# dmi_req_arbiter

--- src/rtl/dmi_arb_pkg.sv ---
// ============================================================================
// Module      : dmi_arb_pkg
// Description : Shared state, op and response encodings for the DMI request
//               arbiter.
// Revision    : 1.0 - initial release
// ============================================================================
`default_nettype none

package dmi_arb_pkg;

  typedef enum logic [1:0] {
    ST_IDLE = 2'd0,
    ST_REQ  = 2'd1,
    ST_WAIT = 2'd2,
    ST_RSP  = 2'd3
  } arb_state_e;

  localparam logic [1:0] OP_NOP   = 2'd0;
  localparam logic [1:0] OP_READ  = 2'd1;
  localparam logic [1:0] OP_WRITE = 2'd2;

  localparam logic [1:0] RESP_OK     = 2'd0;
  localparam logic [1:0] RESP_FAILED = 2'd2;
  localparam logic [1:0] RESP_BUSY   = 2'd3;

endpackage

`default_nettype wire

--- src/rtl/dmi_rr_arbiter.sv ---
// ============================================================================
// Module      : dmi_rr_arbiter
// Description : Round-robin grant: lowest requesting index at or after the
//               pointer wins; the pointer moves past the winner on advance.
// Revision    : 1.0 - initial release
// ============================================================================
`default_nettype none

module dmi_rr_arbiter #(
  parameter int NumHosts = 2,
  parameter int IdxW     = (NumHosts > 1) ? $clog2(NumHosts) : 1
) (
  input  logic                clk_i,
  input  logic                rst_i,
  input  logic [NumHosts-1:0] req_i,
  input  logic                advance_i,
  output logic [NumHosts-1:0] grant_o,
  output logic [IdxW-1:0]     grant_idx_o,
  output logic                grant_any_o
);

  logic [IdxW-1:0] ptr_q;

  always_comb begin
    grant_o     = '0;
    grant_idx_o = '0;
    grant_any_o = 1'b0;
    for (int i = 0; i < NumHosts; i++) begin
      int j;
      j = int'(ptr_q) + i;
      if (j >= NumHosts) j = j - NumHosts;
      if (!grant_any_o && req_i[j]) begin
        grant_any_o = 1'b1;
        grant_o[j]  = 1'b1;
        grant_idx_o = IdxW'(j);
      end
    end
  end

  always_ff @(posedge clk_i or posedge rst_i) begin
    if (rst_i) begin
      ptr_q <= '0;
    end else if (advance_i && grant_any_o) begin
      ptr_q <= (grant_idx_o == IdxW'(NumHosts - 1)) ? '0 : grant_idx_o + IdxW'(1);
    end
  end

endmodule

`default_nettype wire

--- src/rtl/dmi_req_arbiter.sv ---
// ============================================================================
// Module      : dmi_req_arbiter
// Description : Arbitrates several debug hosts onto one DMI port, one
//               transaction outstanding at a time.
//               Optional macro DMI_ARB_TIMEOUT_EN enables the response timeout.
// Revision    : 1.0 - initial release
// ============================================================================
`default_nettype none

module dmi_req_arbiter
  import dmi_arb_pkg::*;
#(
  parameter int NumHosts      = 2,
  parameter int AddrWidth     = 7,
  parameter int DataWidth     = 32,
  parameter int TimeoutCycles = 1024
) (
  input  logic                                clk_i,
  input  logic                                rst_i,
  input  logic [NumHosts-1:0]                 host_req_valid_i,
  output logic [NumHosts-1:0]                 host_req_ready_o,
  input  logic [NumHosts-1:0][AddrWidth-1:0]  host_req_addr_i,
  input  logic [NumHosts-1:0][DataWidth-1:0]  host_req_data_i,
  input  logic [NumHosts-1:0][1:0]            host_req_op_i,
  output logic [NumHosts-1:0]                 host_rsp_valid_o,
  input  logic [NumHosts-1:0]                 host_rsp_ready_i,
  output logic [DataWidth-1:0]                host_rsp_data_o,
  output logic [1:0]                          host_rsp_resp_o,
  output logic                                dm_req_valid_o,
  input  logic                                dm_req_ready_i,
  output logic [AddrWidth-1:0]                dm_req_addr_o,
  output logic [DataWidth-1:0]                dm_req_data_o,
  output logic [1:0]                          dm_req_op_o,
  input  logic                                dm_rsp_valid_i,
  output logic                                dm_rsp_ready_o,
  input  logic [DataWidth-1:0]                dm_rsp_data_i,
  input  logic [1:0]                          dm_rsp_resp_i
);

  localparam int IdxW = (NumHosts > 1) ? $clog2(NumHosts) : 1;

  arb_state_e          state_q, state_nxt;
  logic [IdxW-1:0]     idx_q;
  logic [AddrWidth-1:0] addr_q;
  logic [DataWidth-1:0] data_q;
  logic [1:0]          op_q;
  logic [DataWidth-1:0] rsp_data_q;
  logic [1:0]          rsp_resp_q;

  logic [NumHosts-1:0] grant_oh;
  logic [IdxW-1:0]     grant_idx;
  logic                grant_any;
  logic                advance;
  logic                timeout;

  dmi_rr_arbiter #(
    .NumHosts (NumHosts),
    .IdxW     (IdxW)
  ) u_rr (
    .clk_i       (clk_i),
    .rst_i       (rst_i),
    .req_i       (host_req_valid_i),
    .advance_i   (advance),
    .grant_o     (grant_oh),
    .grant_idx_o (grant_idx),
    .grant_any_o (grant_any)
  );

`ifdef DMI_ARB_TIMEOUT_EN
  localparam int              CntW    = $clog2(TimeoutCycles + 1);
  localparam logic [CntW-1:0] CntLast = CntW'(TimeoutCycles - 1);
  localparam logic [CntW-1:0] CntMax  = CntW'(TimeoutCycles);

  logic [CntW-1:0] cnt_q;

  // Counter is zeroed while the request is presented, so WAIT always starts at 0.
  always_ff @(posedge clk_i or posedge rst_i) begin
    if (rst_i) begin
      cnt_q <= '0;
    end else if (state_q == ST_REQ) begin
      cnt_q <= '0;
    end else if (state_q == ST_WAIT && cnt_q != CntMax) begin
      cnt_q <= cnt_q + CntW'(1);
    end
  end

  assign timeout = (state_q == ST_WAIT) && !dm_rsp_valid_i && (cnt_q >= CntLast);
`else
  assign timeout = 1'b0;
`endif

  always_ff @(posedge clk_i or posedge rst_i) begin
    if (rst_i) begin
      state_q <= ST_IDLE;
    end else begin
      state_q <= state_nxt;
    end
  end

  always_comb begin
    state_nxt        = state_q;
    advance          = 1'b0;
    host_req_ready_o = '0;
    host_rsp_valid_o = '0;
    dm_req_valid_o   = 1'b0;
    dm_rsp_ready_o   = 1'b0;
    case (state_q)
      ST_IDLE: begin
        dm_rsp_ready_o = 1'b1;
        if (grant_any) begin
          host_req_ready_o = grant_oh;
          advance          = 1'b1;
          state_nxt        = ST_REQ;
        end
      end
      ST_REQ: begin
        dm_req_valid_o = 1'b1;
        if (dm_req_ready_i) state_nxt = ST_WAIT;
      end
      ST_WAIT: begin
        dm_rsp_ready_o = 1'b1;
        if (dm_rsp_valid_i || timeout) state_nxt = ST_RSP;
      end
      ST_RSP: begin
        host_rsp_valid_o[idx_q] = 1'b1;
        if (host_rsp_ready_i[idx_q]) state_nxt = ST_IDLE;
      end
      default: state_nxt = ST_IDLE;
    endcase
    // Outputs must read zero for the whole reset interval, not just after the edge.
    if (rst_i) begin
      advance          = 1'b0;
      host_req_ready_o = '0;
      host_rsp_valid_o = '0;
      dm_req_valid_o   = 1'b0;
      dm_rsp_ready_o   = 1'b0;
    end
  end

  always_ff @(posedge clk_i or posedge rst_i) begin
    if (rst_i) begin
      idx_q      <= '0;
      addr_q     <= '0;
      data_q     <= '0;
      op_q       <= OP_NOP;
      rsp_data_q <= '0;
      rsp_resp_q <= RESP_OK;
    end else begin
      if (state_q == ST_IDLE && grant_any) begin
        idx_q  <= grant_idx;
        addr_q <= host_req_addr_i[grant_idx];
        data_q <= host_req_data_i[grant_idx];
        op_q   <= host_req_op_i[grant_idx];
      end
      if (state_q == ST_WAIT) begin
        if (dm_rsp_valid_i) begin
          rsp_data_q <= dm_rsp_data_i;
          rsp_resp_q <= dm_rsp_resp_i;
        end else if (timeout) begin
          rsp_data_q <= '0;
          rsp_resp_q <= RESP_FAILED;
        end
      end
    end
  end

  assign dm_req_addr_o   = addr_q;
  assign dm_req_data_o   = data_q;
  assign dm_req_op_o     = op_q;
  assign host_rsp_data_o = rsp_data_q;
  assign host_rsp_resp_o = rsp_resp_q;

endmodule

`default_nettype wire

--- config.mk ---
export PLATFORM = sky130hd
export DESIGN_NAME = dmi_req_arbiter
export DESIGN_NICKNAME = d
export VERILOG_FILES = /design/src/rtl/dmi_arb_pkg.sv /design/src/rtl/dmi_rr_arbiter.sv /design/src/rtl/dmi_req_arbiter.sv
export SDC_FILE = /design/constraint.sdc
export NUM_CORES = 1
export LEC_CHECK = 0
export ABC_AREA = 1
export ABC_CLOCK_PERIOD_IN_PS = 2800
export CORE_MARGIN = 2
export CORE_UTILIZATION = 57
export DETAILED_ROUTE_END_ITERATION = 16
export DONT_BUFFER_PORTS = 1
export PLACE_DENSITY = 0.84
export SLEW_MARGIN = 5
export SYNTH_ARGS = -nofsm -noshare
export SYNTH_HDL_FRONTEND = slang
export SYNTH_SLANG_ARGS = --single-unit
--- constraint.sdc ---
create_clock -name clk_i -period 2.8 [get_ports clk_i]
set_clock_uncertainty 0.2 [all_clocks]
set_input_delay 0.56 -clock clk_i [delete_from_list [all_inputs] [get_ports clk_i]]
set_output_delay 0.56 -clock clk_i [all_outputs]
set_load 0.02 [all_outputs]
dmi_req_arbiter, metal 1:
The bar under the picture is 20 um long. Cells faint in the background.
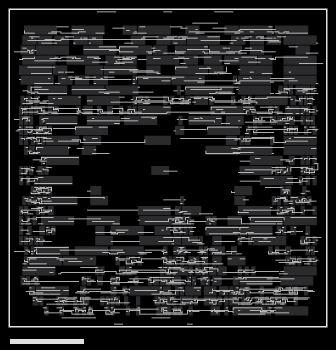
share of all routed wire: 36%
main direction: horizontal
wire length on this layer: 2970 um
via count: 2866
Final Routed Wirelength: 8.28 mm
met1 Resource Use GR: 0.254

dmi_req_arbiter, met2 routing:
Cells faint in the background.
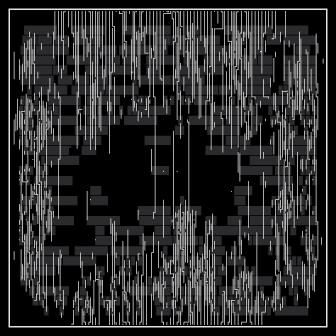
longest straight run: 38.6 um
share of all routed wire: 54%

==> Slide: Implementation Results <==
Implementation Results

Pwr
  • Sw frac: 0.474
  • Largest power group: registers
  • Logic power comb: 1.54 mW

Worst setup path
  • CP delay by family, top: simple AND/OR/NAND/NOR gates
  • Worst r2r path cells: 9
  • WP data required: 2.04 ns
  • Critical Path Sink: host_req_ready_o[0]

Yosys
  • Avg Cell Area, Syn: 8.72 um2
  • Synth warn: 0
  • Biggest area cells: dfrtp_1, nand2_1, mux2_2
  • Post-synth top area cell: dfrtp_1
  • Simple share: 0.302
  • Mapped Nets: 564
  • Asr flop ratio synth: 1.00
  • Synthesized area: 3800 um2

Final layout
  • Sequential fraction of total cell area: 0.493
  • Finished Layout Cells: 514
  • Filler cells: 562
  • Area Overhead vs Synth: 5.36%
  • #MultiIn Comb: 321
  • Comb/total area: 0.402

CTS
  • H-tree levels: 3
  • Latency at later pin: around 0.34 ns
  • Clk sinks: 79

Status
  • Status: finished clean

Min path
  • Hold Crit Class: input port to flip-flop

Global route
  • Overflow after GRT: 0
  • Initial antenna violation count: 0

Final timing
  • Slew at the pin closest to its max-slew limit: 0.650 ns
  • Hold Vio Cnt, Final: 0
==> layout by cell type (no fill, tap or decap) <==
cell type and n:
buf_12 1, buf_4 7, clkbuf_8 10, clkinv_4 2, clkinvlp_4 3, dfrtp_1 79, dlygate4sd3_1 1, ha_1 3
ha_2 1, inv_1 9, inv_2 1, inv_4 1, inv_6 1, inv_8 1, mux2_2 34, nand2_1 219
nand2_2 2, nand2_4 3, nand3_1 46, nor2_1 4, nor3_1 2, nor3_2 2, o21ai_0 3, o21ai_2 1
or2_2 1

# fpu_issue_ctrl

**src/rtl/fpu_issue_ctrl.sv**
```systemverilog
// Issue/completion controller for the FP add/sub, divide and multiply units:
// one transaction at a time, with a start pulse, a watchdog and a registered response.
module fpu_issue_ctrl #(
    parameter int W       = 32,
    parameter int TIMEOUT = 64,
    parameter int CNT_W   = $clog2(TIMEOUT + 1)
) (
    input  logic         clk,
    input  logic         rst_n,
    input  logic         in_valid,
    output logic         in_ready,
    input  logic [3:0]   in_funct,
    input  logic [W-1:0] in_a,
    input  logic [W-1:0] in_b,
    output logic [W-1:0] op_a,
    output logic [W-1:0] op_b,
    output logic         add_start,
    output logic         div_start,
    output logic         mul_start,
    output logic         add_sub,
    input  logic         add_done,
    input  logic         div_done,
    input  logic         mul_done,
    input  logic [W-1:0] add_res,
    input  logic [W-1:0] div_res,
    input  logic [W-1:0] mul_res,
    output logic         out_valid,
    input  logic         out_ready,
    output logic [W-1:0] out_result,
    output logic [3:0]   out_funct,
    output logic         out_zero,
    output logic         out_err
);

    typedef enum logic [1:0] {
        ST_IDLE  = 2'd0,
        ST_ISSUE = 2'd1,
        ST_WAIT  = 2'd2,
        ST_RESP  = 2'd3
    } state_t;

    localparam logic [1:0] U_ADD  = 2'd0;
    localparam logic [1:0] U_DIV  = 2'd1;
    localparam logic [1:0] U_MUL  = 2'd2;
    localparam logic [1:0] U_NONE = 2'd3;

    localparam logic [3:0] F_ABS = 4'd5;
    localparam logic [3:0] F_NEG = 4'd7;

    // Maps an opcode onto the execution unit that services it.
    function automatic logic [1:0] unit_of(input logic [3:0] f);
        logic [1:0] u;
        case (f)
            4'd0, 4'd1: u = U_ADD;
            4'd2:       u = U_DIV;
            4'd3:       u = U_MUL;
            default:    u = U_NONE;
        endcase
        return u;
    endfunction

    state_t           state_q, state_d;
    logic [W-1:0]     op_a_q, op_a_d;
    logic [W-1:0]     op_b_q, op_b_d;
    logic [3:0]       funct_q, funct_d;
    logic             add_sub_q, add_sub_d;
    logic [2:0]       start_q, start_d;
    logic [CNT_W-1:0] cnt_q, cnt_d;
    logic [W-1:0]     res_q, res_d;
    logic             err_q, err_d;
    logic             sel_done_s;
    logic [W-1:0]     sel_res_s;

    // Completion strobe and result of the unit owning the current opcode.
    always_comb begin
        sel_done_s = 1'b0;
        sel_res_s  = {W{1'b0}};
        case (unit_of(funct_q))
            U_ADD: begin
                sel_done_s = add_done;
                sel_res_s  = add_res;
            end
            U_DIV: begin
                sel_done_s = div_done;
                sel_res_s  = div_res;
            end
            U_MUL: begin
                sel_done_s = mul_done;
                sel_res_s  = mul_res;
            end
            default: begin
                sel_done_s = 1'b0;
                sel_res_s  = {W{1'b0}};
            end
        endcase
    end

    // Transaction sequencing: next state, captures, start pulse and response.
    always_comb begin
        state_d   = state_q;
        op_a_d    = op_a_q;
        op_b_d    = op_b_q;
        funct_d   = funct_q;
        add_sub_d = add_sub_q;
        start_d   = 3'b000;
        cnt_d     = cnt_q;
        res_d     = res_q;
        err_d     = err_q;
        case (state_q)
            ST_IDLE: begin
                if (in_valid) begin
                    op_a_d    = in_a;
                    op_b_d    = in_b;
                    funct_d   = in_funct;
                    add_sub_d = in_funct[0];
                    // start_q bit order is {mul, div, add}; it is high exactly during ISSUE
                    case (unit_of(in_funct))
                        U_ADD: begin
                            start_d = 3'b001;
                            state_d = ST_ISSUE;
                        end
                        U_DIV: begin
                            start_d = 3'b010;
                            state_d = ST_ISSUE;
                        end
                        U_MUL: begin
                            start_d = 3'b100;
                            state_d = ST_ISSUE;
                        end
                        default: begin
                            state_d = ST_RESP;
                            if (in_funct == F_ABS) begin
                                res_d = {1'b0, in_a[W-2:0]};
                                err_d = 1'b0;
                            end else if (in_funct == F_NEG) begin
                                res_d = {~in_a[W-1], in_a[W-2:0]};
                                err_d = 1'b0;
                            end else begin
                                res_d = {W{1'b0}};
                                err_d = 1'b1;
                            end
                        end
                    endcase
                end else begin
                    state_d = ST_IDLE;
                end
            end
            ST_ISSUE: begin
                cnt_d   = {CNT_W{1'b0}};
                state_d = ST_WAIT;
            end
            ST_WAIT: begin
                // A done arriving in the last watchdog cycle still completes normally.
                if (sel_done_s) begin
                    res_d   = sel_res_s;
                    err_d   = 1'b0;
                    state_d = ST_RESP;
                end else if (cnt_q == CNT_W'(TIMEOUT - 1)) begin
                    res_d   = {W{1'b0}};
                    err_d   = 1'b1;
                    state_d = ST_RESP;
                end else begin
                    cnt_d = cnt_q + CNT_W'(1);
                end
            end
            ST_RESP: begin
                if (out_ready) begin
                    state_d = ST_IDLE;
                end else begin
                    state_d = ST_RESP;
                end
            end
            default: begin
                state_d = ST_IDLE;
            end
        endcase
    end

    // State and datapath registers.
    always_ff @(posedge clk or negedge rst_n) begin
        if (!rst_n) begin
            state_q   <= ST_IDLE;
            op_a_q    <= {W{1'b0}};
            op_b_q    <= {W{1'b0}};
            funct_q   <= 4'd0;
            add_sub_q <= 1'b0;
            start_q   <= 3'b000;
            cnt_q     <= {CNT_W{1'b0}};
            res_q     <= {W{1'b0}};
            err_q     <= 1'b0;
        end else begin
            state_q   <= state_d;
            op_a_q    <= op_a_d;
            op_b_q    <= op_b_d;
            funct_q   <= funct_d;
            add_sub_q <= add_sub_d;
            start_q   <= start_d;
            cnt_q     <= cnt_d;
            res_q     <= res_d;
            err_q     <= err_d;
        end
    end

    assign in_ready   = (state_q == ST_IDLE);
    assign out_valid  = (state_q == ST_RESP);
    assign op_a       = op_a_q;
    assign op_b       = op_b_q;
    assign add_sub    = add_sub_q;
    assign add_start  = start_q[0];
    assign div_start  = start_q[1];
    assign mul_start  = start_q[2];
    assign out_result = res_q;
    assign out_funct  = funct_q;
    assign out_err    = err_q;
    // Sign is ignored so that -0 also reports zero.
    assign out_zero   = (res_q[W-2:0] == {(W-1){1'b0}});

endmodule

```
**config.mk**
```make
export PLATFORM = sky130hd
export DESIGN_NAME = fpu_issue_ctrl
export DESIGN_NICKNAME = d
export VERILOG_FILES = /design/src/rtl/fpu_issue_ctrl.sv
export SDC_FILE = /design/constraint.sdc
export NUM_CORES = 1
export LEC_CHECK = 0
export CAP_MARGIN = 20
export CORE_MARGIN = 3
export CORE_UTILIZATION = 44
export CTS_CLUSTER_DIAMETER = 40
export DETAILED_ROUTE_END_ITERATION = 10
export HOLD_SLACK_MARGIN = 0.05
export PLACE_DENSITY = 0.87
export SLEW_MARGIN = 30
export SYNTH_ARGS = -nofsm -noshare
export SYNTH_HDL_FRONTEND = slang
export SYNTH_SLANG_ARGS = --single-unit
```
**constraint.sdc**
```tcl
create_clock -name clk -period 4.4 [get_ports clk]
set_input_delay 0.66 -clock clk [delete_from_list [all_inputs] [get_ports clk]]
set_output_delay 0.66 -clock clk [all_outputs]
set_load 0.02 [all_outputs]
```
fpu_issue_ctrl, M3 wires:
The bar under the picture is 20 um long. Cells faint in the background.
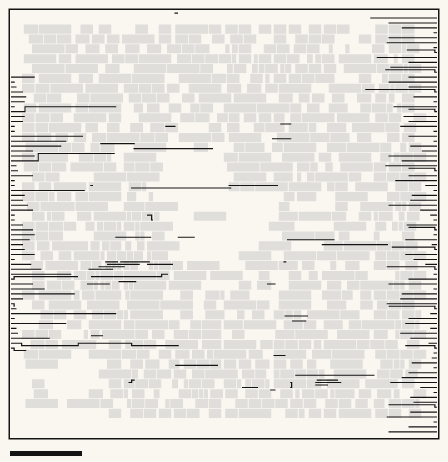
nets with wire on the layer: 164
share of all routed wire: 7.9%

## worst reg2reg max path: stages, from the launching register on
cell and delay [ns]:
dfrtp_2 0.35, buf_4 0.54, a2111oi_4 0.26, o21ai_4 0.64, buf_12 0.28, mux2_2 0.36
## per-layer routing
layer	vias to the layer above	global-route usage	wire length (um)
met5	-	0	0
met4	0	0.0674	183
met3	14	0.0684	1360
met2	209	0.441	9080
met1	2258	0.285	6600
li1	2171	-	-
## flip-flops by register name, summed over array words and instances, names as in the netlist
name,flops
out_err,1
state_q,2
out_funct,4
op_a,32
out_result,32
op_b,32
start_q,3
cnt_q,7
==> Slide: Implementation Results <==
Implementation Results

Final layout
  • Layout cells sized above 1: 0.203
  • Clock-cell share of area: 0.0612
  • Logic area: 2570 um2
  • Area Overhead vs Synth: 63.4%
  • Commonest non-fill, non-tap cells in the layout: clkdlybuf4s50_1, dfrtp_1, mux2_2

Route
  • Final Routed Wirelength: 17.2 mm
  • DRC: 0
  • Initial DRC count: 238

CTS
  • Post_cts resized: 0
  • CTS Buffer Depth: 2

Pwr
  • Power density over cell area: 710 nW/um2
  • Leak: 3.86 nW
  • Clock Power Share: 0.198
  • Flop pwr share: 0.282

Worst setup path
  • Worst path arrival time: 2.08 ns
  • Crit. Startpoint: out_result[26]
  • Crit end category: output pin
  • Startpoint types: flip-flop

Yosys
  • Yosys Instances: ~440
  • Sequential element share of the synthesized area: 0.511
  • Adder Area Share: 0.00226
  • Post-synth EDFFs: 0
  • Yosys chip area: 5540 um2

Flow run
  • Tool Warnings: 26
  • Max_cap viols: 0

Global route
  • First-pass GRT wire length: 27.3 mm

Place
  • Setup WS pre-CTS: 1.32 ns
  • Post-DP HPWL: 12.6 mm

Status
  • Status: finished clean

Final timing
  • Setup tns final: 0 ns

# regfile_writeback_unit

==> config.mk <==
export PLATFORM = sky130hd
export DESIGN_NAME = regfile_writeback_unit
export DESIGN_NICKNAME = d
export VERILOG_FILES = /design/src/rtl/regfile_writeback_unit.sv
export SDC_FILE = /design/constraint.sdc
export NUM_CORES = 1
export LEC_CHECK = 0
export CORE_ASPECT_RATIO = 0.6
export CORE_MARGIN = 3
export CORE_UTILIZATION = 49
export DETAILED_ROUTE_END_ITERATION = 7
export PLACE_DENSITY = 0.76
export SYNTH_ARGS = -nofsm -noshare
export SYNTH_HDL_FRONTEND = slang
export SYNTH_SLANG_ARGS = --single-unit
==> constraint.sdc <==
create_clock -name clk -period 2.4 [get_ports clk]
set_clock_uncertainty 0.05 [all_clocks]
set_input_delay 0.48 -clock clk [delete_from_list [all_inputs] [get_ports clk]]
set_output_delay 0.48 -clock clk [all_outputs]
set_load 0.005 [all_outputs]
==> src/rtl/regfile_writeback_unit.sv <==
// Write-port arbiter for the 32x32 register file: ALU results win the port, load results
// wait in a small FIFO, and a starvation guard forces a load pop after STARVE_MAX ALU wins.
module regfile_writeback_unit #(
    parameter int XLEN       = 32,
    parameter int DEPTH      = 4,
    parameter int STARVE_MAX = 3
) (
    input  logic                       clk,
    input  logic                       rst,
    input  logic                       alu_valid,
    input  logic [4:0]                 alu_rd,
    input  logic [XLEN-1:0]            alu_data,
    output logic                       alu_stall,
    input  logic                       ld_valid,
    input  logic [4:0]                 ld_rd,
    input  logic [XLEN-1:0]            ld_data,
    output logic                       ld_ready,
    input  logic [4:0]                 q_rs1,
    input  logic [4:0]                 q_rs2,
    output logic                       q_hit1,
    output logic                       q_hit2,
    output logic [$clog2(DEPTH+1)-1:0] fifo_count,
    output logic [4:0]                 A3,
    output logic [XLEN-1:0]            WD3,
    output logic                       WE3
);
    localparam int CW = $clog2(DEPTH + 1);
    localparam int PW = (DEPTH > 1) ? $clog2(DEPTH) : 1;
    localparam int SW = (STARVE_MAX > 0) ? $clog2(STARVE_MAX + 1) : 1;

    logic [4:0]      rd_mem   [DEPTH];
    logic [XLEN-1:0] data_mem [DEPTH];
    logic [DEPTH-1:0] valid_reg, valid_next;
    logic [PW-1:0]   head_reg, tail_reg;
    logic [CW-1:0]   count_reg;
    logic [SW-1:0]   starve_reg, starve_next;
    logic            take_alu, fifo_nonempty, pop, push;
    logic [DEPTH-1:0] hit1_vec, hit2_vec;

    function automatic logic [PW-1:0] ptr_inc(input logic [PW-1:0] p);
        return (p == PW'(DEPTH - 1)) ? '0 : p + 1'b1;
    endfunction

    assign fifo_count    = count_reg;
    assign fifo_nonempty = (count_reg != '0);
    assign ld_ready      = rst && (count_reg < CW'(DEPTH));
    assign alu_stall     = (starve_reg == SW'(STARVE_MAX)) && fifo_nonempty;
    assign take_alu      = alu_valid && !alu_stall;
    assign pop           = !take_alu && fifo_nonempty;
    // Writes to x0 complete the handshake but never occupy a slot.
    assign push          = ld_valid && ld_ready && (ld_rd != 5'd0);

    // Per-slot valid bits let every queued destination be compared in parallel.
    generate
        for (genvar gi = 0; gi < DEPTH; gi++) begin : g_hit
            assign hit1_vec[gi] = valid_reg[gi] && (rd_mem[gi] == q_rs1);
            assign hit2_vec[gi] = valid_reg[gi] && (rd_mem[gi] == q_rs2);
        end
    endgenerate

    assign q_hit1 = (q_rs1 != 5'd0) && ((|hit1_vec) || (WE3 && (A3 == q_rs1)));
    assign q_hit2 = (q_rs2 != 5'd0) && ((|hit2_vec) || (WE3 && (A3 == q_rs2)));

    always_comb begin
        valid_next = valid_reg;
        if (pop)  valid_next[head_reg] = 1'b0;
        if (push) valid_next[tail_reg] = 1'b1;
    end

    always_comb begin
        starve_next = starve_reg;
        if (pop || !fifo_nonempty)
            starve_next = '0;
        else if (take_alu && (starve_reg != SW'(STARVE_MAX)))
            starve_next = starve_reg + 1'b1;
    end

    always_ff @(posedge clk) begin
        if (push) begin
            rd_mem[tail_reg]   <= ld_rd;
            data_mem[tail_reg] <= ld_data;
        end
    end

    always_ff @(posedge clk or negedge rst) begin
        if (!rst) begin
            valid_reg  <= '0;
            head_reg   <= '0;
            tail_reg   <= '0;
            count_reg  <= '0;
            starve_reg <= '0;
            A3         <= '0;
            WD3        <= '0;
            WE3        <= 1'b0;
        end else begin
            valid_reg  <= valid_next;
            starve_reg <= starve_next;
            if (push) tail_reg <= ptr_inc(tail_reg);
            if (pop)  head_reg <= ptr_inc(head_reg);
            if (push && !pop)
                count_reg <= count_reg + 1'b1;
            else if (pop && !push)
                count_reg <= count_reg - 1'b1;
            if (take_alu) begin
                A3  <= alu_rd;
                WD3 <= alu_data;
                WE3 <= (alu_rd != 5'd0);
            end else if (pop) begin
                A3  <= rd_mem[head_reg];
                WD3 <= data_mem[head_reg];
                WE3 <= 1'b1;
            end else begin
                WE3 <= 1'b0;
            end
        end
    end
endmodule
regfile_writeback_unit, metal 1:
The bar under the picture is 50 um long. Cells faint in the background.
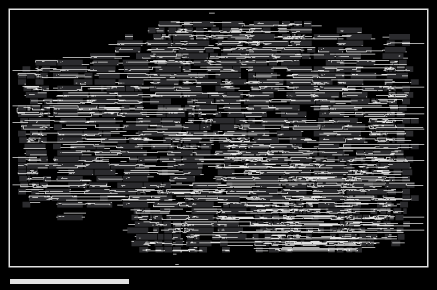
nets with wire on the layer: 709
main direction: horizontal
wire length on this layer: 8950 um
longest straight run: 48.8 um
share of all routed wire: 45%
met1 Resource Use GR: 0.311
via count: 5154
Final Routed Wirelength: 19.8 mm

regfile_writeback_unit, met2 routing:
Cells faint in the background.
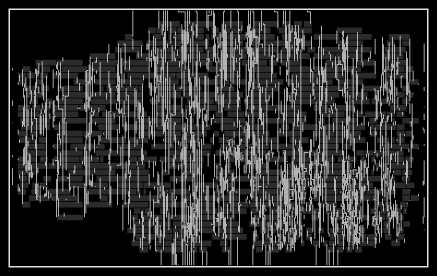
wire length on this layer: 8840 um
longest straight run: 49.6 um
share of all routed wire: 45%
main direction: vertical
nets with wire on the layer: 696
GR met2 Demand/Resource: 0.322

==> Slide: Implementation Results <==
Implementation Results

Status
  • Status: finished with violations
  • Failing checks: setup timing

Yosys
  • Seq cells post-synth: 199
  • Synth warn: 0
  • Sequential element share of the synthesized area: 0.675
  • Main flop type: edfxtp_1

Final layout
  • Area Overhead vs Synth: 30.8%
  • Logic area: 2580 um2
  • Top flop regs: data_mem: 128 flops, WD3: 32 flops, rd_mem: 20 flops
  • Finished Cell Area: between 10000 and 15000 um2
  • Logic inverters: 8
  • Commonest non-fill, non-tap cells in the layout: edfxtp_1, clkdlybuf4s50_1, nand2_1
  • Flops: 199

Worst setup path
  • Critical setup path kind: flip-flop to output pin
  • Startpoint types: flip-flop
  • Critical path, cell by cell: xor2_1, nor4_2, nand3_1, nand3_1, o22a_1, buf_2

Final timing
  • Final tally of setup violations: 1
  • Final worst slack: -0.0366 ns
  • Worst rel slew slack: 0.523

Place
  • Post-DP HPWL: roughly 14 mm
  • Setup WS pre-CTS: -0.634 ns

Pwr
  • Sw frac: 0.291
  • Final Total Pwr: 11.1 mW
  • Flop pwr share: 0.429

CTS
  • Latency at later pin: 0.42 ns

Route
  • First-pass DRT Iterations: 5

Global route
  • Gr busiest metal: met2
## cells by family (layout without fill, tap and decap cells)
family          Yosys count  count (layout)  synth area share
compound gates           54              54            0.0359
xor+xnor                 53              53            0.0548
fa+ha+maj                11              11            0.0171
buf+inv                  38             224            0.0252
flops                   199             199             0.675
mux                      70              70             0.137
simple gates             97              97            0.0546
## worst register-to-register path, stage by stage, from the launching register on
cell and delay, ns:
dfrtp_1 0.38, or3_4 0.44, nand2_8 0.12, a21oi_2 0.08, inv_1 0.07, ha_1 0.17, inv_1 0.06, fa_1 0.38
xor2_1 0.17, nor2_1 0.11, xor2_1 0.16

# i2c_reg_sched_flat

i2c_reg_sched_flat, metal 1:
The bar under the picture is 20 um long. Cells faint in the background.
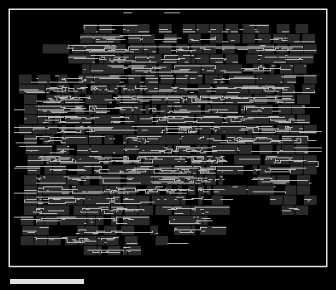
i2c_reg_sched_flat, met2 routing:
Cells faint in the background.
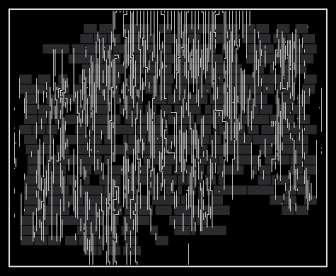
===== src/rtl/i2c_reg_sched_if.sv =====
// i2c_reg_sched_if: request/done bus between the register-read scheduler and the shared i2c core.
interface i2c_reg_sched_if #(
    parameter int ADDR_W = 7,
    parameter int DAT_W  = 8
);
    logic              i2c_req;
    logic              i2c_done;
    logic [ADDR_W-1:0] i2c_addr;
    logic [DAT_W-1:0]  i2c_dat_to_slv;
    logic [DAT_W-1:0]  i2c_dat_from_slv;
    modport master (output i2c_req, i2c_addr, i2c_dat_to_slv, input i2c_done, i2c_dat_from_slv);
    modport slave  (input i2c_req, i2c_addr, i2c_dat_to_slv, output i2c_done, i2c_dat_from_slv);
endinterface


===== src/rtl/i2c_reg_sched.sv =====
// i2c_reg_sched: round-robin scheduler sharing one i2c core among register-read clients,
// with a per-transaction watchdog and a settle period after reset or abort.
module i2c_reg_sched #(
    parameter int NUM_REQ     = 4,
    parameter int TIMEOUT_CYC = 1024,
    parameter int ADDR_W      = 7,
    parameter int DAT_W       = 8,
    localparam int GW = $clog2(NUM_REQ),
    localparam int WW = $clog2(TIMEOUT_CYC + 1)
) (
    input  logic                      clk_200k,
    input  logic                      rst,
    input  logic [NUM_REQ-1:0]        i_cl_req,
    input  logic [NUM_REQ*ADDR_W-1:0] i_cl_addr,
    input  logic [NUM_REQ*DAT_W-1:0]  i_cl_reg,
    output logic [NUM_REQ-1:0]        o_cl_done,
    output logic                      o_cl_err,
    output logic [DAT_W-1:0]          o_cl_data,
    output logic                      o_busy,
    output logic [GW-1:0]             o_gnt_id,
    i2c_reg_sched_if.master           bus
);
    typedef enum logic [1:0] {SETTLE, IDLE, BUSY, DRAIN} state_t;

    state_t             r_state, w_state_nxt;
    logic [WW-1:0]      r_wdog;
    logic [GW-1:0]      r_rr_ptr, r_gnt_id, w_gnt, w_next_ptr;
    logic [NUM_REQ-1:0] r_cl_done;
    logic               r_cl_err, r_i2c_req, w_grant, w_ok, w_to;
    logic [DAT_W-1:0]   r_cl_data, r_i2c_dat;
    logic [ADDR_W-1:0]  r_i2c_addr;

    function automatic logic [GW-1:0] wrap(input int v);
        return GW'(v >= NUM_REQ ? v - NUM_REQ : v);
    endfunction

    // Descending scan so the nearest requester at or after rr_ptr wins.
    always_comb begin
        w_gnt = r_rr_ptr;
        for (int k = NUM_REQ - 1; k >= 0; k--)
            if (i_cl_req[wrap(int'(r_rr_ptr) + k)]) w_gnt = wrap(int'(r_rr_ptr) + k);
        w_grant     = r_state == IDLE && |i_cl_req && !bus.i2c_done;
        w_ok        = r_state == BUSY && bus.i2c_done;
        w_to        = r_state == BUSY && !bus.i2c_done && r_wdog == WW'(1);
        w_next_ptr  = wrap(int'(r_gnt_id) + 1);
        w_state_nxt = (r_state == SETTLE && r_wdog <= WW'(1)) ? IDLE :
                      w_grant ? BUSY :
                      w_ok ? DRAIN :
                      w_to ? SETTLE :
                      (r_state == DRAIN && !bus.i2c_done) ? IDLE : r_state;
    end

    always_ff @(posedge clk_200k) begin
        if (rst) begin
            r_state    <= SETTLE;
            r_wdog     <= WW'(TIMEOUT_CYC);
            r_rr_ptr   <= '0;
            r_gnt_id   <= '0;
            r_cl_done  <= '0;
            r_cl_err   <= 1'b0;
            r_cl_data  <= '0;
            r_i2c_req  <= 1'b0;
            r_i2c_addr <= '0;
            r_i2c_dat  <= '0;
        end else begin
            r_state   <= w_state_nxt;
            r_wdog    <= (w_grant || w_to) ? WW'(TIMEOUT_CYC) :
                         (r_wdog != '0 && (r_state == SETTLE || r_state == BUSY)) ? r_wdog - 1'b1 : r_wdog;
            r_cl_done <= (w_ok || w_to) ? NUM_REQ'(1) << r_gnt_id : '0;
            r_cl_err  <= w_to;
            if (w_grant) begin
                r_gnt_id   <= w_gnt;
                r_i2c_addr <= i_cl_addr[int'(w_gnt)*ADDR_W +: ADDR_W];
                r_i2c_dat  <= i_cl_reg[int'(w_gnt)*DAT_W +: DAT_W];
                r_i2c_req  <= 1'b1;
            end
            if (w_ok || w_to) begin
                r_cl_data <= w_to ? '1 : bus.i2c_dat_from_slv;
                r_i2c_req <= 1'b0;
                r_rr_ptr  <= w_next_ptr;
            end
        end
    end

    assign o_cl_done          = r_cl_done;
    assign o_cl_err           = r_cl_err;
    assign o_cl_data          = r_cl_data;
    assign o_busy             = r_state != IDLE;
    assign o_gnt_id           = r_gnt_id;
    assign bus.i2c_req        = r_i2c_req;
    assign bus.i2c_addr       = r_i2c_addr;
    assign bus.i2c_dat_to_slv = r_i2c_dat;
endmodule


===== src/flat_wrapper.sv =====
// flat-port wrapper written by rule: the top's interface ports become plain ports
module i2c_reg_sched_flat 
#(
    parameter int NUM_REQ     = 4,
    parameter int TIMEOUT_CYC = 1024,
    parameter int ADDR_W      = 7,
    parameter int DAT_W       = 8,
    localparam int GW = $clog2(NUM_REQ),
    localparam int WW = $clog2(TIMEOUT_CYC + 1)
)
  (clk_200k, rst, i_cl_req, i_cl_addr, i_cl_reg, o_cl_done, o_cl_err, o_cl_data, o_busy, o_gnt_id, bus_i2c_req, bus_i2c_addr, bus_i2c_dat_to_slv, bus_i2c_done, bus_i2c_dat_from_slv);
  i2c_reg_sched_if #(.ADDR_W(ADDR_W), .DAT_W(DAT_W)) bus_i ();
  input  logic clk_200k;
  input  logic rst;
  input  logic [NUM_REQ-1:0] i_cl_req;
  input  logic [NUM_REQ*ADDR_W-1:0] i_cl_addr;
  input  logic [NUM_REQ*DAT_W-1:0] i_cl_reg;
  output logic [NUM_REQ-1:0] o_cl_done;
  output logic o_cl_err;
  output logic [DAT_W-1:0] o_cl_data;
  output logic o_busy;
  output logic [GW-1:0] o_gnt_id;
  output wire logic [$bits(bus_i.i2c_req)-1:0] bus_i2c_req;
  output wire logic [$bits(bus_i.i2c_addr)-1:0] bus_i2c_addr;
  output wire logic [$bits(bus_i.i2c_dat_to_slv)-1:0] bus_i2c_dat_to_slv;
  input wire logic [$bits(bus_i.i2c_done)-1:0] bus_i2c_done;
  input wire logic [$bits(bus_i.i2c_dat_from_slv)-1:0] bus_i2c_dat_from_slv;
  assign bus_i2c_req = bus_i.i2c_req;
  assign bus_i2c_addr = bus_i.i2c_addr;
  assign bus_i2c_dat_to_slv = bus_i.i2c_dat_to_slv;
  assign bus_i.i2c_done = bus_i2c_done;
  assign bus_i.i2c_dat_from_slv = bus_i2c_dat_from_slv;
  i2c_reg_sched #(.NUM_REQ(NUM_REQ), .TIMEOUT_CYC(TIMEOUT_CYC), .ADDR_W(ADDR_W), .DAT_W(DAT_W)) u_core (.clk_200k(clk_200k), .rst(rst), .i_cl_req(i_cl_req), .i_cl_addr(i_cl_addr), .i_cl_reg(i_cl_reg), .o_cl_done(o_cl_done), .o_cl_err(o_cl_err), .o_cl_data(o_cl_data), .o_busy(o_busy), .o_gnt_id(o_gnt_id), .bus(bus_i));
endmodule

===== config.mk =====
export PLATFORM = sky130hd
export DESIGN_NAME = i2c_reg_sched_flat
export DESIGN_NICKNAME = d
export VERILOG_FILES = /design/src/rtl/i2c_reg_sched_if.sv /design/src/rtl/i2c_reg_sched.sv /design/src/flat_wrapper.sv
export SDC_FILE = /design/constraint.sdc
export NUM_CORES = 1
export LEC_CHECK = 0
export ABC_AREA = 0
export CAP_MARGIN = 20
export CORE_ASPECT_RATIO = 0.8
export CORE_MARGIN = 2
export CORE_UTILIZATION = 45
export CTS_BUF_LIST = sky130_fd_sc_hd__clkbuf_16
export DETAILED_ROUTE_END_ITERATION = 8
export GPL_TIMING_DRIVEN = 0
export PLACE_DENSITY = 0.93
export SYNTH_ARGS = -nofsm -noshare
export SYNTH_HDL_FRONTEND = slang
export SYNTH_SLANG_ARGS = --single-unit

===== constraint.sdc =====
create_clock -name clk_200k -period 3.7 [get_ports clk_200k]
set_input_delay 1.11 -clock clk_200k [delete_from_list [all_inputs] [get_ports clk_200k]]
set_output_delay 1.11 -clock clk_200k [all_outputs]
set_load 0.01 [all_outputs]

==> Slide: Implementation Results <==
Implementation Results

Yosys
  • Synth warn: 0

Floorplan
  • Tap cells: 62
  • Core area: 5040 um2

Final timing
  • WHS: 0.462 ns
  • Clk_skew: 0.00940 ns
  • Final tally of setup violations: 0
  • Worst rel slew slack: 0.576
  • Slew at the pin closest to its max-slew limit: 0.632 ns

Final layout
  • Comb/total area: 0.369
  • Logic inverters: 6
  • Area Overhead vs Synth: 55.1%
  • Filler cells: 352
  • Top reg by flops: u_core.r_wdog

Worst setup path
  • Worst path arrival time: 3.09 ns
  • Reg2reg setup slack: roughly 1.8 ns

Place
  • Setup WS pre-CTS: between 0.5 and 0.6 ns
  • RD Place Congestion: 0.853

Route
  • Via density per instance: 5.39

Status
  • Status: finished clean

CTS
  • CTS clk-pin slew, worst paths: 0.06 ns

Pwr
  • Power density over cell area: 466 nW/um2
Notes on 'metal 1' of i2c_reg_sched_flat above:
wire length on this layer: 2770 um
longest straight run: 47.0 um
share of all routed wire: 41%
main direction: horizontal
via count: 2275
met1 Resource Use GR: 0.267
Final Routed Wirelength: 6.74 mm

Notes on 'met2 routing' of i2c_reg_sched_flat above:
share of all routed wire: 49%
main direction: vertical
nets with wire on the layer: 375
longest straight run: 29.2 um

power by group:
part	switching (mW)	internal, mW
combinational	0.290	0.285
clock	0.193	0.320
sequential	0.0659	0.561
total	0.550	1.16
critical path, cell delays in order:
cell and delay [ns]:
clkdlybuf4s50_1 0.49, nor2_1 0.38, nand3_2 0.23, nor2_1 0.27, nand2_2 0.17, buf_4 0.23, o221ai_1 0.21
layer usage:
layer	track usage	wire length, um
met1	0.267	2770
met2	0.406	3310
met3	0.0679	548
met4	0.0734	110
met5	0	0

# special_item_placer

<file path="src/rtl/special_item_placer.sv">
// Places the "plus" and "minus" power-up items on free maze cells, hands them to the
// special-box draw stage, and respawns an item some time after the player picks it up.
module special_item_placer #(
   parameter int          GRID_W         = 24,
   parameter int          GRID_H         = 24,
   parameter logic [15:0] LFSR_SEED      = 16'hACE1,
   parameter int          RESPAWN_CYCLES = 50000000
) (
   input  logic       clk,
   input  logic       resetn,
   input  logic       start,
   input  logic [4:0] player_x,
   input  logic [4:0] player_y,
   output logic [9:0] maze_addr,
   input  logic       maze_wall,
   output logic [4:0] x_plus,
   output logic [4:0] y_plus,
   output logic [4:0] x_minus,
   output logic [4:0] y_minus,
   output logic       draw_special,
   input  logic       draw_done,
   output logic       plus_taken,
   output logic       minus_taken,
   output logic       busy
);

   localparam int CNT_W = $clog2(RESPAWN_CYCLES + 1);
   localparam logic [CNT_W-1:0] CNT_LOAD = CNT_W'(RESPAWN_CYCLES - 1);
   localparam logic [CNT_W-1:0] CNT_ONE  = CNT_W'(1);
   localparam logic [5:0] GW   = 6'(GRID_W);
   localparam logic [5:0] GH   = 6'(GRID_H);
   localparam logic [9:0] GW10 = 10'(GRID_W);

   localparam logic [3:0] S_IDLE          = 4'd0;
   localparam logic [3:0] S_GEN_PLUS      = 4'd1;
   localparam logic [3:0] S_READ_PLUS     = 4'd2;
   localparam logic [3:0] S_CHECK_PLUS    = 4'd3;
   localparam logic [3:0] S_GEN_MINUS     = 4'd4;
   localparam logic [3:0] S_READ_MINUS    = 4'd5;
   localparam logic [3:0] S_CHECK_MINUS   = 4'd6;
   localparam logic [3:0] S_DRAW_SETUP    = 4'd7;
   localparam logic [3:0] S_DRAW          = 4'd8;
   localparam logic [3:0] S_ACTIVE        = 4'd9;
   localparam logic [3:0] S_RESPAWN_PLUS  = 4'd10;
   localparam logic [3:0] S_RESPAWN_MINUS = 4'd11;

   logic [3:0]       state_reg;
   logic [15:0]      lfsr_reg;
   logic [4:0]       cand_x_reg, cand_y_reg;
   logic             plus_valid_reg, minus_valid_reg;
   logic             both_reg;
   logic [CNT_W-1:0] cnt_reg;

   logic [4:0] gen_x, gen_y;
   logic       gen_ok;
   logic [9:0] gen_addr;
   logic       cand_on_player, reject_plus, reject_minus;
   logic       plus_hit, minus_hit;

   assign gen_x    = lfsr_reg[4:0];
   assign gen_y    = lfsr_reg[9:5];
   assign gen_ok   = ({1'b0, gen_x} < GW) && ({1'b0, gen_y} < GH);
   assign gen_addr = {5'b0, gen_y} * GW10 + {5'b0, gen_x};

   assign cand_on_player = (cand_x_reg == player_x) && (cand_y_reg == player_y);
   assign reject_plus  = maze_wall || cand_on_player ||
                         (minus_valid_reg && cand_x_reg == x_minus && cand_y_reg == y_minus);
   assign reject_minus = maze_wall || cand_on_player ||
                         (plus_valid_reg && cand_x_reg == x_plus && cand_y_reg == y_plus);

   assign plus_hit  = plus_valid_reg  && player_x == x_plus  && player_y == y_plus;
   assign minus_hit = minus_valid_reg && player_x == x_minus && player_y == y_minus;

   assign draw_special = (state_reg == S_DRAW);
   assign busy         = (state_reg != S_IDLE) && (state_reg != S_ACTIVE);

   always_ff @(posedge clk) begin
      if (!resetn) begin
         state_reg       <= S_IDLE;
         lfsr_reg        <= LFSR_SEED;
         cand_x_reg      <= '0;
         cand_y_reg      <= '0;
         plus_valid_reg  <= 1'b0;
         minus_valid_reg <= 1'b0;
         both_reg        <= 1'b0;
         cnt_reg         <= '0;
         maze_addr       <= '0;
         x_plus          <= '0;
         y_plus          <= '0;
         x_minus         <= '0;
         y_minus         <= '0;
         plus_taken      <= 1'b0;
         minus_taken     <= 1'b0;
      end else begin
         lfsr_reg    <= {lfsr_reg[14:0], lfsr_reg[15] ^ lfsr_reg[13] ^ lfsr_reg[12] ^ lfsr_reg[10]};
         plus_taken  <= 1'b0;
         minus_taken <= 1'b0;
         if (start) begin
            plus_valid_reg  <= 1'b0;
            minus_valid_reg <= 1'b0;
            cnt_reg         <= '0;
            both_reg        <= 1'b1;
            state_reg       <= S_GEN_PLUS;
         end else begin
            case (state_reg)
               S_GEN_PLUS, S_GEN_MINUS: begin
                  cand_x_reg <= gen_x;
                  cand_y_reg <= gen_y;
                  if (gen_ok) begin
                     maze_addr <= gen_addr;
                     state_reg <= (state_reg == S_GEN_PLUS) ? S_READ_PLUS : S_READ_MINUS;
                  end
               end
               S_READ_PLUS:  state_reg <= S_CHECK_PLUS;
               S_READ_MINUS: state_reg <= S_CHECK_MINUS;
               S_CHECK_PLUS: begin
                  if (reject_plus) begin
                     state_reg <= S_GEN_PLUS;
                  end else begin
                     x_plus         <= cand_x_reg;
                     y_plus         <= cand_y_reg;
                     plus_valid_reg <= 1'b1;
                     // a full level start places minus next; a respawn goes straight to redraw
                     state_reg      <= both_reg ? S_GEN_MINUS : S_DRAW_SETUP;
                  end
               end
               S_CHECK_MINUS: begin
                  if (reject_minus) begin
                     state_reg <= S_GEN_MINUS;
                  end else begin
                     x_minus         <= cand_x_reg;
                     y_minus         <= cand_y_reg;
                     minus_valid_reg <= 1'b1;
                     state_reg       <= S_DRAW_SETUP;
                  end
               end
               S_DRAW_SETUP: begin
                  both_reg  <= 1'b0;
                  state_reg <= S_DRAW;
               end
               S_DRAW: begin
                  if (draw_done) state_reg <= S_ACTIVE;
               end
               S_ACTIVE: begin
                  if (plus_hit) begin
                     plus_taken     <= 1'b1;
                     plus_valid_reg <= 1'b0;
                     cnt_reg        <= CNT_LOAD;
                     state_reg      <= S_RESPAWN_PLUS;
                  end else if (minus_hit) begin
                     minus_taken     <= 1'b1;
                     minus_valid_reg <= 1'b0;
                     cnt_reg         <= CNT_LOAD;
                     state_reg       <= S_RESPAWN_MINUS;
                  end
               end
               S_RESPAWN_PLUS, S_RESPAWN_MINUS: begin
                  if (cnt_reg == '0)
                     state_reg <= (state_reg == S_RESPAWN_PLUS) ? S_GEN_PLUS : S_GEN_MINUS;
                  else
                     cnt_reg <= cnt_reg - CNT_ONE;
               end
               default: state_reg <= S_IDLE;
            endcase
         end
      end
   end

endmodule

</file>
<file path="config.mk">
export PLATFORM = sky130hd
export DESIGN_NAME = special_item_placer
export DESIGN_NICKNAME = d
export VERILOG_FILES = /design/src/rtl/special_item_placer.sv
export SDC_FILE = /design/constraint.sdc
export NUM_CORES = 1
export LEC_CHECK = 0
export CAP_MARGIN = 0
export CORE_MARGIN = 2
export CORE_UTILIZATION = 50
export DETAILED_ROUTE_END_ITERATION = 12
export PLACE_DENSITY = 0.68
export SYNTH_ARGS = -nofsm -noshare
export SYNTH_HDL_FRONTEND = slang
export SYNTH_SLANG_ARGS = --single-unit
</file>
<file path="constraint.sdc">
create_clock -name clk -period 2.8 [get_ports clk]
set_clock_uncertainty 0.1 [all_clocks]
set_input_delay 0.7 -clock clk [delete_from_list [all_inputs] [get_ports clk]]
set_output_delay 0.7 -clock clk [all_outputs]
set_load 0.02 [all_outputs]
</file>
special_item_placer, metal 1:
The bar under the picture is 20 um long. Cells faint in the background.
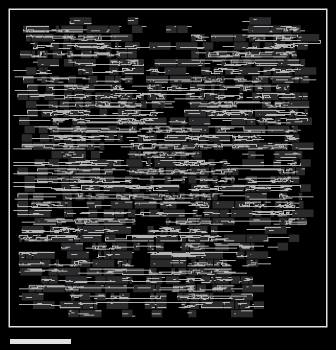
longest straight run: 37.7 um
nets with wire on the layer: 602
via count: 4178
met1 Resource Use GR: 0.301

special_item_placer, met2 routing:
Cells faint in the background.
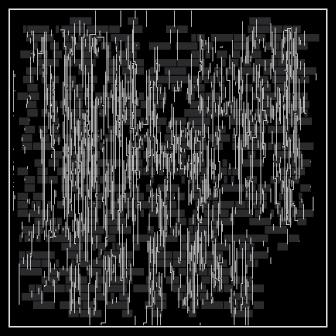
wire length on this layer: 5680 um
nets with wire on the layer: 549
main direction: vertical
longest straight run: 75.1 um

==> Slide: Implementation Results <==
Implementation Results

Yosys
  • Biggest area cells: dfxtp_1, xnor2_1, mux2i_1
  • Synthesized area: 4880 um2
  • Top logic family: simple AND/OR/NAND/NOR gates
  • Yosys Instances: 563

Final timing
  • Slew at the pin closest to its max-slew limit: 0.598 ns
  • Cycle use final: 0.971
  • RSZ-0062 raised after global routing: false
  • Final tally of setup violations: 0

CTS
  • Post-CTS Repair Setup Buffers: 0
  • Clock buffer count from CTS: 9
  • CTS Root Cell: clkbuf_8
  • Clk sinks: 91

Global route
  • Number of global-route vias before repair: 3976
  • GR met2 Demand/Resource: 0.397

Worst setup path
  • WP data required: 2.97 ns
  • Crit end category: flip-flop
  • Reg-to-Reg Start: cnt_reg[0]
  • Reg2reg setup slack: about 0.26 ns

Final layout
  • Layout cells sized above 1: 0.122
  • Area Overhead vs Synth: 21.8%
  • Max reg flops: 26
  • Finished Cell Area: 5950 um2

Route
  • Final ANT Viol Nets: 0
  • Final Routed Wirelength: 11.8 mm
  • First-pass DRT Iterations: 5

Floorplan
  • DIE AREA: 10600 um2

Status
  • Status: finished clean

Min path
  • Hold Path Stages: 1
## layout make-up
type	count	area, um2
Timing Repair Buffer	91	816
Fill cell	888	3690
Tap cell	133	166
Clock buffer	9	124
Sequential cell	91	1820
Clock inverter	7	76.3
Inverter	9	33.8
Multi-Input combinational cell	425	2910
## power breakdown
| part | internal [mW] | total [mW] | switching (mW) |
|---|---|---|---|
| Combinational | 0.142 | 0.291 | 0.149 |
| Clock | 0.357 | 0.898 | 0.542 |
| Sequential | 1.32 | 1.36 | 0.0321 |

# sc_fetch

sc_fetch, metal 1:
The bar under the picture is 50 um long. Cells faint in the background.
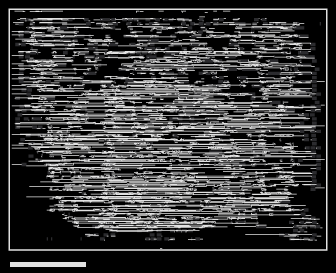
sc_fetch, where the registers sit:
Other sequential cells in the stronger gray, the rest of the logic in the fainter gray.
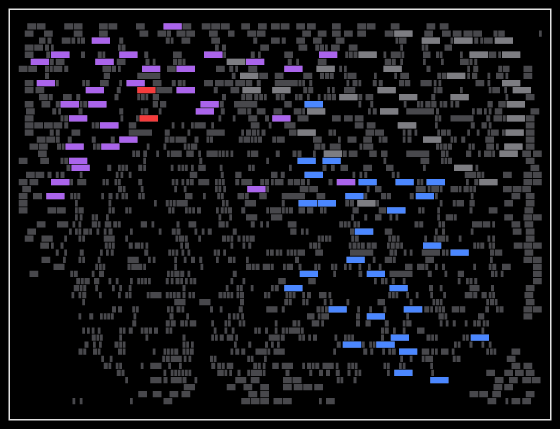
$ cat src/rtl/sc_fetch.sv
// Instruction fetch unit: owns the PC, fetches words over a req/ack handshake, advances on commit.
// Latency: req one cycle after reset release; 2 cycles per instruction with zero-wait memory and immediate commit.
// Backpressure: stalls in FETCH until imem_ack and in EXEC until commit; each stall cycle adds one cycle.
module sc_fetch #(
  parameter logic [31:0] RESET_PC = 32'h0000_0000
) (
  input  logic        clk,
  input  logic        resetn,
  output logic        imem_req,
  output logic [31:0] imem_addr,
  input  logic [31:0] imem_rdata,
  input  logic        imem_ack,
  output logic [31:0] inst,
  output logic [11:0] op,
  output logic        inst_valid,
  output logic [31:0] pc,
  output logic [31:0] pc4,
  input  logic [1:0]  pcsource,
  input  logic [31:0] rs_data,
  input  logic        commit,
  output logic        align_err,
  output logic [31:0] retired
);

  typedef enum logic [1:0] {
    IDLE  = 2'd0,
    FETCH = 2'd1,
    EXEC  = 2'd2
  } state_t;

  state_t      state_q, state_d;
  logic [31:0] pc_q;
  logic [31:0] inst_q;
  logic        inst_valid_q;
  logic        align_err_q;
  logic [31:0] retired_q;

  logic        take_ack;
  logic        take_commit;
  logic        jr_misaligned;
  logic [31:0] next_pc;
  logic [31:0] br_off;

  // Next-state decode; the handshake strobes are qualified by state so stray
  // acks/commits outside their owning state have no effect.
  always_comb begin
    state_d     = state_q;
    imem_req    = 1'b0;
    take_ack    = 1'b0;
    take_commit = 1'b0;
    case (state_q)
      IDLE: begin
        state_d = FETCH;
      end
      FETCH: begin
        imem_req = 1'b1;
        if (imem_ack) begin
          take_ack = 1'b1;
          state_d  = EXEC;
        end
      end
      EXEC: begin
        if (commit) begin
          take_commit = 1'b1;
          state_d     = FETCH;
        end
      end
      default: begin
        state_d = IDLE;
      end
    endcase
  end

  // Next-PC selection; all arithmetic wraps modulo 2^32.
  always_comb begin
    pc4           = pc_q + 32'd4;
    br_off        = {{14{inst_q[15]}}, inst_q[15:0], 2'b00};
    jr_misaligned = 1'b0;
    next_pc       = pc4;
    case (pcsource)
      2'b00: next_pc = pc4;
      2'b01: next_pc = pc4 + br_off;
      2'b10: begin
        next_pc       = {rs_data[31:2], 2'b00};
        jr_misaligned = (rs_data[1:0] != 2'b00);
      end
      2'b11: next_pc = {pc4[31:28], inst_q[25:0], 2'b00};
      default: next_pc = pc4;
    endcase
  end

  // State, PC, instruction latch and counters; reset wins over a same-cycle commit.
  always_ff @(posedge clk) begin
    if (!resetn) begin
      state_q      <= IDLE;
      pc_q         <= RESET_PC;
      inst_q       <= 32'd0;
      inst_valid_q <= 1'b0;
      align_err_q  <= 1'b0;
      retired_q    <= 32'd0;
    end else begin
      state_q <= state_d;
      if (take_ack) begin
        inst_q       <= imem_rdata;
        inst_valid_q <= 1'b1;
      end
      if (take_commit) begin
        pc_q         <= next_pc;
        inst_valid_q <= 1'b0;
        retired_q    <= retired_q + 32'd1;
        if (jr_misaligned) begin
          align_err_q <= 1'b1;
        end
      end
    end
  end

  // Output wiring; the fetch address is the PC itself.
  always_comb begin
    imem_addr  = pc_q;
    pc         = pc_q;
    inst       = inst_q;
    op         = {inst_q[31:26], inst_q[5:0]};
    inst_valid = inst_valid_q;
    align_err  = align_err_q;
    retired    = retired_q;
  end

endmodule

$ cat config.mk
export PLATFORM = sky130hd
export DESIGN_NAME = sc_fetch
export DESIGN_NICKNAME = d
export VERILOG_FILES = /design/src/rtl/sc_fetch.sv
export SDC_FILE = /design/constraint.sdc
export NUM_CORES = 1
export LEC_CHECK = 0
export ABC_AREA = 1
export CELL_PAD_IN_SITES_DETAIL_PLACEMENT = 0
export CELL_PAD_IN_SITES_GLOBAL_PLACEMENT = 2
export CORE_ASPECT_RATIO = 0.75
export CORE_MARGIN = 3
export CORE_UTILIZATION = 26
export CTS_CLUSTER_SIZE = 25
export DETAILED_ROUTE_END_ITERATION = 10
export PLACE_DENSITY_LB_ADDON = 0.1
export SLEW_MARGIN = 0
export SYNTH_ARGS = -nofsm -noshare
export SYNTH_HDL_FRONTEND = slang
export SYNTH_SLANG_ARGS = --single-unit
export TNS_END_PERCENT = 10
$ cat constraint.sdc
create_clock -name clk -period 7.61 [get_ports clk]
set_input_delay 1.9025 -clock clk [delete_from_list [all_inputs] [get_ports clk]]
set_output_delay 1.9025 -clock clk [all_outputs]
set_load 0.02 [all_outputs]
==> Slide: Implementation Results <==
Implementation Results

Status
  • Status: finished clean

Route
  • Via density per instance: 4.73
  • Met3 WL: 2.52 mm
  • Highest routed layer: met4
  • Final Routed Wirelength: between 30 and 40 mm

Final timing
  • Setup tns final: 0 ns
  • Fmax: 201 MHz
  • Cycle use final: 0.653

Final layout
  • Finished Cell Area: 10700 um2
  • Layout cells sized above 1: 0.0396
  • Finished Layout Cells: 1882

Place
  • Post-DP HPWL: 31.0 mm
  • Post-placement cell count: 1866

Flow run
  • Tool Warnings: 32

Worst setup path
  • Worst r2r path cells: 20
  • Critical path's slowest cell: clkdlybuf4s50_1

Yosys
  • Synth warn: 0
  • Yosys aoi share: 0.141
  • Yosys Instances: approximately 1300
  • Yosys chip area: 7940 um2

Pwr
  • Power density over cell area: between 100 and 150 nW/um2

CTS
  • H-tree levels: 3

Global route
  • Initial antenna violation count: 0

Min path
  • Worst Hold Path EP: inst[28]
Notes on 'metal 1' of sc_fetch above:
longest straight run: 72.2 um
share of all routed wire: 51%
nets with wire on the layer: 1467
wire length on this layer: 19000 um
main direction: horizontal

Notes on 'where the registers sit' of sc_fetch above:
[state_q] red | placed flops: 2
[imem_addr] blue | placed flops: 30
[inst] purple | placed flops: 32
not colored: 34
P_seq: 546 uW
final design utilization: 0.362
register area: 1960 um2
sequential fraction of total cell area: 0.183

[cell type report]
class / count / area (um2) / share of cell area
timing repair buffer: 245 / 2430 / 0.228
clock buffer: 11 / 233 / 0.0217
inverter: 176 / 661 / 0.0617
multi-input combinational: 955 / 4860 / 0.454
sequential: 98 / 1960 / 0.183
clock inverter: 5 / 63.8 / 0.00596
tap: 392 / 490 / 0.0458
[state kept, by name, indices dropped and copies added (netlist names)]
name	cells
align_err	1
imem_addr	30
inst_valid	1
retired	32
state_q	2
inst	32
[worst min-delay path, stage by stage (launching register included)]
cell     delay, ns
dfxtp_1       0.32
nand2_1       0.06
a21oi_1       0.05

# key_param_ctrl_flat

key_param_ctrl_flat, metal 1:
The bar under the picture is 20 um long. Cells faint in the background.
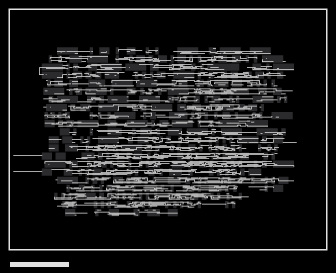
===== src/rtl/key_param_ctrl_if.sv =====
// key_param_ctrl_if: key press pulses in, threshold/display mode and update pulses out
interface key_param_ctrl_if;
    logic       key_up_flag;
    logic       key_dn_flag;
    logic       key_mode_flag;
    logic [7:0] threshold;
    logic [1:0] disp_mode;
    logic       th_upd;
    logic       mode_upd;
    modport master (
        output key_up_flag, key_dn_flag, key_mode_flag,
        input  threshold, disp_mode, th_upd, mode_upd
    );
    modport slave (
        input  key_up_flag, key_dn_flag, key_mode_flag,
        output threshold, disp_mode, th_upd, mode_upd
    );
endinterface


===== src/rtl/key_param_ctrl.sv =====
// key_param_ctrl: runtime Sobel threshold with accelerated repeat stepping, plus display mode select
module key_param_ctrl #(
    parameter logic [7:0]  TH_INIT    = 8'd80,
    parameter logic [7:0]  TH_MIN     = 8'd8,
    parameter logic [7:0]  TH_MAX     = 8'd248,
    parameter logic [7:0]  STEP_SLOW  = 8'd1,
    parameter logic [7:0]  STEP_FAST  = 8'd8,
    parameter logic [25:0] REPEAT_WIN = 26'd25000000,
    parameter logic [1:0]  MODE_NUM   = 2'd3
) (
    input logic             sys_clk,
    input logic             sys_rst,
    key_param_ctrl_if.slave kp
);
    typedef enum logic [1:0] {IDLE, WIN_UP, WIN_DN} state_t;
    state_t      state, state_nx;
    logic [25:0] win_cnt, win_cnt_nx;
    logic        up, dn, fast;
    logic [7:0]  step, th_nx;
    logic [1:0]  mode_nx;
    always_ff @(posedge sys_clk) begin
        if (sys_rst) begin
            state        <= IDLE;
            win_cnt      <= '0;
            kp.threshold <= TH_INIT;
            kp.disp_mode <= 2'd0;
            kp.th_upd    <= 1'b0;
            kp.mode_upd  <= 1'b0;
        end else begin
            state        <= state_nx;
            win_cnt      <= win_cnt_nx;
            kp.threshold <= th_nx;
            kp.disp_mode <= mode_nx;
            kp.th_upd    <= th_nx != kp.threshold;
            kp.mode_upd  <= mode_nx != kp.disp_mode;
        end
    end
    // Simultaneous up and down cancel out and are treated as no press.
    always_comb begin
        up         = kp.key_up_flag & ~kp.key_dn_flag;
        dn         = kp.key_dn_flag & ~kp.key_up_flag;
        fast       = (up && state == WIN_UP) || (dn && state == WIN_DN);
        step       = fast ? STEP_FAST : STEP_SLOW;
        state_nx   = up ? WIN_UP : dn ? WIN_DN :
                     (state != IDLE && win_cnt == REPEAT_WIN - 26'd1) ? IDLE : state;
        win_cnt_nx = (up || dn || state_nx == IDLE) ? 26'd0 : win_cnt + 26'd1;
        th_nx      = kp.threshold;
        if (up)
            th_nx = ({1'b0, kp.threshold} + {1'b0, step} > {1'b0, TH_MAX}) ? TH_MAX : kp.threshold + step;
        else if (dn)
            th_nx = ({1'b0, kp.threshold} < {1'b0, TH_MIN} + {1'b0, step}) ? TH_MIN : kp.threshold - step;
        mode_nx    = !kp.key_mode_flag ? kp.disp_mode :
                     (kp.disp_mode == MODE_NUM - 2'd1) ? 2'd0 : kp.disp_mode + 2'd1;
    end
endmodule


===== src/flat_wrapper.sv =====
// flat-port wrapper written by rule: the top's interface ports become plain ports
module key_param_ctrl_flat 
#(
    parameter logic [7:0]  TH_INIT    = 8'd80,
    parameter logic [7:0]  TH_MIN     = 8'd8,
    parameter logic [7:0]  TH_MAX     = 8'd248,
    parameter logic [7:0]  STEP_SLOW  = 8'd1,
    parameter logic [7:0]  STEP_FAST  = 8'd8,
    parameter logic [25:0] REPEAT_WIN = 26'd25000000,
    parameter logic [1:0]  MODE_NUM   = 2'd3
)
  (sys_clk, sys_rst, kp_key_up_flag, kp_key_dn_flag, kp_key_mode_flag, kp_threshold, kp_disp_mode, kp_th_upd, kp_mode_upd);
  key_param_ctrl_if kp_i ();
  input logic sys_clk;
  input logic sys_rst;
  input wire logic [$bits(kp_i.key_up_flag)-1:0] kp_key_up_flag;
  input wire logic [$bits(kp_i.key_dn_flag)-1:0] kp_key_dn_flag;
  input wire logic [$bits(kp_i.key_mode_flag)-1:0] kp_key_mode_flag;
  output wire logic [$bits(kp_i.threshold)-1:0] kp_threshold;
  output wire logic [$bits(kp_i.disp_mode)-1:0] kp_disp_mode;
  output wire logic [$bits(kp_i.th_upd)-1:0] kp_th_upd;
  output wire logic [$bits(kp_i.mode_upd)-1:0] kp_mode_upd;
  assign kp_i.key_up_flag = kp_key_up_flag;
  assign kp_i.key_dn_flag = kp_key_dn_flag;
  assign kp_i.key_mode_flag = kp_key_mode_flag;
  assign kp_threshold = kp_i.threshold;
  assign kp_disp_mode = kp_i.disp_mode;
  assign kp_th_upd = kp_i.th_upd;
  assign kp_mode_upd = kp_i.mode_upd;
  key_param_ctrl #(.TH_INIT(TH_INIT), .TH_MIN(TH_MIN), .TH_MAX(TH_MAX), .STEP_SLOW(STEP_SLOW), .STEP_FAST(STEP_FAST), .REPEAT_WIN(REPEAT_WIN), .MODE_NUM(MODE_NUM)) u_core (.sys_clk(sys_clk), .sys_rst(sys_rst), .kp(kp_i));
endmodule

===== config.mk =====
export PLATFORM = sky130hd
export DESIGN_NAME = key_param_ctrl_flat
export DESIGN_NICKNAME = d
export VERILOG_FILES = /design/src/rtl/key_param_ctrl_if.sv /design/src/rtl/key_param_ctrl.sv /design/src/flat_wrapper.sv
export SDC_FILE = /design/constraint.sdc
export NUM_CORES = 1
export LEC_CHECK = 0
export ABC_AREA = 1
export CAP_MARGIN = 20
export CELL_PAD_IN_SITES_DETAIL_PLACEMENT = 1
export CELL_PAD_IN_SITES_GLOBAL_PLACEMENT = 1
export CORE_ASPECT_RATIO = 0.7
export CORE_MARGIN = 10
export CORE_UTILIZATION = 46
export DETAILED_ROUTE_END_ITERATION = 8
export PLACE_DENSITY = 0.9
export SLEW_MARGIN = 30
export SYNTH_ARGS = -nofsm -noshare
export SYNTH_HDL_FRONTEND = slang
export SYNTH_SLANG_ARGS = --single-unit

===== constraint.sdc =====
create_clock -name sys_clk -period 6.29 [get_ports sys_clk]
set_input_delay 0.629 -clock sys_clk [delete_from_list [all_inputs] [get_ports sys_clk]]
set_output_delay 0.629 -clock sys_clk [all_outputs]
set_load 0.01 [all_outputs]

==> Slide: Implementation Results <==
Implementation Results

Route
  • First-pass DRT Iterations: 4
  • Final ANT Viol Nets: 0
  • Drt wl/cell: about 16 um

Final layout
  • Finished Cell Area: 2730 um2
  • Top reg by flops: u_core.win_cnt
  • Nets: 371
  • Commonest non-fill, non-tap cells in the layout: nand2_1, nor2_1, dfxtp_1

Yosys
  • Synthesized area: about 2400 um2
  • Synth warn: 0
  • Synth top cells by count: nand2_1, nor2_1, dfxtp_1
  • Netlist cell types: 29
  • Area share, top type: 0.334
  • Biggest area cells: dfxtp_1, nand2_1, nor2_1
  • Simple share: 0.390
  • Main flop type: dfxtp_1
  • Post-synth EDFFs: 0

Status
  • Status: finished clean

Pwr
  • Leak: ~1.1 nW

Global route
  • Pin count of the biggest net entering global routing: 27
  • Overflow after GRT: 0
  • Met1 Resource Use GR: 0.216

Place
  • Post-DP HPWL: 5.06 mm

Worst setup path
  • Worst r2r path cells: 20
  • Critical path's most frequent cell: nand2_1
  • Crit path max fanout: 8

Min path
  • Min-delay src: u_core.win_cnt[0]
  • Hold Crit Class: flip-flop to flip-flop

CTS
  • CTS Buffer Depth: 2

Floorplan
  • Die X: 106 um
  • I/O Pins: 17
## Picture notes: 'metal 1' of key_param_ctrl_flat
main direction: horizontal
longest straight run: 27.6 um

[area by class of cell]
| class | count | area (um2) | share of cell area |
|---|---|---|---|
| clock inverters | 3 | 42.5 | 0.0156 |
| clock buffers | 5 | 68.8 | 0.0252 |
| multi-input cells | 254 | 1420 | 0.521 |
| repair buffers | 16 | 160 | 0.0587 |
| well taps | 69 | 86.3 | 0.0317 |
| inverters | 39 | 146 | 0.0537 |
| flip-flops and latches | 40 | 801 | 0.294 |

# pipe_hazard_ctrl

`src/rtl/pipe_pkg.sv`:
```
// pipe_pkg: shared scoreboard types and helpers for the hazard controller
package pipe_pkg;
   localparam int RA_W = 5;
   localparam int FWD_REGFILE = 0;
   typedef struct packed {
      logic            valid;
      logic [RA_W-1:0] rd;
      logic            reg_write;
      logic            mem_read;
   } sb_entry_t;
   function automatic int fw_w(input int depth);
      return $clog2(depth);
   endfunction
   function automatic logic is_writer(input sb_entry_t e);
      return e.valid && e.reg_write && e.rd != '0;
   endfunction
   function automatic logic reads_dest(input sb_entry_t e, input logic [RA_W-1:0] rs, input logic [RA_W-1:0] rt,
                                       input logic uses_rs, input logic uses_rt);
      return is_writer(e) && ((uses_rs && e.rd == rs) || (uses_rt && e.rd == rt));
   endfunction
endpackage

```
`src/rtl/pipe_hazard_ctrl_fwd_select.sv`:
```
// fwd_select: nearest-producer priority encoder for one EX operand
module fwd_select
   import pipe_pkg::*;
#(
   parameter int DEPTH = 3,
   parameter int LOAD_READY = 2,
   parameter int FW_W = fw_w(DEPTH)
) (
   input  sb_entry_t             sb [1:DEPTH],
   input  logic [pipe_pkg::RA_W-1:0] r,
   input  logic                  used,
   output logic [FW_W-1:0]       sel
);
   always_comb begin
      sel = FW_W'(FWD_REGFILE);
      // scan oldest to youngest so the nearest producer overwrites
      for (int k = DEPTH; k >= 2; k--)
         sel = (used && r != '0 && is_writer(sb[k]) && sb[k].rd == r && (!sb[k].mem_read || k > LOAD_READY))
               ? FW_W'(k - 1) : sel;
   end
endmodule

```
`src/rtl/pipe_hazard_ctrl.sv`:
```
// pipe_hazard_ctrl: scoreboard-based stall, flush and EX forwarding control
module pipe_hazard_ctrl
   import pipe_pkg::*;
#(
   parameter int DEPTH = 3,
   parameter int RA_W = pipe_pkg::RA_W,
   parameter int LOAD_READY = 2,
   parameter int BRANCH_IN_ID = 1,
   parameter int FW_W = fw_w(DEPTH)
) (
   input  logic             clk,
   input  logic             reset,
   input  logic             hold,
   input  logic             id_valid,
   input  logic [RA_W-1:0]  id_rs,
   input  logic [RA_W-1:0]  id_rt,
   input  logic             id_uses_rs,
   input  logic             id_uses_rt,
   input  logic [RA_W-1:0]  id_rd,
   input  logic             id_reg_write,
   input  logic             id_mem_read,
   input  logic             id_is_branch,
   input  logic             branch_taken,
   input  logic             jump,
   output logic             id_en,
   output logic             stall,
   output logic             if_flush,
   output logic [FW_W-1:0]  fwd_a,
   output logic [FW_W-1:0]  fwd_b,
   output logic [DEPTH-1:0] stage_valid
);
   sb_entry_t sb [1:DEPTH];
   logic [RA_W-1:0] ex_rs, ex_rt;
   logic ex_uses_rs, ex_uses_rt;
   logic load_use, br_hz;
   always_comb begin
      load_use = 1'b0;
      br_hz = 1'b0;
      for (int k = 1; k <= DEPTH; k++) begin
         load_use |= id_valid && k < LOAD_READY && sb[k].mem_read
                     && reads_dest(sb[k], id_rs, id_rt, id_uses_rs, id_uses_rt);
         // ID compares need the value one stage earlier than EX does
         br_hz |= BRANCH_IN_ID != 0 && id_is_branch && (k < LOAD_READY || (sb[k].mem_read && k <= LOAD_READY))
                  && reads_dest(sb[k], id_rs, id_rt, id_uses_rs, id_uses_rt);
      end
   end
   assign stall = load_use | br_hz;
   assign id_en = !stall && !hold;
   assign if_flush = (branch_taken || jump) && !stall && !hold;
   always_comb
      for (int k = 1; k <= DEPTH; k++) stage_valid[k-1] = sb[k].valid;
   always_ff @(posedge clk) begin
      if (reset) begin
         for (int k = 1; k <= DEPTH; k++) sb[k] <= '0;
         ex_rs <= '0;
         ex_rt <= '0;
         ex_uses_rs <= 1'b0;
         ex_uses_rt <= 1'b0;
      end else if (!hold) begin
         sb[1] <= '{valid: id_valid && !stall, rd: id_rd, reg_write: id_reg_write, mem_read: id_mem_read};
         for (int k = 2; k <= DEPTH; k++) sb[k] <= sb[k-1];
         ex_rs <= id_rs;
         ex_rt <= id_rt;
         ex_uses_rs <= id_uses_rs;
         ex_uses_rt <= id_uses_rt;
      end
   end
   fwd_select #(.DEPTH(DEPTH), .LOAD_READY(LOAD_READY), .FW_W(FW_W)) u_fwd_a (
      .sb(sb), .r(ex_rs), .used(ex_uses_rs), .sel(fwd_a)
   );
   fwd_select #(.DEPTH(DEPTH), .LOAD_READY(LOAD_READY), .FW_W(FW_W)) u_fwd_b (
      .sb(sb), .r(ex_rt), .used(ex_uses_rt), .sel(fwd_b)
   );
endmodule

```
`config.mk`:
```
export PLATFORM = sky130hd
export DESIGN_NAME = pipe_hazard_ctrl
export DESIGN_NICKNAME = d
export VERILOG_FILES = /design/src/rtl/pipe_pkg.sv /design/src/rtl/pipe_hazard_ctrl_fwd_select.sv /design/src/rtl/pipe_hazard_ctrl.sv
export SDC_FILE = /design/constraint.sdc
export NUM_CORES = 1
export LEC_CHECK = 0
export CELL_PAD_IN_SITES_DETAIL_PLACEMENT = 0
export CELL_PAD_IN_SITES_GLOBAL_PLACEMENT = 1
export CORE_ASPECT_RATIO = 0.8
export CORE_MARGIN = 2
export CORE_UTILIZATION = 39
export CTS_CLUSTER_SIZE = 40
export DETAILED_ROUTE_END_ITERATION = 8
export PLACE_DENSITY_LB_ADDON = 0.1
export SKIP_LAST_GASP = 1
export SLEW_MARGIN = 10
export SYNTH_ARGS = -nofsm -noshare
export SYNTH_HDL_FRONTEND = slang
export SYNTH_HIERARCHICAL = 1
export SYNTH_SLANG_ARGS = --single-unit
export TNS_END_PERCENT = 50
```
`constraint.sdc`:
```
create_clock -name clk -period 2.05 [get_ports clk]
set_input_delay 0.41 -clock clk [delete_from_list [all_inputs] [get_ports clk]]
set_output_delay 0.41 -clock clk [all_outputs]
set_load 0.03 [all_outputs]
```
pipe_hazard_ctrl, metal 1:
The bar under the picture is 20 um long. Cells faint in the background.
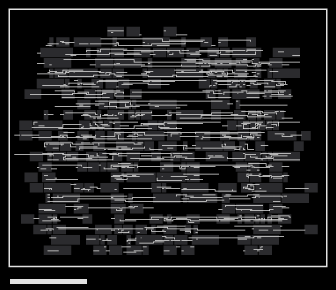
longest straight run: 33.1 um
nets with wire on the layer: 256
wire length on this layer: 2370 um

==> Slide: Implementation Results <==
Implementation Results

Yosys
  • Mapped Nets: 234
  • Synthesized area: 1930 um2

Status
  • Status: finished with violations
  • Failing checks: setup timing

Final layout
  • Commonest non-fill, non-tap cells in the layout: nor2_1, mux2i_1, xnor2_1
  • Filler cells: 449
  • Area Overhead vs Synth: 35.3%

Place
  • Post-DP HPWL: 3.68 mm
  • Setup WS pre-CTS: -0.256 ns
  • RD Place Congestion: about 0.85

CTS
  • Clock buffer count from CTS: 5
  • CTS Root Cell: clkbuf_8
  • H-tree levels: 2

Final timing
  • Slew at the pin closest to its max-slew limit: about 0.44 ns
  • Final tally of setup violations: 7
  • Final worst slack: -0.214 ns

Flow run
  • Max_cap viols: 0

Route
  • Initial DRC count: 78
pipe_hazard_ctrl, met2 routing:
Cells faint in the background.
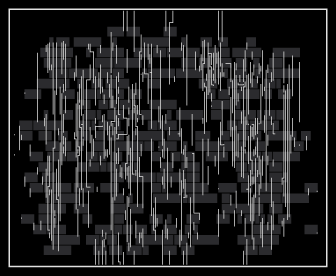
share of all routed wire: 47%
longest straight run: 39.8 um
GR met2 Demand/Resource: 0.302
via count: 1632
Final Routed Wirelength: 4.81 mm

[flip-flops by register name, summed over array words and instances (netlist names)]
register	flops
ex_rs	5
ex_uses_rt	1
ex_rt	5
stage_valid	3
sb	20
ex_uses_rs	1
[critical path: cells and delay by family, from the launching register on]
kind,cells,cell delay (ns)
simple gates,4,0.87
buf+inv,1,0.17
flops,1,0.32
compound gates,1,0.20
[where the power goes]
part / switching (mW) / leakage [nW] / internal [mW]
clock network: 0.257 / 0.0412 / 0.237
registers: 0.0460 / 0.290 / 0.711
logic: 0.137 / 0.748 / 0.178

# pulse_stretch

pulse_stretch, metal 1:
The bar under the picture is 10 um long. Cells faint in the background.
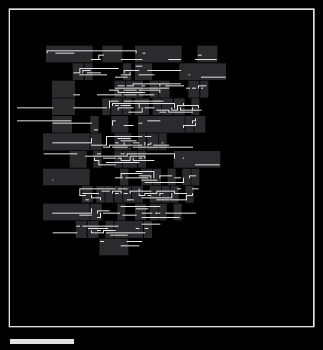
pulse_stretch, met2 routing:
Cells faint in the background.
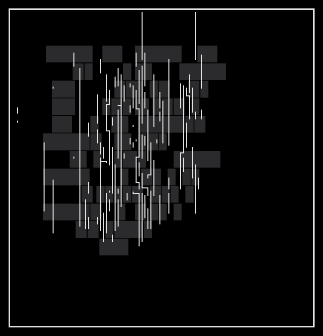
<file path="config.mk">
export PLATFORM = sky130hd
export DESIGN_NAME = pulse_stretch
export DESIGN_NICKNAME = d
export VERILOG_FILES = /design/src/rtl/pulse_stretch_pkg.sv /design/src/rtl/pulse_stretch.sv
export SDC_FILE = /design/constraint.sdc
export NUM_CORES = 1
export LEC_CHECK = 0
export ABC_AREA = 1
export CORE_AREA = 5 5 42 44
export DETAILED_ROUTE_END_ITERATION = 10
export DIE_AREA = 0 0 47 49
export GPL_TIMING_DRIVEN = 0
export PLACE_DENSITY = 0.63
export SLEW_MARGIN = 20
export SYNTH_ARGS = -nofsm -noshare
export SYNTH_HDL_FRONTEND = slang
export SYNTH_SLANG_ARGS = --single-unit
</file>
<file path="constraint.sdc">
create_clock -name clk -period 1.5 [get_ports clk]
set_input_delay 0.3 -clock clk [delete_from_list [all_inputs] [get_ports clk]]
set_output_delay 0.3 -clock clk [all_outputs]
set_load 0.05 [all_outputs]
</file>
<file path="src/rtl/pulse_stretch_pkg.sv">
// Shared types and sizing helpers for pulse_stretch.
package pulse_stretch_pkg;

    typedef enum logic [1:0] {
        IDLE = 2'd0,
        HIGH = 2'd1,
        GAP  = 2'd2
    } pstr_state_e;

    function automatic int unsigned max_u(input int unsigned a, input int unsigned b);
        return (a > b) ? a : b;
    endfunction

    // Bits needed to hold values 0..max_val (at least one bit).
    function automatic int unsigned cnt_width(input int unsigned max_val);
        return (max_val < 1) ? 1 : $clog2(max_val + 1);
    endfunction

endpackage

</file>
<file path="src/rtl/pulse_stretch.sv">
// Stretches single-cycle event pulses into registered high/low windows of fixed width.
// Define PULSE_STRETCH_QUEUE_EN to queue events arriving while a pulse is in flight.
module pulse_stretch
    import pulse_stretch_pkg::*;
#(
    parameter int unsigned HIGH_CYCLES = 4,
    parameter int unsigned LOW_CYCLES  = 4,
    parameter int unsigned QUEUE_DEPTH = 7,
    parameter logic        INIT_VALUE  = 1'b0
) (
    input  logic clk,
    input  logic rst,
    input  logic pulse_i,
    output logic sig_o,
    output logic busy_o,
    output logic ovf_o
);

    localparam int unsigned CW = cnt_width(max_u(HIGH_CYCLES, LOW_CYCLES));
    localparam logic [CW-1:0] HIGH_LOAD = CW'(HIGH_CYCLES - 1);
    localparam logic [CW-1:0] LOW_LOAD  = CW'(LOW_CYCLES - 1);

    pstr_state_e   state;
    logic [CW-1:0] cnt;
    logic          have_work;
    logic          start;
    logic          drop;

`ifdef PULSE_STRETCH_QUEUE_EN
    localparam int unsigned PW = cnt_width(QUEUE_DEPTH);
    localparam logic [PW-1:0] DEPTH = PW'(QUEUE_DEPTH);

    logic [PW-1:0] pending;
    logic [PW-1:0] pending_d;
    logic          from_queue;
    logic          accept;
`else
    // Depth has no meaning without the queue.
    logic unused_depth;
    assign unused_depth = (QUEUE_DEPTH == 0);
`endif

    // Event consumption and queue accounting for the current cycle.
    always_comb begin
        have_work = pulse_i;
        drop      = 1'b0;
`ifdef PULSE_STRETCH_QUEUE_EN
        have_work = pulse_i || (pending != '0);
`endif
        start = have_work && ((state == IDLE) || ((state == GAP) && (cnt == '0)));
`ifdef PULSE_STRETCH_QUEUE_EN
        pending_d  = pending;
        from_queue = start && (pending != '0);
        accept     = pulse_i && !(start && (pending == '0));
        drop       = accept && !from_queue && (pending == DEPTH);
        if (from_queue && !accept) begin
            pending_d = pending - PW'(1);
        end else if (accept && !from_queue && !drop) begin
            pending_d = pending + PW'(1);
        end
`else
        drop = pulse_i && !start;
`endif
    end

    // Pulse FSM; sig_o and busy_o are registered alongside the state.
    always_ff @(posedge clk) begin
        if (rst) begin
            state  <= IDLE;
            cnt    <= '0;
            sig_o  <= INIT_VALUE;
            busy_o <= 1'b0;
            ovf_o  <= 1'b0;
`ifdef PULSE_STRETCH_QUEUE_EN
            pending <= '0;
`endif
        end else begin
            ovf_o <= ovf_o | drop;
`ifdef PULSE_STRETCH_QUEUE_EN
            pending <= pending_d;
`endif
            case (state)
                IDLE: begin
                    if (start) begin
                        state  <= HIGH;
                        cnt    <= HIGH_LOAD;
                        sig_o  <= ~INIT_VALUE;
                        busy_o <= 1'b1;
                    end
                end
                HIGH: begin
                    if (cnt == '0) begin
                        state <= GAP;
                        cnt   <= LOW_LOAD;
                        sig_o <= INIT_VALUE;
                    end else begin
                        cnt <= cnt - CW'(1);
                    end
                end
                GAP: begin
                    if (cnt != '0) begin
                        cnt <= cnt - CW'(1);
                    end else if (start) begin
                        state <= HIGH;
                        cnt   <= HIGH_LOAD;
                        sig_o <= ~INIT_VALUE;
                    end else begin
                        state  <= IDLE;
                        cnt    <= '0;
                        busy_o <= 1'b0;
                    end
                end
                default: begin
                    state  <= IDLE;
                    cnt    <= '0;
                    sig_o  <= INIT_VALUE;
                    busy_o <= 1'b0;
                end
            endcase
        end
    end

endmodule

</file>
==> Slide: Implementation Results <==
Implementation Results

Status
  • Status: finished clean

Final timing
  • Slew at the pin closest to its max-slew limit: 0.489 ns
  • RSZ-0062 raised after global routing: false

Route
  • Wl on met1: 419 um

Worst setup path
  • Critical Path Sink: sig_o
  • Critical Path Max Stage Delay: 0.53 ns

Flow run
  • Tool Warnings: 27

Final layout
  • Max reg flops: 3
  • Comb/total area: 0.427
  • Sequential fraction of total cell area: 0.311
  • Finished Layout Cells: 89
  • Logic inverters: 11
  • Largest cell class: multi-input combinational cells

Pwr
  • P_seq: 258 uW

Yosys
  • Post-synth top area cell: dfxtp_1
  • Sequential element share of the synthesized area: 0.375
  • Main flop type: dfxtp_1

Floorplan
  • Core area: 1400 um2

Global route
  • Pin count of the biggest net entering global routing: 9
## Picture notes: 'metal 1' of pulse_stretch
main direction: horizontal
wire length on this layer: 420 um
longest straight run: 13.8 um
nets with wire on the layer: 75
share of all routed wire: 48%

## Picture notes: 'met2 routing' of pulse_stretch
longest straight run: 24.5 um
main direction: vertical
nets with wire on the layer: 62
Final Routed Wirelength: 876 um
via count: 425
GR met2 Demand/Resource: 0.124

placed cells by master (no fill, tap or decap):
cell | synthesis | final
a211oi_1 | 1 | 1
a21oi_1 | 10 | 10
buf_2 | 1 | 1
clkbuf_4 | 0 | 3
clkdlybuf4s50_1 | 0 | 2
dfxtp_1 | 8 | 8
dlygate4sd2_1 | 0 | 3
ha_1 | 2 | 2
inv_1 | 10 | 10
inv_2 | 1 | 1
nand2_1 | 16 | 16
nand2_2 | 2 | 2
nand3_1 | 2 | 2
nor2_1 | 6 | 6
o211ai_1 | 1 | 1
o21ai_0 | 5 | 5

# sha_msg_feeder

<file path="src/rtl/sha_msg_feeder_pkg.sv">
// Shared definitions for the SHA-256 message feeder: FSM encoding and bus widths.
package sha_msg_feeder_pkg;

    localparam int DIGEST_W = 256;
    localparam int BYTE_W   = 8;

    typedef enum logic [2:0] {
        ST_IDLE,
        ST_CLR,
        ST_FEED,
        ST_STOP,
        ST_WAIT,
        ST_DONE
    } state_t;

endpackage

</file>
<file path="src/rtl/sha_byte_sel.sv">
// Combinational byte picker: selects message byte cnt (forward) or msg_len-1-cnt (reverse).
module sha_byte_sel
    import sha_msg_feeder_pkg::*;
#(
    parameter int MAX_BYTES = 32,
    parameter int LEN_W     = 6
) (
    input  logic [BYTE_W*MAX_BYTES-1:0] msg,
    input  logic [LEN_W-1:0]            msg_len,
    input  logic                        order,
    input  logic [LEN_W-1:0]            cnt,
    output logic [BYTE_W-1:0]           byte_out
);

    logic [LEN_W-1:0] idx;

    // Out-of-range indices (only reachable when the result is unused) read as zero.
    always_comb begin
        idx      = order ? (msg_len - cnt - LEN_W'(1)) : cnt;
        byte_out = '0;
        for (int k = 0; k < MAX_BYTES; k++) begin
            if (idx == LEN_W'(k)) byte_out = msg[BYTE_W*k +: BYTE_W];
        end
    end

endmodule

</file>
<file path="src/rtl/sha_msg_feeder.sv">
// Message front-end for the SHA-256 core: latch a candidate, stream it byte-wise,
// wait for the digest under a timeout and compare against the target.
module sha_msg_feeder
    import sha_msg_feeder_pkg::*;
#(
    parameter int MAX_BYTES   = 32,
    parameter int LEN_W       = 6,
    parameter int TIMEOUT_CYC = 1024
) (
    input  logic                        clk,
    input  logic                        reset,
    input  logic                        start,
    input  logic [BYTE_W*MAX_BYTES-1:0] msg,
    input  logic [LEN_W-1:0]            msg_len,
    input  logic                        msg_order,
    input  logic                        cmp_en,
    input  logic [DIGEST_W-1:0]         target,
    output logic                        busy,
    output logic                        done,
    output logic [DIGEST_W-1:0]         digest,
    output logic                        match,
    output logic                        err_len,
    output logic                        err_ovf,
    output logic                        err_timeout,
    output logic                        core_rst_n,
    output logic                        core_byte_rdy,
    output logic                        core_byte_stop,
    output logic [BYTE_W-1:0]           core_data,
    input  logic                        core_ovf,
    input  logic [DIGEST_W-1:0]         core_digest,
    input  logic                        core_done,
    output state_t                      state_dbg
);

    localparam int TW = $clog2(TIMEOUT_CYC + 1);

    // Handshake: start is a request sampled only in IDLE (no queueing); every accepted
    // request ends with exactly one done pulse unless reset aborts it.
    state_t                      state;
    logic [BYTE_W*MAX_BYTES-1:0] msg_l;
    logic [LEN_W-1:0]            len_l;
    logic                        order_l;
    logic                        cmp_l;
    logic [DIGEST_W-1:0]         target_l;
    logic [LEN_W-1:0]            cnt;
    logic [TW-1:0]               tcnt;
    logic [BYTE_W-1:0]           sel_byte;

    assign state_dbg = state;

    sha_byte_sel #(
        .MAX_BYTES (MAX_BYTES),
        .LEN_W     (LEN_W)
    ) u_byte_sel (
        .msg      (msg_l),
        .msg_len  (len_l),
        .order    (order_l),
        .cnt      (cnt),
        .byte_out (sel_byte)
    );

    always_ff @(posedge clk) begin
        if (reset) begin
            state          <= ST_IDLE;
            busy           <= 1'b0;
            done           <= 1'b0;
            digest         <= '0;
            match          <= 1'b0;
            err_len        <= 1'b0;
            err_ovf        <= 1'b0;
            err_timeout    <= 1'b0;
            core_rst_n     <= 1'b0;
            core_byte_rdy  <= 1'b0;
            core_byte_stop <= 1'b0;
            core_data      <= '0;
            msg_l          <= '0;
            len_l          <= '0;
            order_l        <= 1'b0;
            cmp_l          <= 1'b0;
            target_l       <= '0;
            cnt            <= '0;
            tcnt           <= '0;
        end else begin
            done <= 1'b0;
            case (state)
                ST_IDLE: begin
                    if (start) begin
                        msg_l       <= msg;
                        len_l       <= msg_len;
                        order_l     <= msg_order;
                        cmp_l       <= cmp_en;
                        target_l    <= target;
                        digest      <= '0;
                        match       <= 1'b0;
                        err_len     <= 1'b0;
                        err_ovf     <= 1'b0;
                        err_timeout <= 1'b0;
                        cnt         <= '0;
                        busy        <= 1'b1;
                        if (msg_len > LEN_W'(MAX_BYTES)) begin
                            err_len <= 1'b1;
                            done    <= 1'b1;
                            state   <= ST_DONE;
                        end else begin
                            state <= ST_CLR;
                        end
                    end
                end
                ST_CLR: begin
                    core_rst_n <= 1'b1;
                    if (len_l == '0) begin
                        core_byte_stop <= 1'b1;
                        state          <= ST_STOP;
                    end else begin
                        core_byte_rdy <= 1'b1;
                        core_data     <= sel_byte;
                        cnt           <= cnt + LEN_W'(1);
                        state         <= ST_FEED;
                    end
                end
                ST_FEED: begin
                    if (core_ovf) begin
                        err_ovf        <= 1'b1;
                        done           <= 1'b1;
                        core_rst_n     <= 1'b0;
                        core_byte_rdy  <= 1'b0;
                        core_byte_stop <= 1'b0;
                        core_data      <= '0;
                        state          <= ST_DONE;
                    end else if (cnt == len_l) begin
                        core_byte_rdy  <= 1'b0;
                        core_byte_stop <= 1'b1;
                        core_data      <= '0;
                        state          <= ST_STOP;
                    end else begin
                        core_data <= sel_byte;
                        cnt       <= cnt + LEN_W'(1);
                    end
                end
                ST_STOP: begin
                    tcnt <= '0;
                    if (core_ovf) begin
                        err_ovf        <= 1'b1;
                        done           <= 1'b1;
                        core_rst_n     <= 1'b0;
                        core_byte_stop <= 1'b0;
                        state          <= ST_DONE;
                    end else begin
                        state <= ST_WAIT;
                    end
                end
                ST_WAIT: begin
                    // Overflow outranks a simultaneous core_done: the digest is not trusted.
                    if (core_ovf || core_done || tcnt == TW'(TIMEOUT_CYC - 1)) begin
                        done           <= 1'b1;
                        core_rst_n     <= 1'b0;
                        core_byte_stop <= 1'b0;
                        state          <= ST_DONE;
                        if (core_ovf)       err_ovf     <= 1'b1;
                        else if (core_done) digest      <= core_digest;
                        else                err_timeout <= 1'b1;
                    end else begin
                        tcnt <= tcnt + TW'(1);
                    end
                end
                ST_DONE: begin
                    match <= cmp_l && (digest == target_l) && !(err_len || err_ovf || err_timeout);
                    busy  <= 1'b0;
                    state <= ST_IDLE;
                end
                default: state <= ST_IDLE;
            endcase
        end
    end

endmodule

</file>
<file path="config.mk">
export PLATFORM = sky130hd
export DESIGN_NAME = sha_msg_feeder
export DESIGN_NICKNAME = d
export VERILOG_FILES = /design/src/rtl/sha_msg_feeder_pkg.sv /design/src/rtl/sha_byte_sel.sv /design/src/rtl/sha_msg_feeder.sv
export SDC_FILE = /design/constraint.sdc
export NUM_CORES = 2
export LEC_CHECK = 0
export ABC_AREA = 1
export CORE_AREA = 2 2 411 413
export DETAILED_ROUTE_END_ITERATION = 8
export DIE_AREA = 0 0 413 415
export SLEW_MARGIN = 20
export SYNTH_ARGS = -nofsm -noshare
export SYNTH_HDL_FRONTEND = slang
export SYNTH_SLANG_ARGS = --single-unit
</file>
<file path="constraint.sdc">
create_clock -name clk -period 3.52 [get_ports clk]
set_clock_uncertainty 0.15 [all_clocks]
set_input_delay 0.528 -clock clk [delete_from_list [all_inputs] [get_ports clk]]
set_output_delay 0.528 -clock clk [all_outputs]
set_load 0.03 [all_outputs]
</file>
sha_msg_feeder, metal 1:
The bar under the picture is 100 um long. Cells faint in the background.
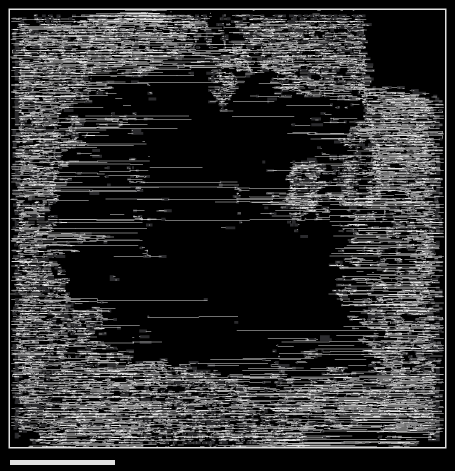
nets with wire on the layer: 6013
main direction: horizontal
longest straight run: 181 um
share of all routed wire: 41%
wire length on this layer: 74.0 mm
met1 Resource Use GR: 0.245
Final Routed Wirelength: 182 mm
via count: 36400

==> Slide: Implementation Results <==
Implementation Results

Final timing
  • Fmax: 259 MHz
  • Final worst slack: -0.342 ns
  • Final tally of setup violations: 8
  • Slew Limit Fails: 0
  • Cycle use final: 1.10

Place
  • Dpl cell area: 48600 um2

Route
  • Met3 WL: approximately 14 mm

Floorplan
  • # rows: ~150
  • I/O Pins: roughly 1100

Final layout
  • Nets: 6497
  • Finished Cell Area: approximately 52000 um2
  • Logic area: 16400 um2

Worst setup path
  • Stages on the worst setup path: 34
  • Worst path arrival time: 4.29 ns

Status
  • Status: finished with violations
  • Failing checks: setup timing

Yosys
  • Area fraction in mux cells: 0
  • Netlist cell types: about 49

Global route
  • Gr busiest metal: met2

Min path
  • Hold Path Stages: 2

Pwr
  • Power density over cell area: 751 nW/um2

Flow run
  • Tool Warnings: 48
==> report_power, final <==
group	internal [mW]	total [mW]	leakage (nW)	switching (mW)
Clock	5.97	10.5	1.61	4.49
Sequential	11.2	12.8	6.65	1.64
Combinational	6.11	16.1	10.7	9.99
==> layout make-up <==
| class | instances | share of cell area |
|---|---|---|
| well taps | 2204 | 0.0525 |
| diodes | 20 | 0.000954 |
| multi-input cells | 3231 | 0.313 |
| flip-flops and latches | 813 | 0.310 |
| clock buffers | 135 | 0.0524 |
| clock inverters | 41 | 0.0103 |
| inverters | 307 | 0.0224 |
| repair buffers | 1258 | 0.238 |

# hazard_detection_unit_flat

--- config.mk ---
export PLATFORM = sky130hd
export DESIGN_NAME = hazard_detection_unit_flat
export DESIGN_NICKNAME = d
export VERILOG_FILES = /design/src/rtl/pipeline_pkg.sv /design/src/rtl/hazard_detection_unit_if.sv /design/src/rtl/stall_counter.sv /design/src/rtl/hazard_detection_unit.sv /design/src/flat_wrapper.sv
export SDC_FILE = /design/constraint.sdc
export NUM_CORES = 1
export LEC_CHECK = 0
export CORE_MARGIN = 2
export CORE_UTILIZATION = 46
export CTS_CLUSTER_DIAMETER = 200
export DETAILED_ROUTE_END_ITERATION = 8
export GPL_TIMING_DRIVEN = 0
export HOLD_SLACK_MARGIN = 0.08
export PLACE_DENSITY = 0.86
export REMOVE_ABC_BUFFERS = 1
export SLEW_MARGIN = 30
export SYNTH_ARGS = -nofsm -noshare
export SYNTH_HDL_FRONTEND = slang
export SYNTH_SLANG_ARGS = --single-unit
--- constraint.sdc ---
create_clock -name clk -period 2.92 [get_ports clk]
set_clock_uncertainty 0.15 [all_clocks]
set_input_delay 0.876 -clock clk [delete_from_list [all_inputs] [get_ports clk]]
set_output_delay 0.876 -clock clk [all_outputs]
set_load 0.005 [all_outputs]
--- src/rtl/pipeline_pkg.sv ---
// pipeline_pkg: shared pipeline widths and encodings for hazard detection and EX forwarding
package pipeline_pkg;
    localparam int REG_ADDR_W = 5;
    typedef enum logic {RUN = 1'b0, HOLD = 1'b1} hdu_state_t;
    typedef enum logic [1:0] {FWD_NONE = 2'b00, FWD_MEMWB = 2'b01, FWD_EXMEM = 2'b10} fwd_sel_t;
endpackage

--- src/rtl/hazard_detection_unit_if.sv ---
// hazard_detection_unit_if: ID/EX/MEM hazard inputs and stall/flush/bypass outputs
interface hazard_detection_unit_if #(
    parameter int REG_ADDR_W = pipeline_pkg::REG_ADDR_W,
    parameter int CNT_W = 32
);
    logic [REG_ADDR_W-1:0] IDRegisterRs, IDRegisterRt, EX_WriteReg, MEM_WriteReg;
    logic IDUsesRs, IDUsesRt, IDBranch, IDJump, BranchTaken;
    logic EXMemRead, EXRegWrite, MEMMemRead, MEMRegWrite;
    logic PCWrite, IFIDWrite, IDEXFlush, IFIDFlush, ForwardC, ForwardD;
    logic [CNT_W-1:0] StallCycles;
    modport master (
        output IDRegisterRs, IDRegisterRt, IDUsesRs, IDUsesRt, IDBranch, IDJump, BranchTaken,
               EXMemRead, EXRegWrite, EX_WriteReg, MEMMemRead, MEMRegWrite, MEM_WriteReg,
        input  PCWrite, IFIDWrite, IDEXFlush, IFIDFlush, ForwardC, ForwardD, StallCycles
    );
    modport slave (
        input  IDRegisterRs, IDRegisterRt, IDUsesRs, IDUsesRt, IDBranch, IDJump, BranchTaken,
               EXMemRead, EXRegWrite, EX_WriteReg, MEMMemRead, MEMRegWrite, MEM_WriteReg,
        output PCWrite, IFIDWrite, IDEXFlush, IFIDFlush, ForwardC, ForwardD, StallCycles
    );
endinterface

--- src/rtl/stall_counter.sv ---
// stall_counter: saturating up-counter with synchronous active-low clear
module stall_counter #(
    parameter int CNT_W = 32
) (
    input  logic             clk,
    input  logic             rst_n,
    input  logic             en,
    output logic [CNT_W-1:0] count
);
    logic [CNT_W-1:0] count_q, count_d;
    always_comb count_d = (en && count_q != '1) ? count_q + CNT_W'(1) : count_q;
    always_ff @(posedge clk) count_q <= !rst_n ? '0 : count_d;
    assign count = count_q;
endmodule

--- src/rtl/hazard_detection_unit.sv ---
// hazard_detection_unit: stall/flush control and ID branch bypass selects for the 5-stage pipeline
module hazard_detection_unit #(
    parameter int REG_ADDR_W = pipeline_pkg::REG_ADDR_W,
    parameter int CNT_W = 32
) (
    input logic clk,
    input logic rst_n,
    hazard_detection_unit_if.slave hz
);
    import pipeline_pkg::*;
    hdu_state_t state_q, state_d;
    logic ex_nz, mem_nz, m_ex, m_mem, h_lu, h_ba, h_bl2, h_bl1, stall;
    always_comb begin
        ex_nz  = hz.EX_WriteReg != REG_ADDR_W'(0);
        mem_nz = hz.MEM_WriteReg != REG_ADDR_W'(0);
        m_ex   = ex_nz && ((hz.IDUsesRs && hz.EX_WriteReg == hz.IDRegisterRs) ||
                           (hz.IDUsesRt && hz.EX_WriteReg == hz.IDRegisterRt));
        m_mem  = mem_nz && ((hz.IDUsesRs && hz.MEM_WriteReg == hz.IDRegisterRs) ||
                            (hz.IDUsesRt && hz.MEM_WriteReg == hz.IDRegisterRt));
        h_lu   = hz.EXMemRead && m_ex;
        h_ba   = hz.IDBranch && hz.EXRegWrite && !hz.EXMemRead && m_ex;
        h_bl2  = hz.IDBranch && hz.EXMemRead && m_ex;
        h_bl1  = hz.IDBranch && hz.MEMMemRead && m_mem;
        stall  = state_q == HOLD || h_lu || h_ba || h_bl2 || h_bl1;
        // HOLD covers the second cycle of a load feeding a branch, regardless of inputs
        state_d = (state_q == RUN && h_bl2) ? HOLD : RUN;
        hz.PCWrite   = !rst_n || !stall;
        hz.IFIDWrite = !rst_n || !stall;
        hz.IDEXFlush = !rst_n || stall;
        hz.IFIDFlush = !rst_n || (!stall && (hz.IDJump || (hz.IDBranch && hz.BranchTaken)));
        hz.ForwardC  = rst_n && hz.IDBranch && hz.MEMRegWrite && !hz.MEMMemRead && mem_nz &&
                       hz.MEM_WriteReg == hz.IDRegisterRs;
        hz.ForwardD  = rst_n && hz.IDBranch && hz.MEMRegWrite && !hz.MEMMemRead && mem_nz &&
                       hz.MEM_WriteReg == hz.IDRegisterRt;
    end
    always_ff @(posedge clk) state_q <= !rst_n ? RUN : state_d;
    stall_counter #(.CNT_W(CNT_W)) u_cnt (
        .clk(clk),
        .rst_n(rst_n),
        .en(stall),
        .count(hz.StallCycles)
    );
endmodule

--- src/flat_wrapper.sv ---
// flat-port wrapper written by rule: the top's interface ports become plain ports
module hazard_detection_unit_flat import pipeline_pkg::*;
#(
    parameter int REG_ADDR_W = pipeline_pkg::REG_ADDR_W,
    parameter int CNT_W = 32
)
  (clk, rst_n, hz_IDRegisterRs, hz_IDRegisterRt, hz_IDUsesRs, hz_IDUsesRt, hz_IDBranch, hz_IDJump, hz_BranchTaken, hz_EXMemRead, hz_EXRegWrite, hz_EX_WriteReg, hz_MEMMemRead, hz_MEMRegWrite, hz_MEM_WriteReg, hz_PCWrite, hz_IFIDWrite, hz_IDEXFlush, hz_IFIDFlush, hz_ForwardC, hz_ForwardD, hz_StallCycles);
  hazard_detection_unit_if #(.REG_ADDR_W(REG_ADDR_W), .CNT_W(CNT_W)) hz_i ();
  input logic clk;
  input logic rst_n;
  input wire logic [$bits(hz_i.IDRegisterRs)-1:0] hz_IDRegisterRs;
  input wire logic [$bits(hz_i.IDRegisterRt)-1:0] hz_IDRegisterRt;
  input wire logic [$bits(hz_i.IDUsesRs)-1:0] hz_IDUsesRs;
  input wire logic [$bits(hz_i.IDUsesRt)-1:0] hz_IDUsesRt;
  input wire logic [$bits(hz_i.IDBranch)-1:0] hz_IDBranch;
  input wire logic [$bits(hz_i.IDJump)-1:0] hz_IDJump;
  input wire logic [$bits(hz_i.BranchTaken)-1:0] hz_BranchTaken;
  input wire logic [$bits(hz_i.EXMemRead)-1:0] hz_EXMemRead;
  input wire logic [$bits(hz_i.EXRegWrite)-1:0] hz_EXRegWrite;
  input wire logic [$bits(hz_i.EX_WriteReg)-1:0] hz_EX_WriteReg;
  input wire logic [$bits(hz_i.MEMMemRead)-1:0] hz_MEMMemRead;
  input wire logic [$bits(hz_i.MEMRegWrite)-1:0] hz_MEMRegWrite;
  input wire logic [$bits(hz_i.MEM_WriteReg)-1:0] hz_MEM_WriteReg;
  output wire logic [$bits(hz_i.PCWrite)-1:0] hz_PCWrite;
  output wire logic [$bits(hz_i.IFIDWrite)-1:0] hz_IFIDWrite;
  output wire logic [$bits(hz_i.IDEXFlush)-1:0] hz_IDEXFlush;
  output wire logic [$bits(hz_i.IFIDFlush)-1:0] hz_IFIDFlush;
  output wire logic [$bits(hz_i.ForwardC)-1:0] hz_ForwardC;
  output wire logic [$bits(hz_i.ForwardD)-1:0] hz_ForwardD;
  output wire logic [$bits(hz_i.StallCycles)-1:0] hz_StallCycles;
  assign hz_i.IDRegisterRs = hz_IDRegisterRs;
  assign hz_i.IDRegisterRt = hz_IDRegisterRt;
  assign hz_i.IDUsesRs = hz_IDUsesRs;
  assign hz_i.IDUsesRt = hz_IDUsesRt;
  assign hz_i.IDBranch = hz_IDBranch;
  assign hz_i.IDJump = hz_IDJump;
  assign hz_i.BranchTaken = hz_BranchTaken;
  assign hz_i.EXMemRead = hz_EXMemRead;
  assign hz_i.EXRegWrite = hz_EXRegWrite;
  assign hz_i.EX_WriteReg = hz_EX_WriteReg;
  assign hz_i.MEMMemRead = hz_MEMMemRead;
  assign hz_i.MEMRegWrite = hz_MEMRegWrite;
  assign hz_i.MEM_WriteReg = hz_MEM_WriteReg;
  assign hz_PCWrite = hz_i.PCWrite;
  assign hz_IFIDWrite = hz_i.IFIDWrite;
  assign hz_IDEXFlush = hz_i.IDEXFlush;
  assign hz_IFIDFlush = hz_i.IFIDFlush;
  assign hz_ForwardC = hz_i.ForwardC;
  assign hz_ForwardD = hz_i.ForwardD;
  assign hz_StallCycles = hz_i.StallCycles;
  hazard_detection_unit #(.REG_ADDR_W(REG_ADDR_W), .CNT_W(CNT_W)) u_core (.clk(clk), .rst_n(rst_n), .hz(hz_i));
endmodule
hazard_detection_unit_flat, metal 1:
The bar under the picture is 20 um long. Cells faint in the background.
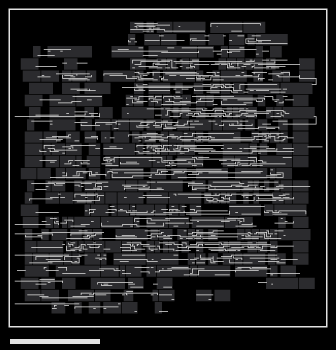
longest straight run: 23.5 um
main direction: horizontal
nets with wire on the layer: 316
wire length on this layer: 2520 um
Final Routed Wirelength: 6.40 mm
met1 Resource Use GR: 0.273

==> Slide: Implementation Results <==
Implementation Results

Worst setup path
  • Crit path max fanout: 3
  • Critical setup path kind: input port to output pin
  • WP data required: 1.89 ns
  • Reg2reg setup slack: 0.18 ns
  • Reg-to-Reg Start: u_core.u_cnt.count[6]

CTS
  • Clock buffer count from CTS: 5
  • CTS tree: done
  • H-tree levels: 2

Status
  • Failing checks: setup timing
  • Status: finished with violations

Pwr
  • P_seq: roughly 450 uW
  • P_sw: 266 uW
  • Leak: between 1 and 1.5 nW

Yosys
  • Asr flop ratio synth: 0
  • Netlist cell types: 44

Final timing
  • Min Tclk post-route: 3.10 ns
  • WHS: ~0.35 ns
  • Fmax: between 300 and 400 MHz
  • Final tally of setup violations: 4
  • Final worst slack: -0.177 ns

Final layout
  • Commonest non-fill, non-tap cells in the layout: clkdlybuf4s50_1, dfxtp_1, a21oi_1

Global route
  • GRT met3 Usage: 0.0620
  • Pin count of the biggest net entering global routing: about 43

Place
  • RD Place Congestion: ~0.80
  • Dpl cell area: 2720 um2
hazard_detection_unit_flat, met2 routing:
Cells faint in the background.
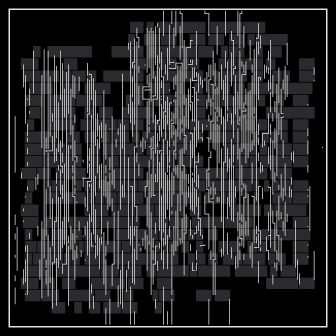
longest straight run: 46.6 um
wire length on this layer: 3280 um
nets with wire on the layer: 333
main direction: vertical
share of all routed wire: 51%
GR met2 Demand/Resource: 0.420
via count: 2315

==> state kept, by name (all words and copies together), names as in the netlist <==
signal and count:
u_core.state_q 1, u_core.u_cnt.count 32
==> area by class of cell <==
| class | count | area [um2] |
|---|---|---|
| Fill cell | 342 | 1190 |
| Clock buffer | 6 | 82.6 |
| Inverter | 3 | 11.3 |
| Clock inverter | 2 | 37.5 |
| Sequential cell | 33 | 661 |
| Tap cell | 52 | 65.1 |
| Timing Repair Buffer | 82 | 753 |
| Multi-Input combinational cell | 213 | 1490 |

# tcp_segment_builder

tcp_segment_builder, metal 1:
The bar under the picture is 200 um long. Cells faint in the background.
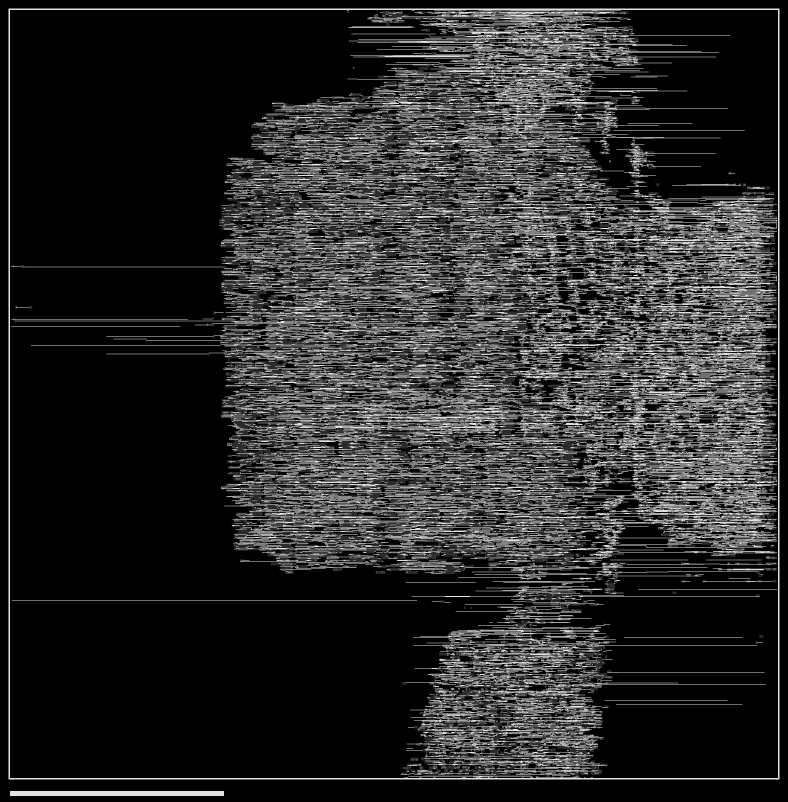
tcp_segment_builder, met2 routing:
Cells faint in the background.
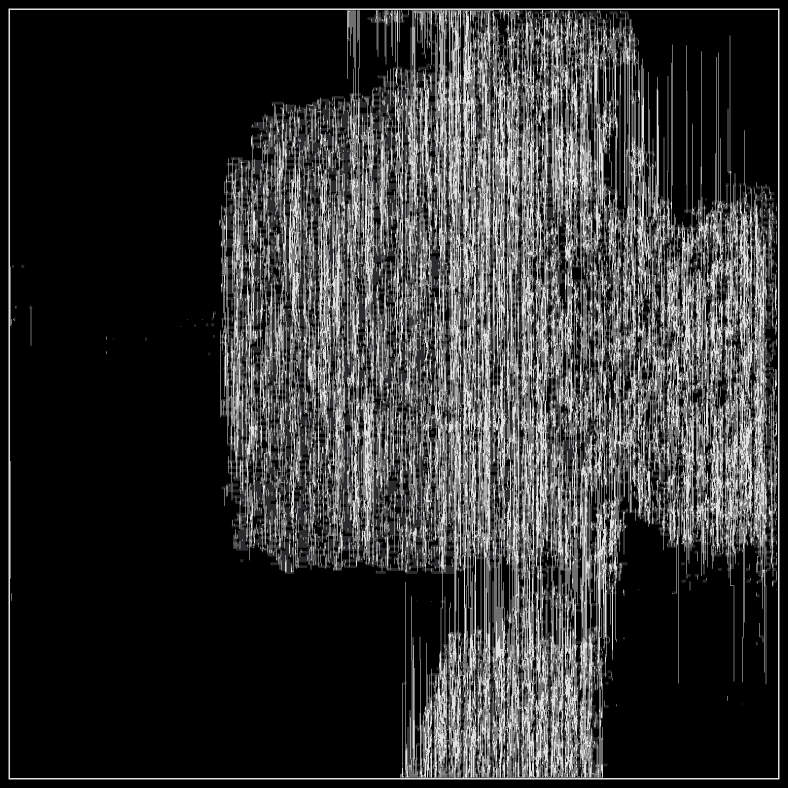
tcp_segment_builder, M3 wires:
The bar under the picture is 200 um long. Cells faint in the background.
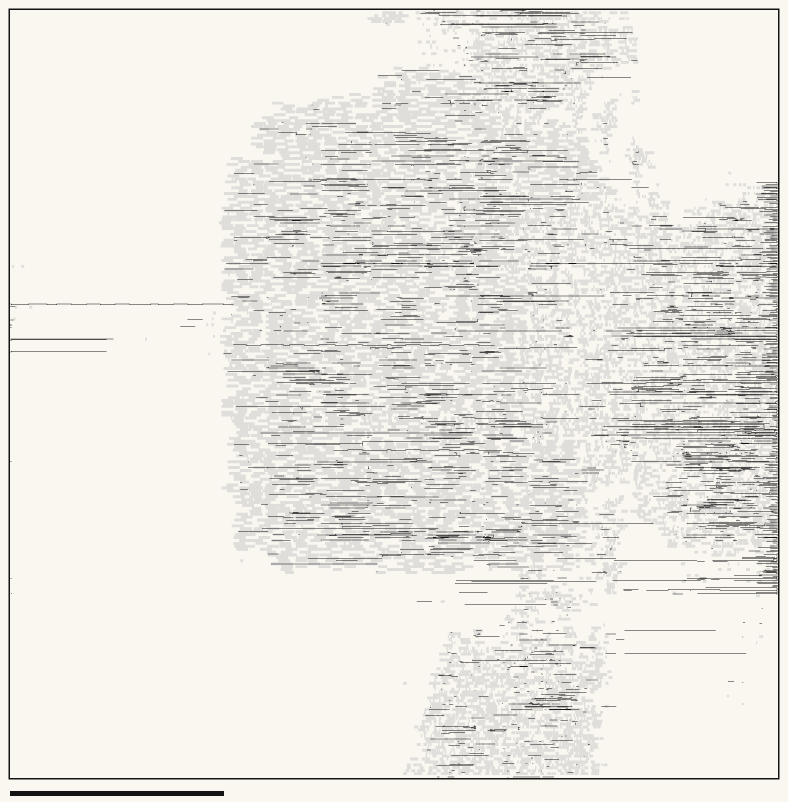
`src/rtl/tcp_segment_builder.sv`:
```
// Buffered TCP transmit encoder: latches header fields, buffers payload words while
// summing the checksum, then streams header, options and payload under valid/ready.
module tcp_segment_builder #(
   parameter int MAX_WORDS = 64,
   parameter int OPT_MAX   = 10
) (
   input  logic                  clk,
   input  logic                  reset,
   input  logic [31:0]           src_ip,
   input  logic [31:0]           dest_ip,
   input  logic [15:0]           src_port,
   input  logic [15:0]           dest_port,
   input  logic [31:0]           seq_num,
   input  logic [31:0]           ack_num,
   input  logic [5:0]            flags,
   input  logic [15:0]           window,
   input  logic [15:0]           urg_ptr,
   input  logic [32*OPT_MAX-1:0] opt_words,
   input  logic [3:0]            opt_len,
   input  logic                  start,
   input  logic [15:0]           len_in,
   input  logic [31:0]           data,
   input  logic                  data_av,
   input  logic                  out_ready,
   output logic [31:0]           pkg_data,
   output logic                  wr_en,
   output logic                  fin,
   output logic [15:0]           checksum_out,
   output logic [15:0]           len_out,
   output logic                  busy,
   output logic                  err
);

   localparam int WCW = $clog2(MAX_WORDS + 1);
   localparam int AW  = (MAX_WORDS > 1) ? $clog2(MAX_WORDS) : 1;
   localparam int CW  = (WCW > 4) ? WCW : 4;
   localparam logic [WCW-1:0] W1 = 1;
   localparam logic [CW-1:0]  C1 = 1;

   typedef enum logic [2:0] {IDLE, LOAD, FOLD, HDR, OPT, PAY} state_t;

   state_t state, state_nx;

   logic [31:0]              word0_r, seq_r, ack_r, hdr3_r;
   logic [15:0]              urg_r;
   logic [1:0]               len_rem_r;
   logic [3:0]               opt_len_r;
   logic [OPT_MAX-1:0][31:0] opt_r;
   logic [WCW-1:0]           nwords_r, wcnt;
   logic [CW-1:0]            ocnt;
   logic [31:0]              acc;
   logic [31:0]              pay_mem [MAX_WORDS];

   function automatic logic [31:0] halves(input logic [31:0] w);
      return {16'h0, w[31:16]} + {16'h0, w[15:0]};
   endfunction

   // Keeps only the bytes of the final word that fall inside len_in.
   function automatic logic [31:0] tail_mask(input logic [1:0] rem, input logic last);
      logic [31:0] m;
      m = '1;
      if (last) begin
         case (rem)
            2'd1:    m = 32'hff00_0000;
            2'd2:    m = 32'hffff_0000;
            2'd3:    m = 32'hffff_ff00;
            default: m = '1;
         endcase
      end
      return m;
   endfunction

   logic [16:0] nwords_in;
   logic        bad_start, accept, take0;
   logic [15:0] len_calc;
   logic [31:0] hdr3_in, word0_in, start_sum;

   always_comb begin
      nwords_in = ({1'b0, len_in} + 17'd3) >> 2;
      bad_start = (len_in > 16'(4 * MAX_WORDS)) || (opt_len > 4'(OPT_MAX));
      accept    = (state == IDLE) && start && !bad_start;
      len_calc  = 16'd20 + {10'd0, opt_len, 2'b00} + len_in;
      hdr3_in   = {4'd5 + opt_len, 6'd0, flags, window};
      word0_in  = data & tail_mask(len_in[1:0], nwords_in == 17'd1);
      take0     = data_av && (nwords_in != 17'd0);
      start_sum = halves(src_ip) + halves(dest_ip) + 32'h6 + {16'h0, len_calc}
                + halves({src_port, dest_port}) + halves(seq_num) + halves(ack_num)
                + halves(hdr3_in) + {16'h0, urg_ptr};
      for (int k = 0; k < OPT_MAX; k++)
         if (k < int'(opt_len)) start_sum = start_sum + halves(opt_words[32*k +: 32]);
      if (take0) start_sum = start_sum + halves(word0_in);
   end

   logic        ld_take, ld_last;
   logic [31:0] ld_word;
   logic [16:0] fold1, fold2;

   always_comb begin
      ld_take = (state == LOAD) && data_av;
      ld_last = (wcnt + W1) == nwords_r;
      ld_word = data & tail_mask(len_rem_r, ld_last);
      fold1   = {1'b0, acc[31:16]} + {1'b0, acc[15:0]};
      fold2   = {16'h0, fold1[16]} + {1'b0, fold1[15:0]};
   end

   logic hdr_end, opt_end, pay_end;

   always_comb begin
      hdr_end = ocnt == CW'(4);
      opt_end = (ocnt + C1) == CW'(opt_len_r);
      pay_end = (ocnt + C1) == CW'(nwords_r);
   end

   always_ff @(posedge clk or posedge reset) begin
      if (reset) state <= IDLE;
      else       state <= state_nx;
   end

   always_comb begin
      state_nx = state;
      wr_en    = 1'b0;
      fin      = 1'b0;
      pkg_data = 32'h0;
      busy     = (state != IDLE);
      case (state)
         IDLE: if (accept)
                  state_nx = (nwords_in == 17'd0 || (take0 && nwords_in == 17'd1)) ? FOLD : LOAD;
         LOAD: if (ld_take && ld_last) state_nx = FOLD;
         FOLD: state_nx = HDR;
         HDR: begin
            wr_en = 1'b1;
            fin   = hdr_end && (opt_len_r == 4'd0) && (nwords_r == '0);
            case (ocnt)
               CW'(0):  pkg_data = word0_r;
               CW'(1):  pkg_data = seq_r;
               CW'(2):  pkg_data = ack_r;
               CW'(3):  pkg_data = hdr3_r;
               default: pkg_data = {checksum_out, urg_r};
            endcase
            if (out_ready && hdr_end)
               state_nx = (opt_len_r != 4'd0) ? OPT : (nwords_r != '0) ? PAY : IDLE;
         end
         OPT: begin
            wr_en = 1'b1;
            fin   = opt_end && (nwords_r == '0);
            for (int k = 0; k < OPT_MAX; k++)
               if (ocnt == CW'(k)) pkg_data = opt_r[k];
            if (out_ready && opt_end) state_nx = (nwords_r != '0) ? PAY : IDLE;
         end
         PAY: begin
            wr_en    = 1'b1;
            fin      = pay_end;
            pkg_data = pay_mem[AW'(ocnt)];
            if (out_ready && pay_end) state_nx = IDLE;
         end
         default: state_nx = IDLE;
      endcase
   end

   always_ff @(posedge clk or posedge reset) begin
      if (reset) begin
         err          <= 1'b0;
         word0_r      <= '0;
         seq_r        <= '0;
         ack_r        <= '0;
         hdr3_r       <= '0;
         urg_r        <= '0;
         len_rem_r    <= '0;
         opt_len_r    <= '0;
         opt_r        <= '0;
         nwords_r     <= '0;
         wcnt         <= '0;
         ocnt         <= '0;
         acc          <= '0;
         checksum_out <= '0;
         len_out      <= '0;
      end else begin
         err <= (state == IDLE) && start && bad_start;
         if (accept) begin
            word0_r   <= {src_port, dest_port};
            seq_r     <= seq_num;
            ack_r     <= ack_num;
            hdr3_r    <= hdr3_in;
            urg_r     <= urg_ptr;
            len_rem_r <= len_in[1:0];
            opt_len_r <= opt_len;
            opt_r     <= opt_words;
            nwords_r  <= WCW'(nwords_in);
            len_out   <= len_calc;
            acc       <= start_sum;
            wcnt      <= take0 ? W1 : '0;
         end
         if (ld_take) begin
            acc  <= acc + halves(ld_word);
            wcnt <= wcnt + W1;
         end
         // Second fold cannot carry again, so a zero result is sent as zero.
         if (state == FOLD) checksum_out <= ~fold2[15:0];
         if (state != state_nx)       ocnt <= '0;
         else if (wr_en && out_ready) ocnt <= ocnt + C1;
      end
   end

   always_ff @(posedge clk) begin
      if (accept && take0) pay_mem[0] <= word0_in;
      if (ld_take)         pay_mem[AW'(wcnt)] <= ld_word;
   end

endmodule

```
`config.mk`:
```
export PLATFORM = sky130hd
export DESIGN_NAME = tcp_segment_builder
export DESIGN_NICKNAME = d
export VERILOG_FILES = /design/src/rtl/tcp_segment_builder.sv
export SDC_FILE = /design/constraint.sdc
export NUM_CORES = 2
export LEC_CHECK = 0
export CORE_UTILIZATION = 25
export DETAILED_ROUTE_END_ITERATION = 7
export SYNTH_ARGS = -nofsm -noshare
export SYNTH_HDL_FRONTEND = slang
export SYNTH_SLANG_ARGS = --single-unit
export TNS_END_PERCENT = 20
```
`constraint.sdc`:
```
create_clock -name clk -period 45 [get_ports clk]
set_input_delay 4.5 -clock clk [delete_from_list [all_inputs] [get_ports clk]]
set_output_delay 4.5 -clock clk [all_outputs]
set_load 0.01 [all_outputs]
```
==> Slide: Implementation Results <==
Implementation Results

Status
  • Status: finished clean

Final layout
  • Max reg flops: 2048
  • Commonest Layout Cell: edfxtp_1
  • Layout cells sized above 1: 0.155

Worst setup path
  • Crit path max fanout: 5
  • Critical Path Sink: acc[22]
  • Reg2reg setup slack: 37.32 ns

Final timing
  • Cycle use final: 0.662
  • Slew Limit Fails: 0

CTS
  • CTS Buffer Depth: 4
  • CTS clk-pin slew, worst paths: 0.06 ns

Min path
  • Hold Path Stages: 2

Route
  • First-pass DRT Iterations: 6

Floorplan
  • Core area: 509000 um2
  • # rows: about 260

Yosys
  • Mapped Nets: 10300
  • Top-count cell post-synth: edfxtp_1
  • Synthesized area: 128000 um2

Place
  • I/O Buffers: ~640
  • Setup WS pre-CTS: 14.42 ns
About 'metal 1' of tcp_segment_builder:
longest straight run: 378 um
share of all routed wire: 38%
nets with wire on the layer: 10504
main direction: horizontal
wire length on this layer: 177 mm

About 'met2 routing' of tcp_segment_builder:
nets with wire on the layer: 9442
main direction: vertical
wire length on this layer: 221 mm
longest straight run: 240 um

About 'M3 wires' of tcp_segment_builder:
share of all routed wire: 7.6%
main direction: horizontal
longest straight run: 196 um
nets with wire on the layer: 1232
wire length on this layer: 35.6 mm

cell type report:
cell class | instances | area (um2) | share of cell area
clock inverters | 142 | 1420 | 0.00928
inverters | 768 | 2890 | 0.0190
well taps | 6732 | 8420 | 0.0552
clock buffers | 335 | 7260 | 0.0476
diodes | 88 | 220 | 0.00144
multi-input cells | 5260 | 48800 | 0.320
repair buffers | 881 | 8260 | 0.0541
flip-flops and latches | 2599 | 75300 | 0.494


## Gallery

Where the registers sit.
Other sequential cells in the stronger gray, the rest of the logic in the fainter gray.
panel A
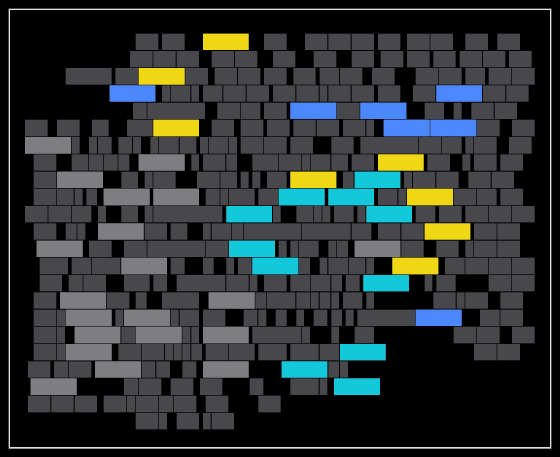
panel B
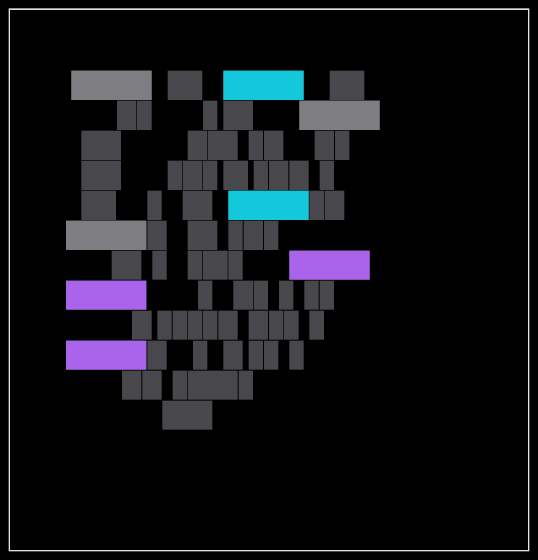
panel C
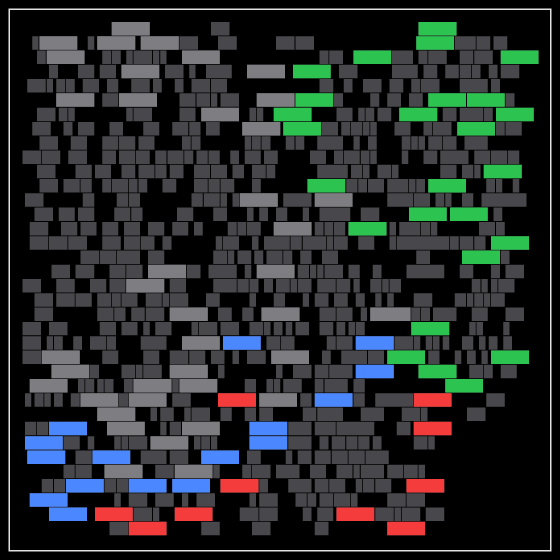
panel D
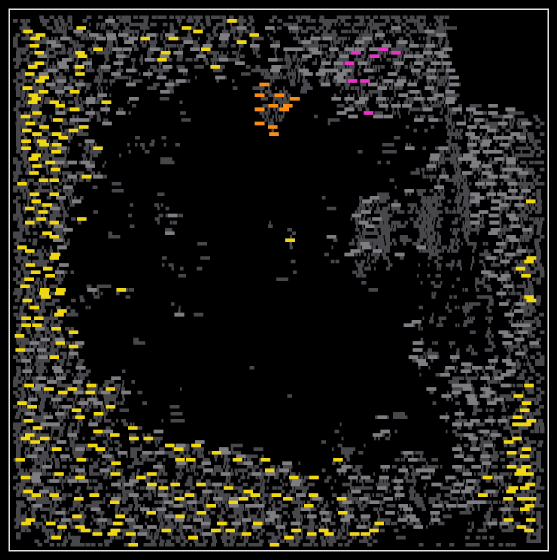
panel E
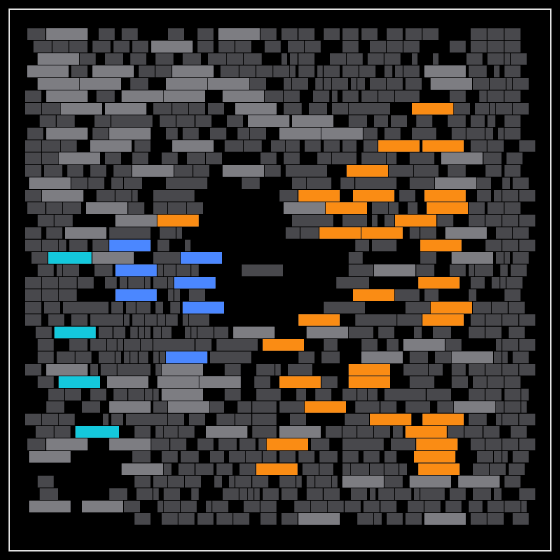
panel F
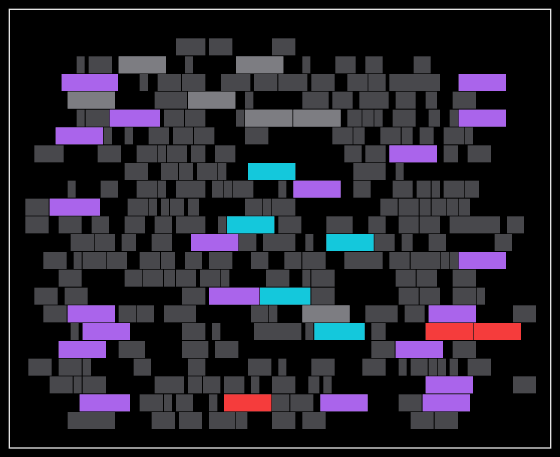
Panel E comes from fpu_issue_ctrl.
Panel F comes from pipe_hazard_ctrl.
Panel A comes from i2c_reg_sched_flat.
Panel C comes from special_item_placer.
Panel D comes from sha_msg_feeder.
Panel B comes from pulse_stretch.

Key to panel B:
[state] cyan | placed flops: 2
[cnt] purple | placed flops: 3
not colored: 3


==> screenshots <==
M3 wires.
shot_01.png
The bar under the picture is 50 um long. Cells faint in the background.
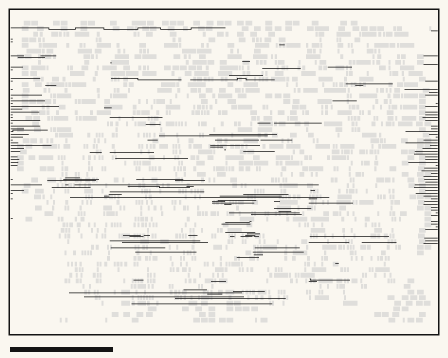
shot_02.png
The bar under the picture is 20 um long. Cells faint in the background.
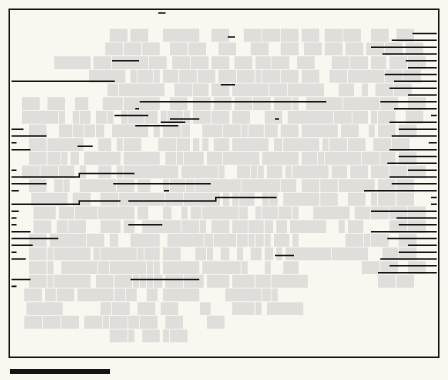
shot_03.png
The bar under the picture is 10 um long. Cells faint in the background.
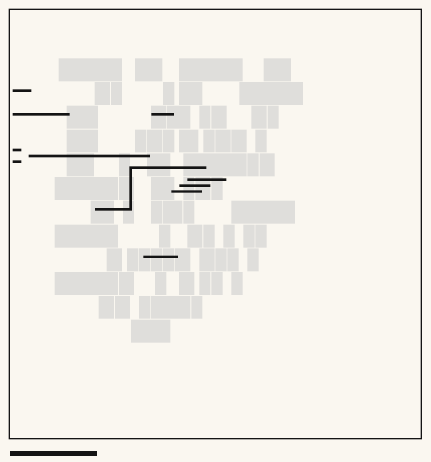
shot_04.png
The bar under the picture is 20 um long. Cells faint in the background.
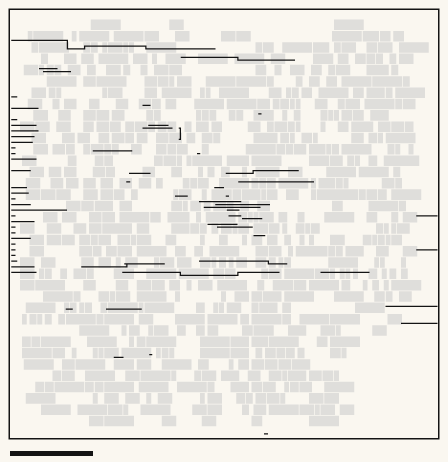
shot_05.png
The bar under the picture is 50 um long. Cells faint in the background.
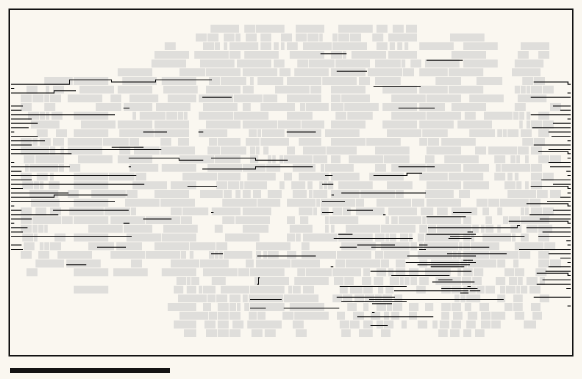
shot_06.png
The bar under the picture is 20 um long. Cells faint in the background.
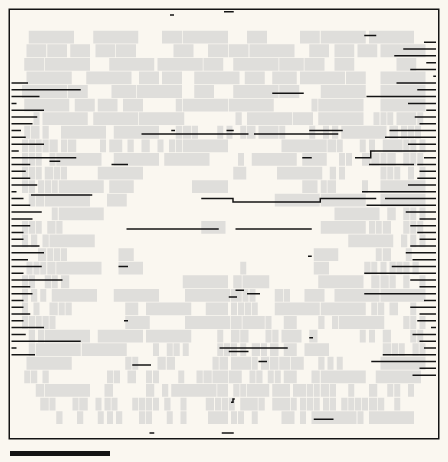
shot_06.png: dmi_req_arbiter
shot_02.png: i2c_reg_sched_flat
shot_01.png: sc_fetch
shot_04.png: special_item_placer
shot_03.png: pulse_stretch
shot_05.png: regfile_writeback_unit
The one with the largest die is shot_01.png.
The one with the smallest die is shot_03.png.

Key to shot_05.png:
longest straight run: 46.7 um
nets with wire on the layer: 130
main direction: horizontal
share of all routed wire: 8.7%
wire length on this layer: 1720 um

No activity file was given, so power comes from the tool's default toggle rates.
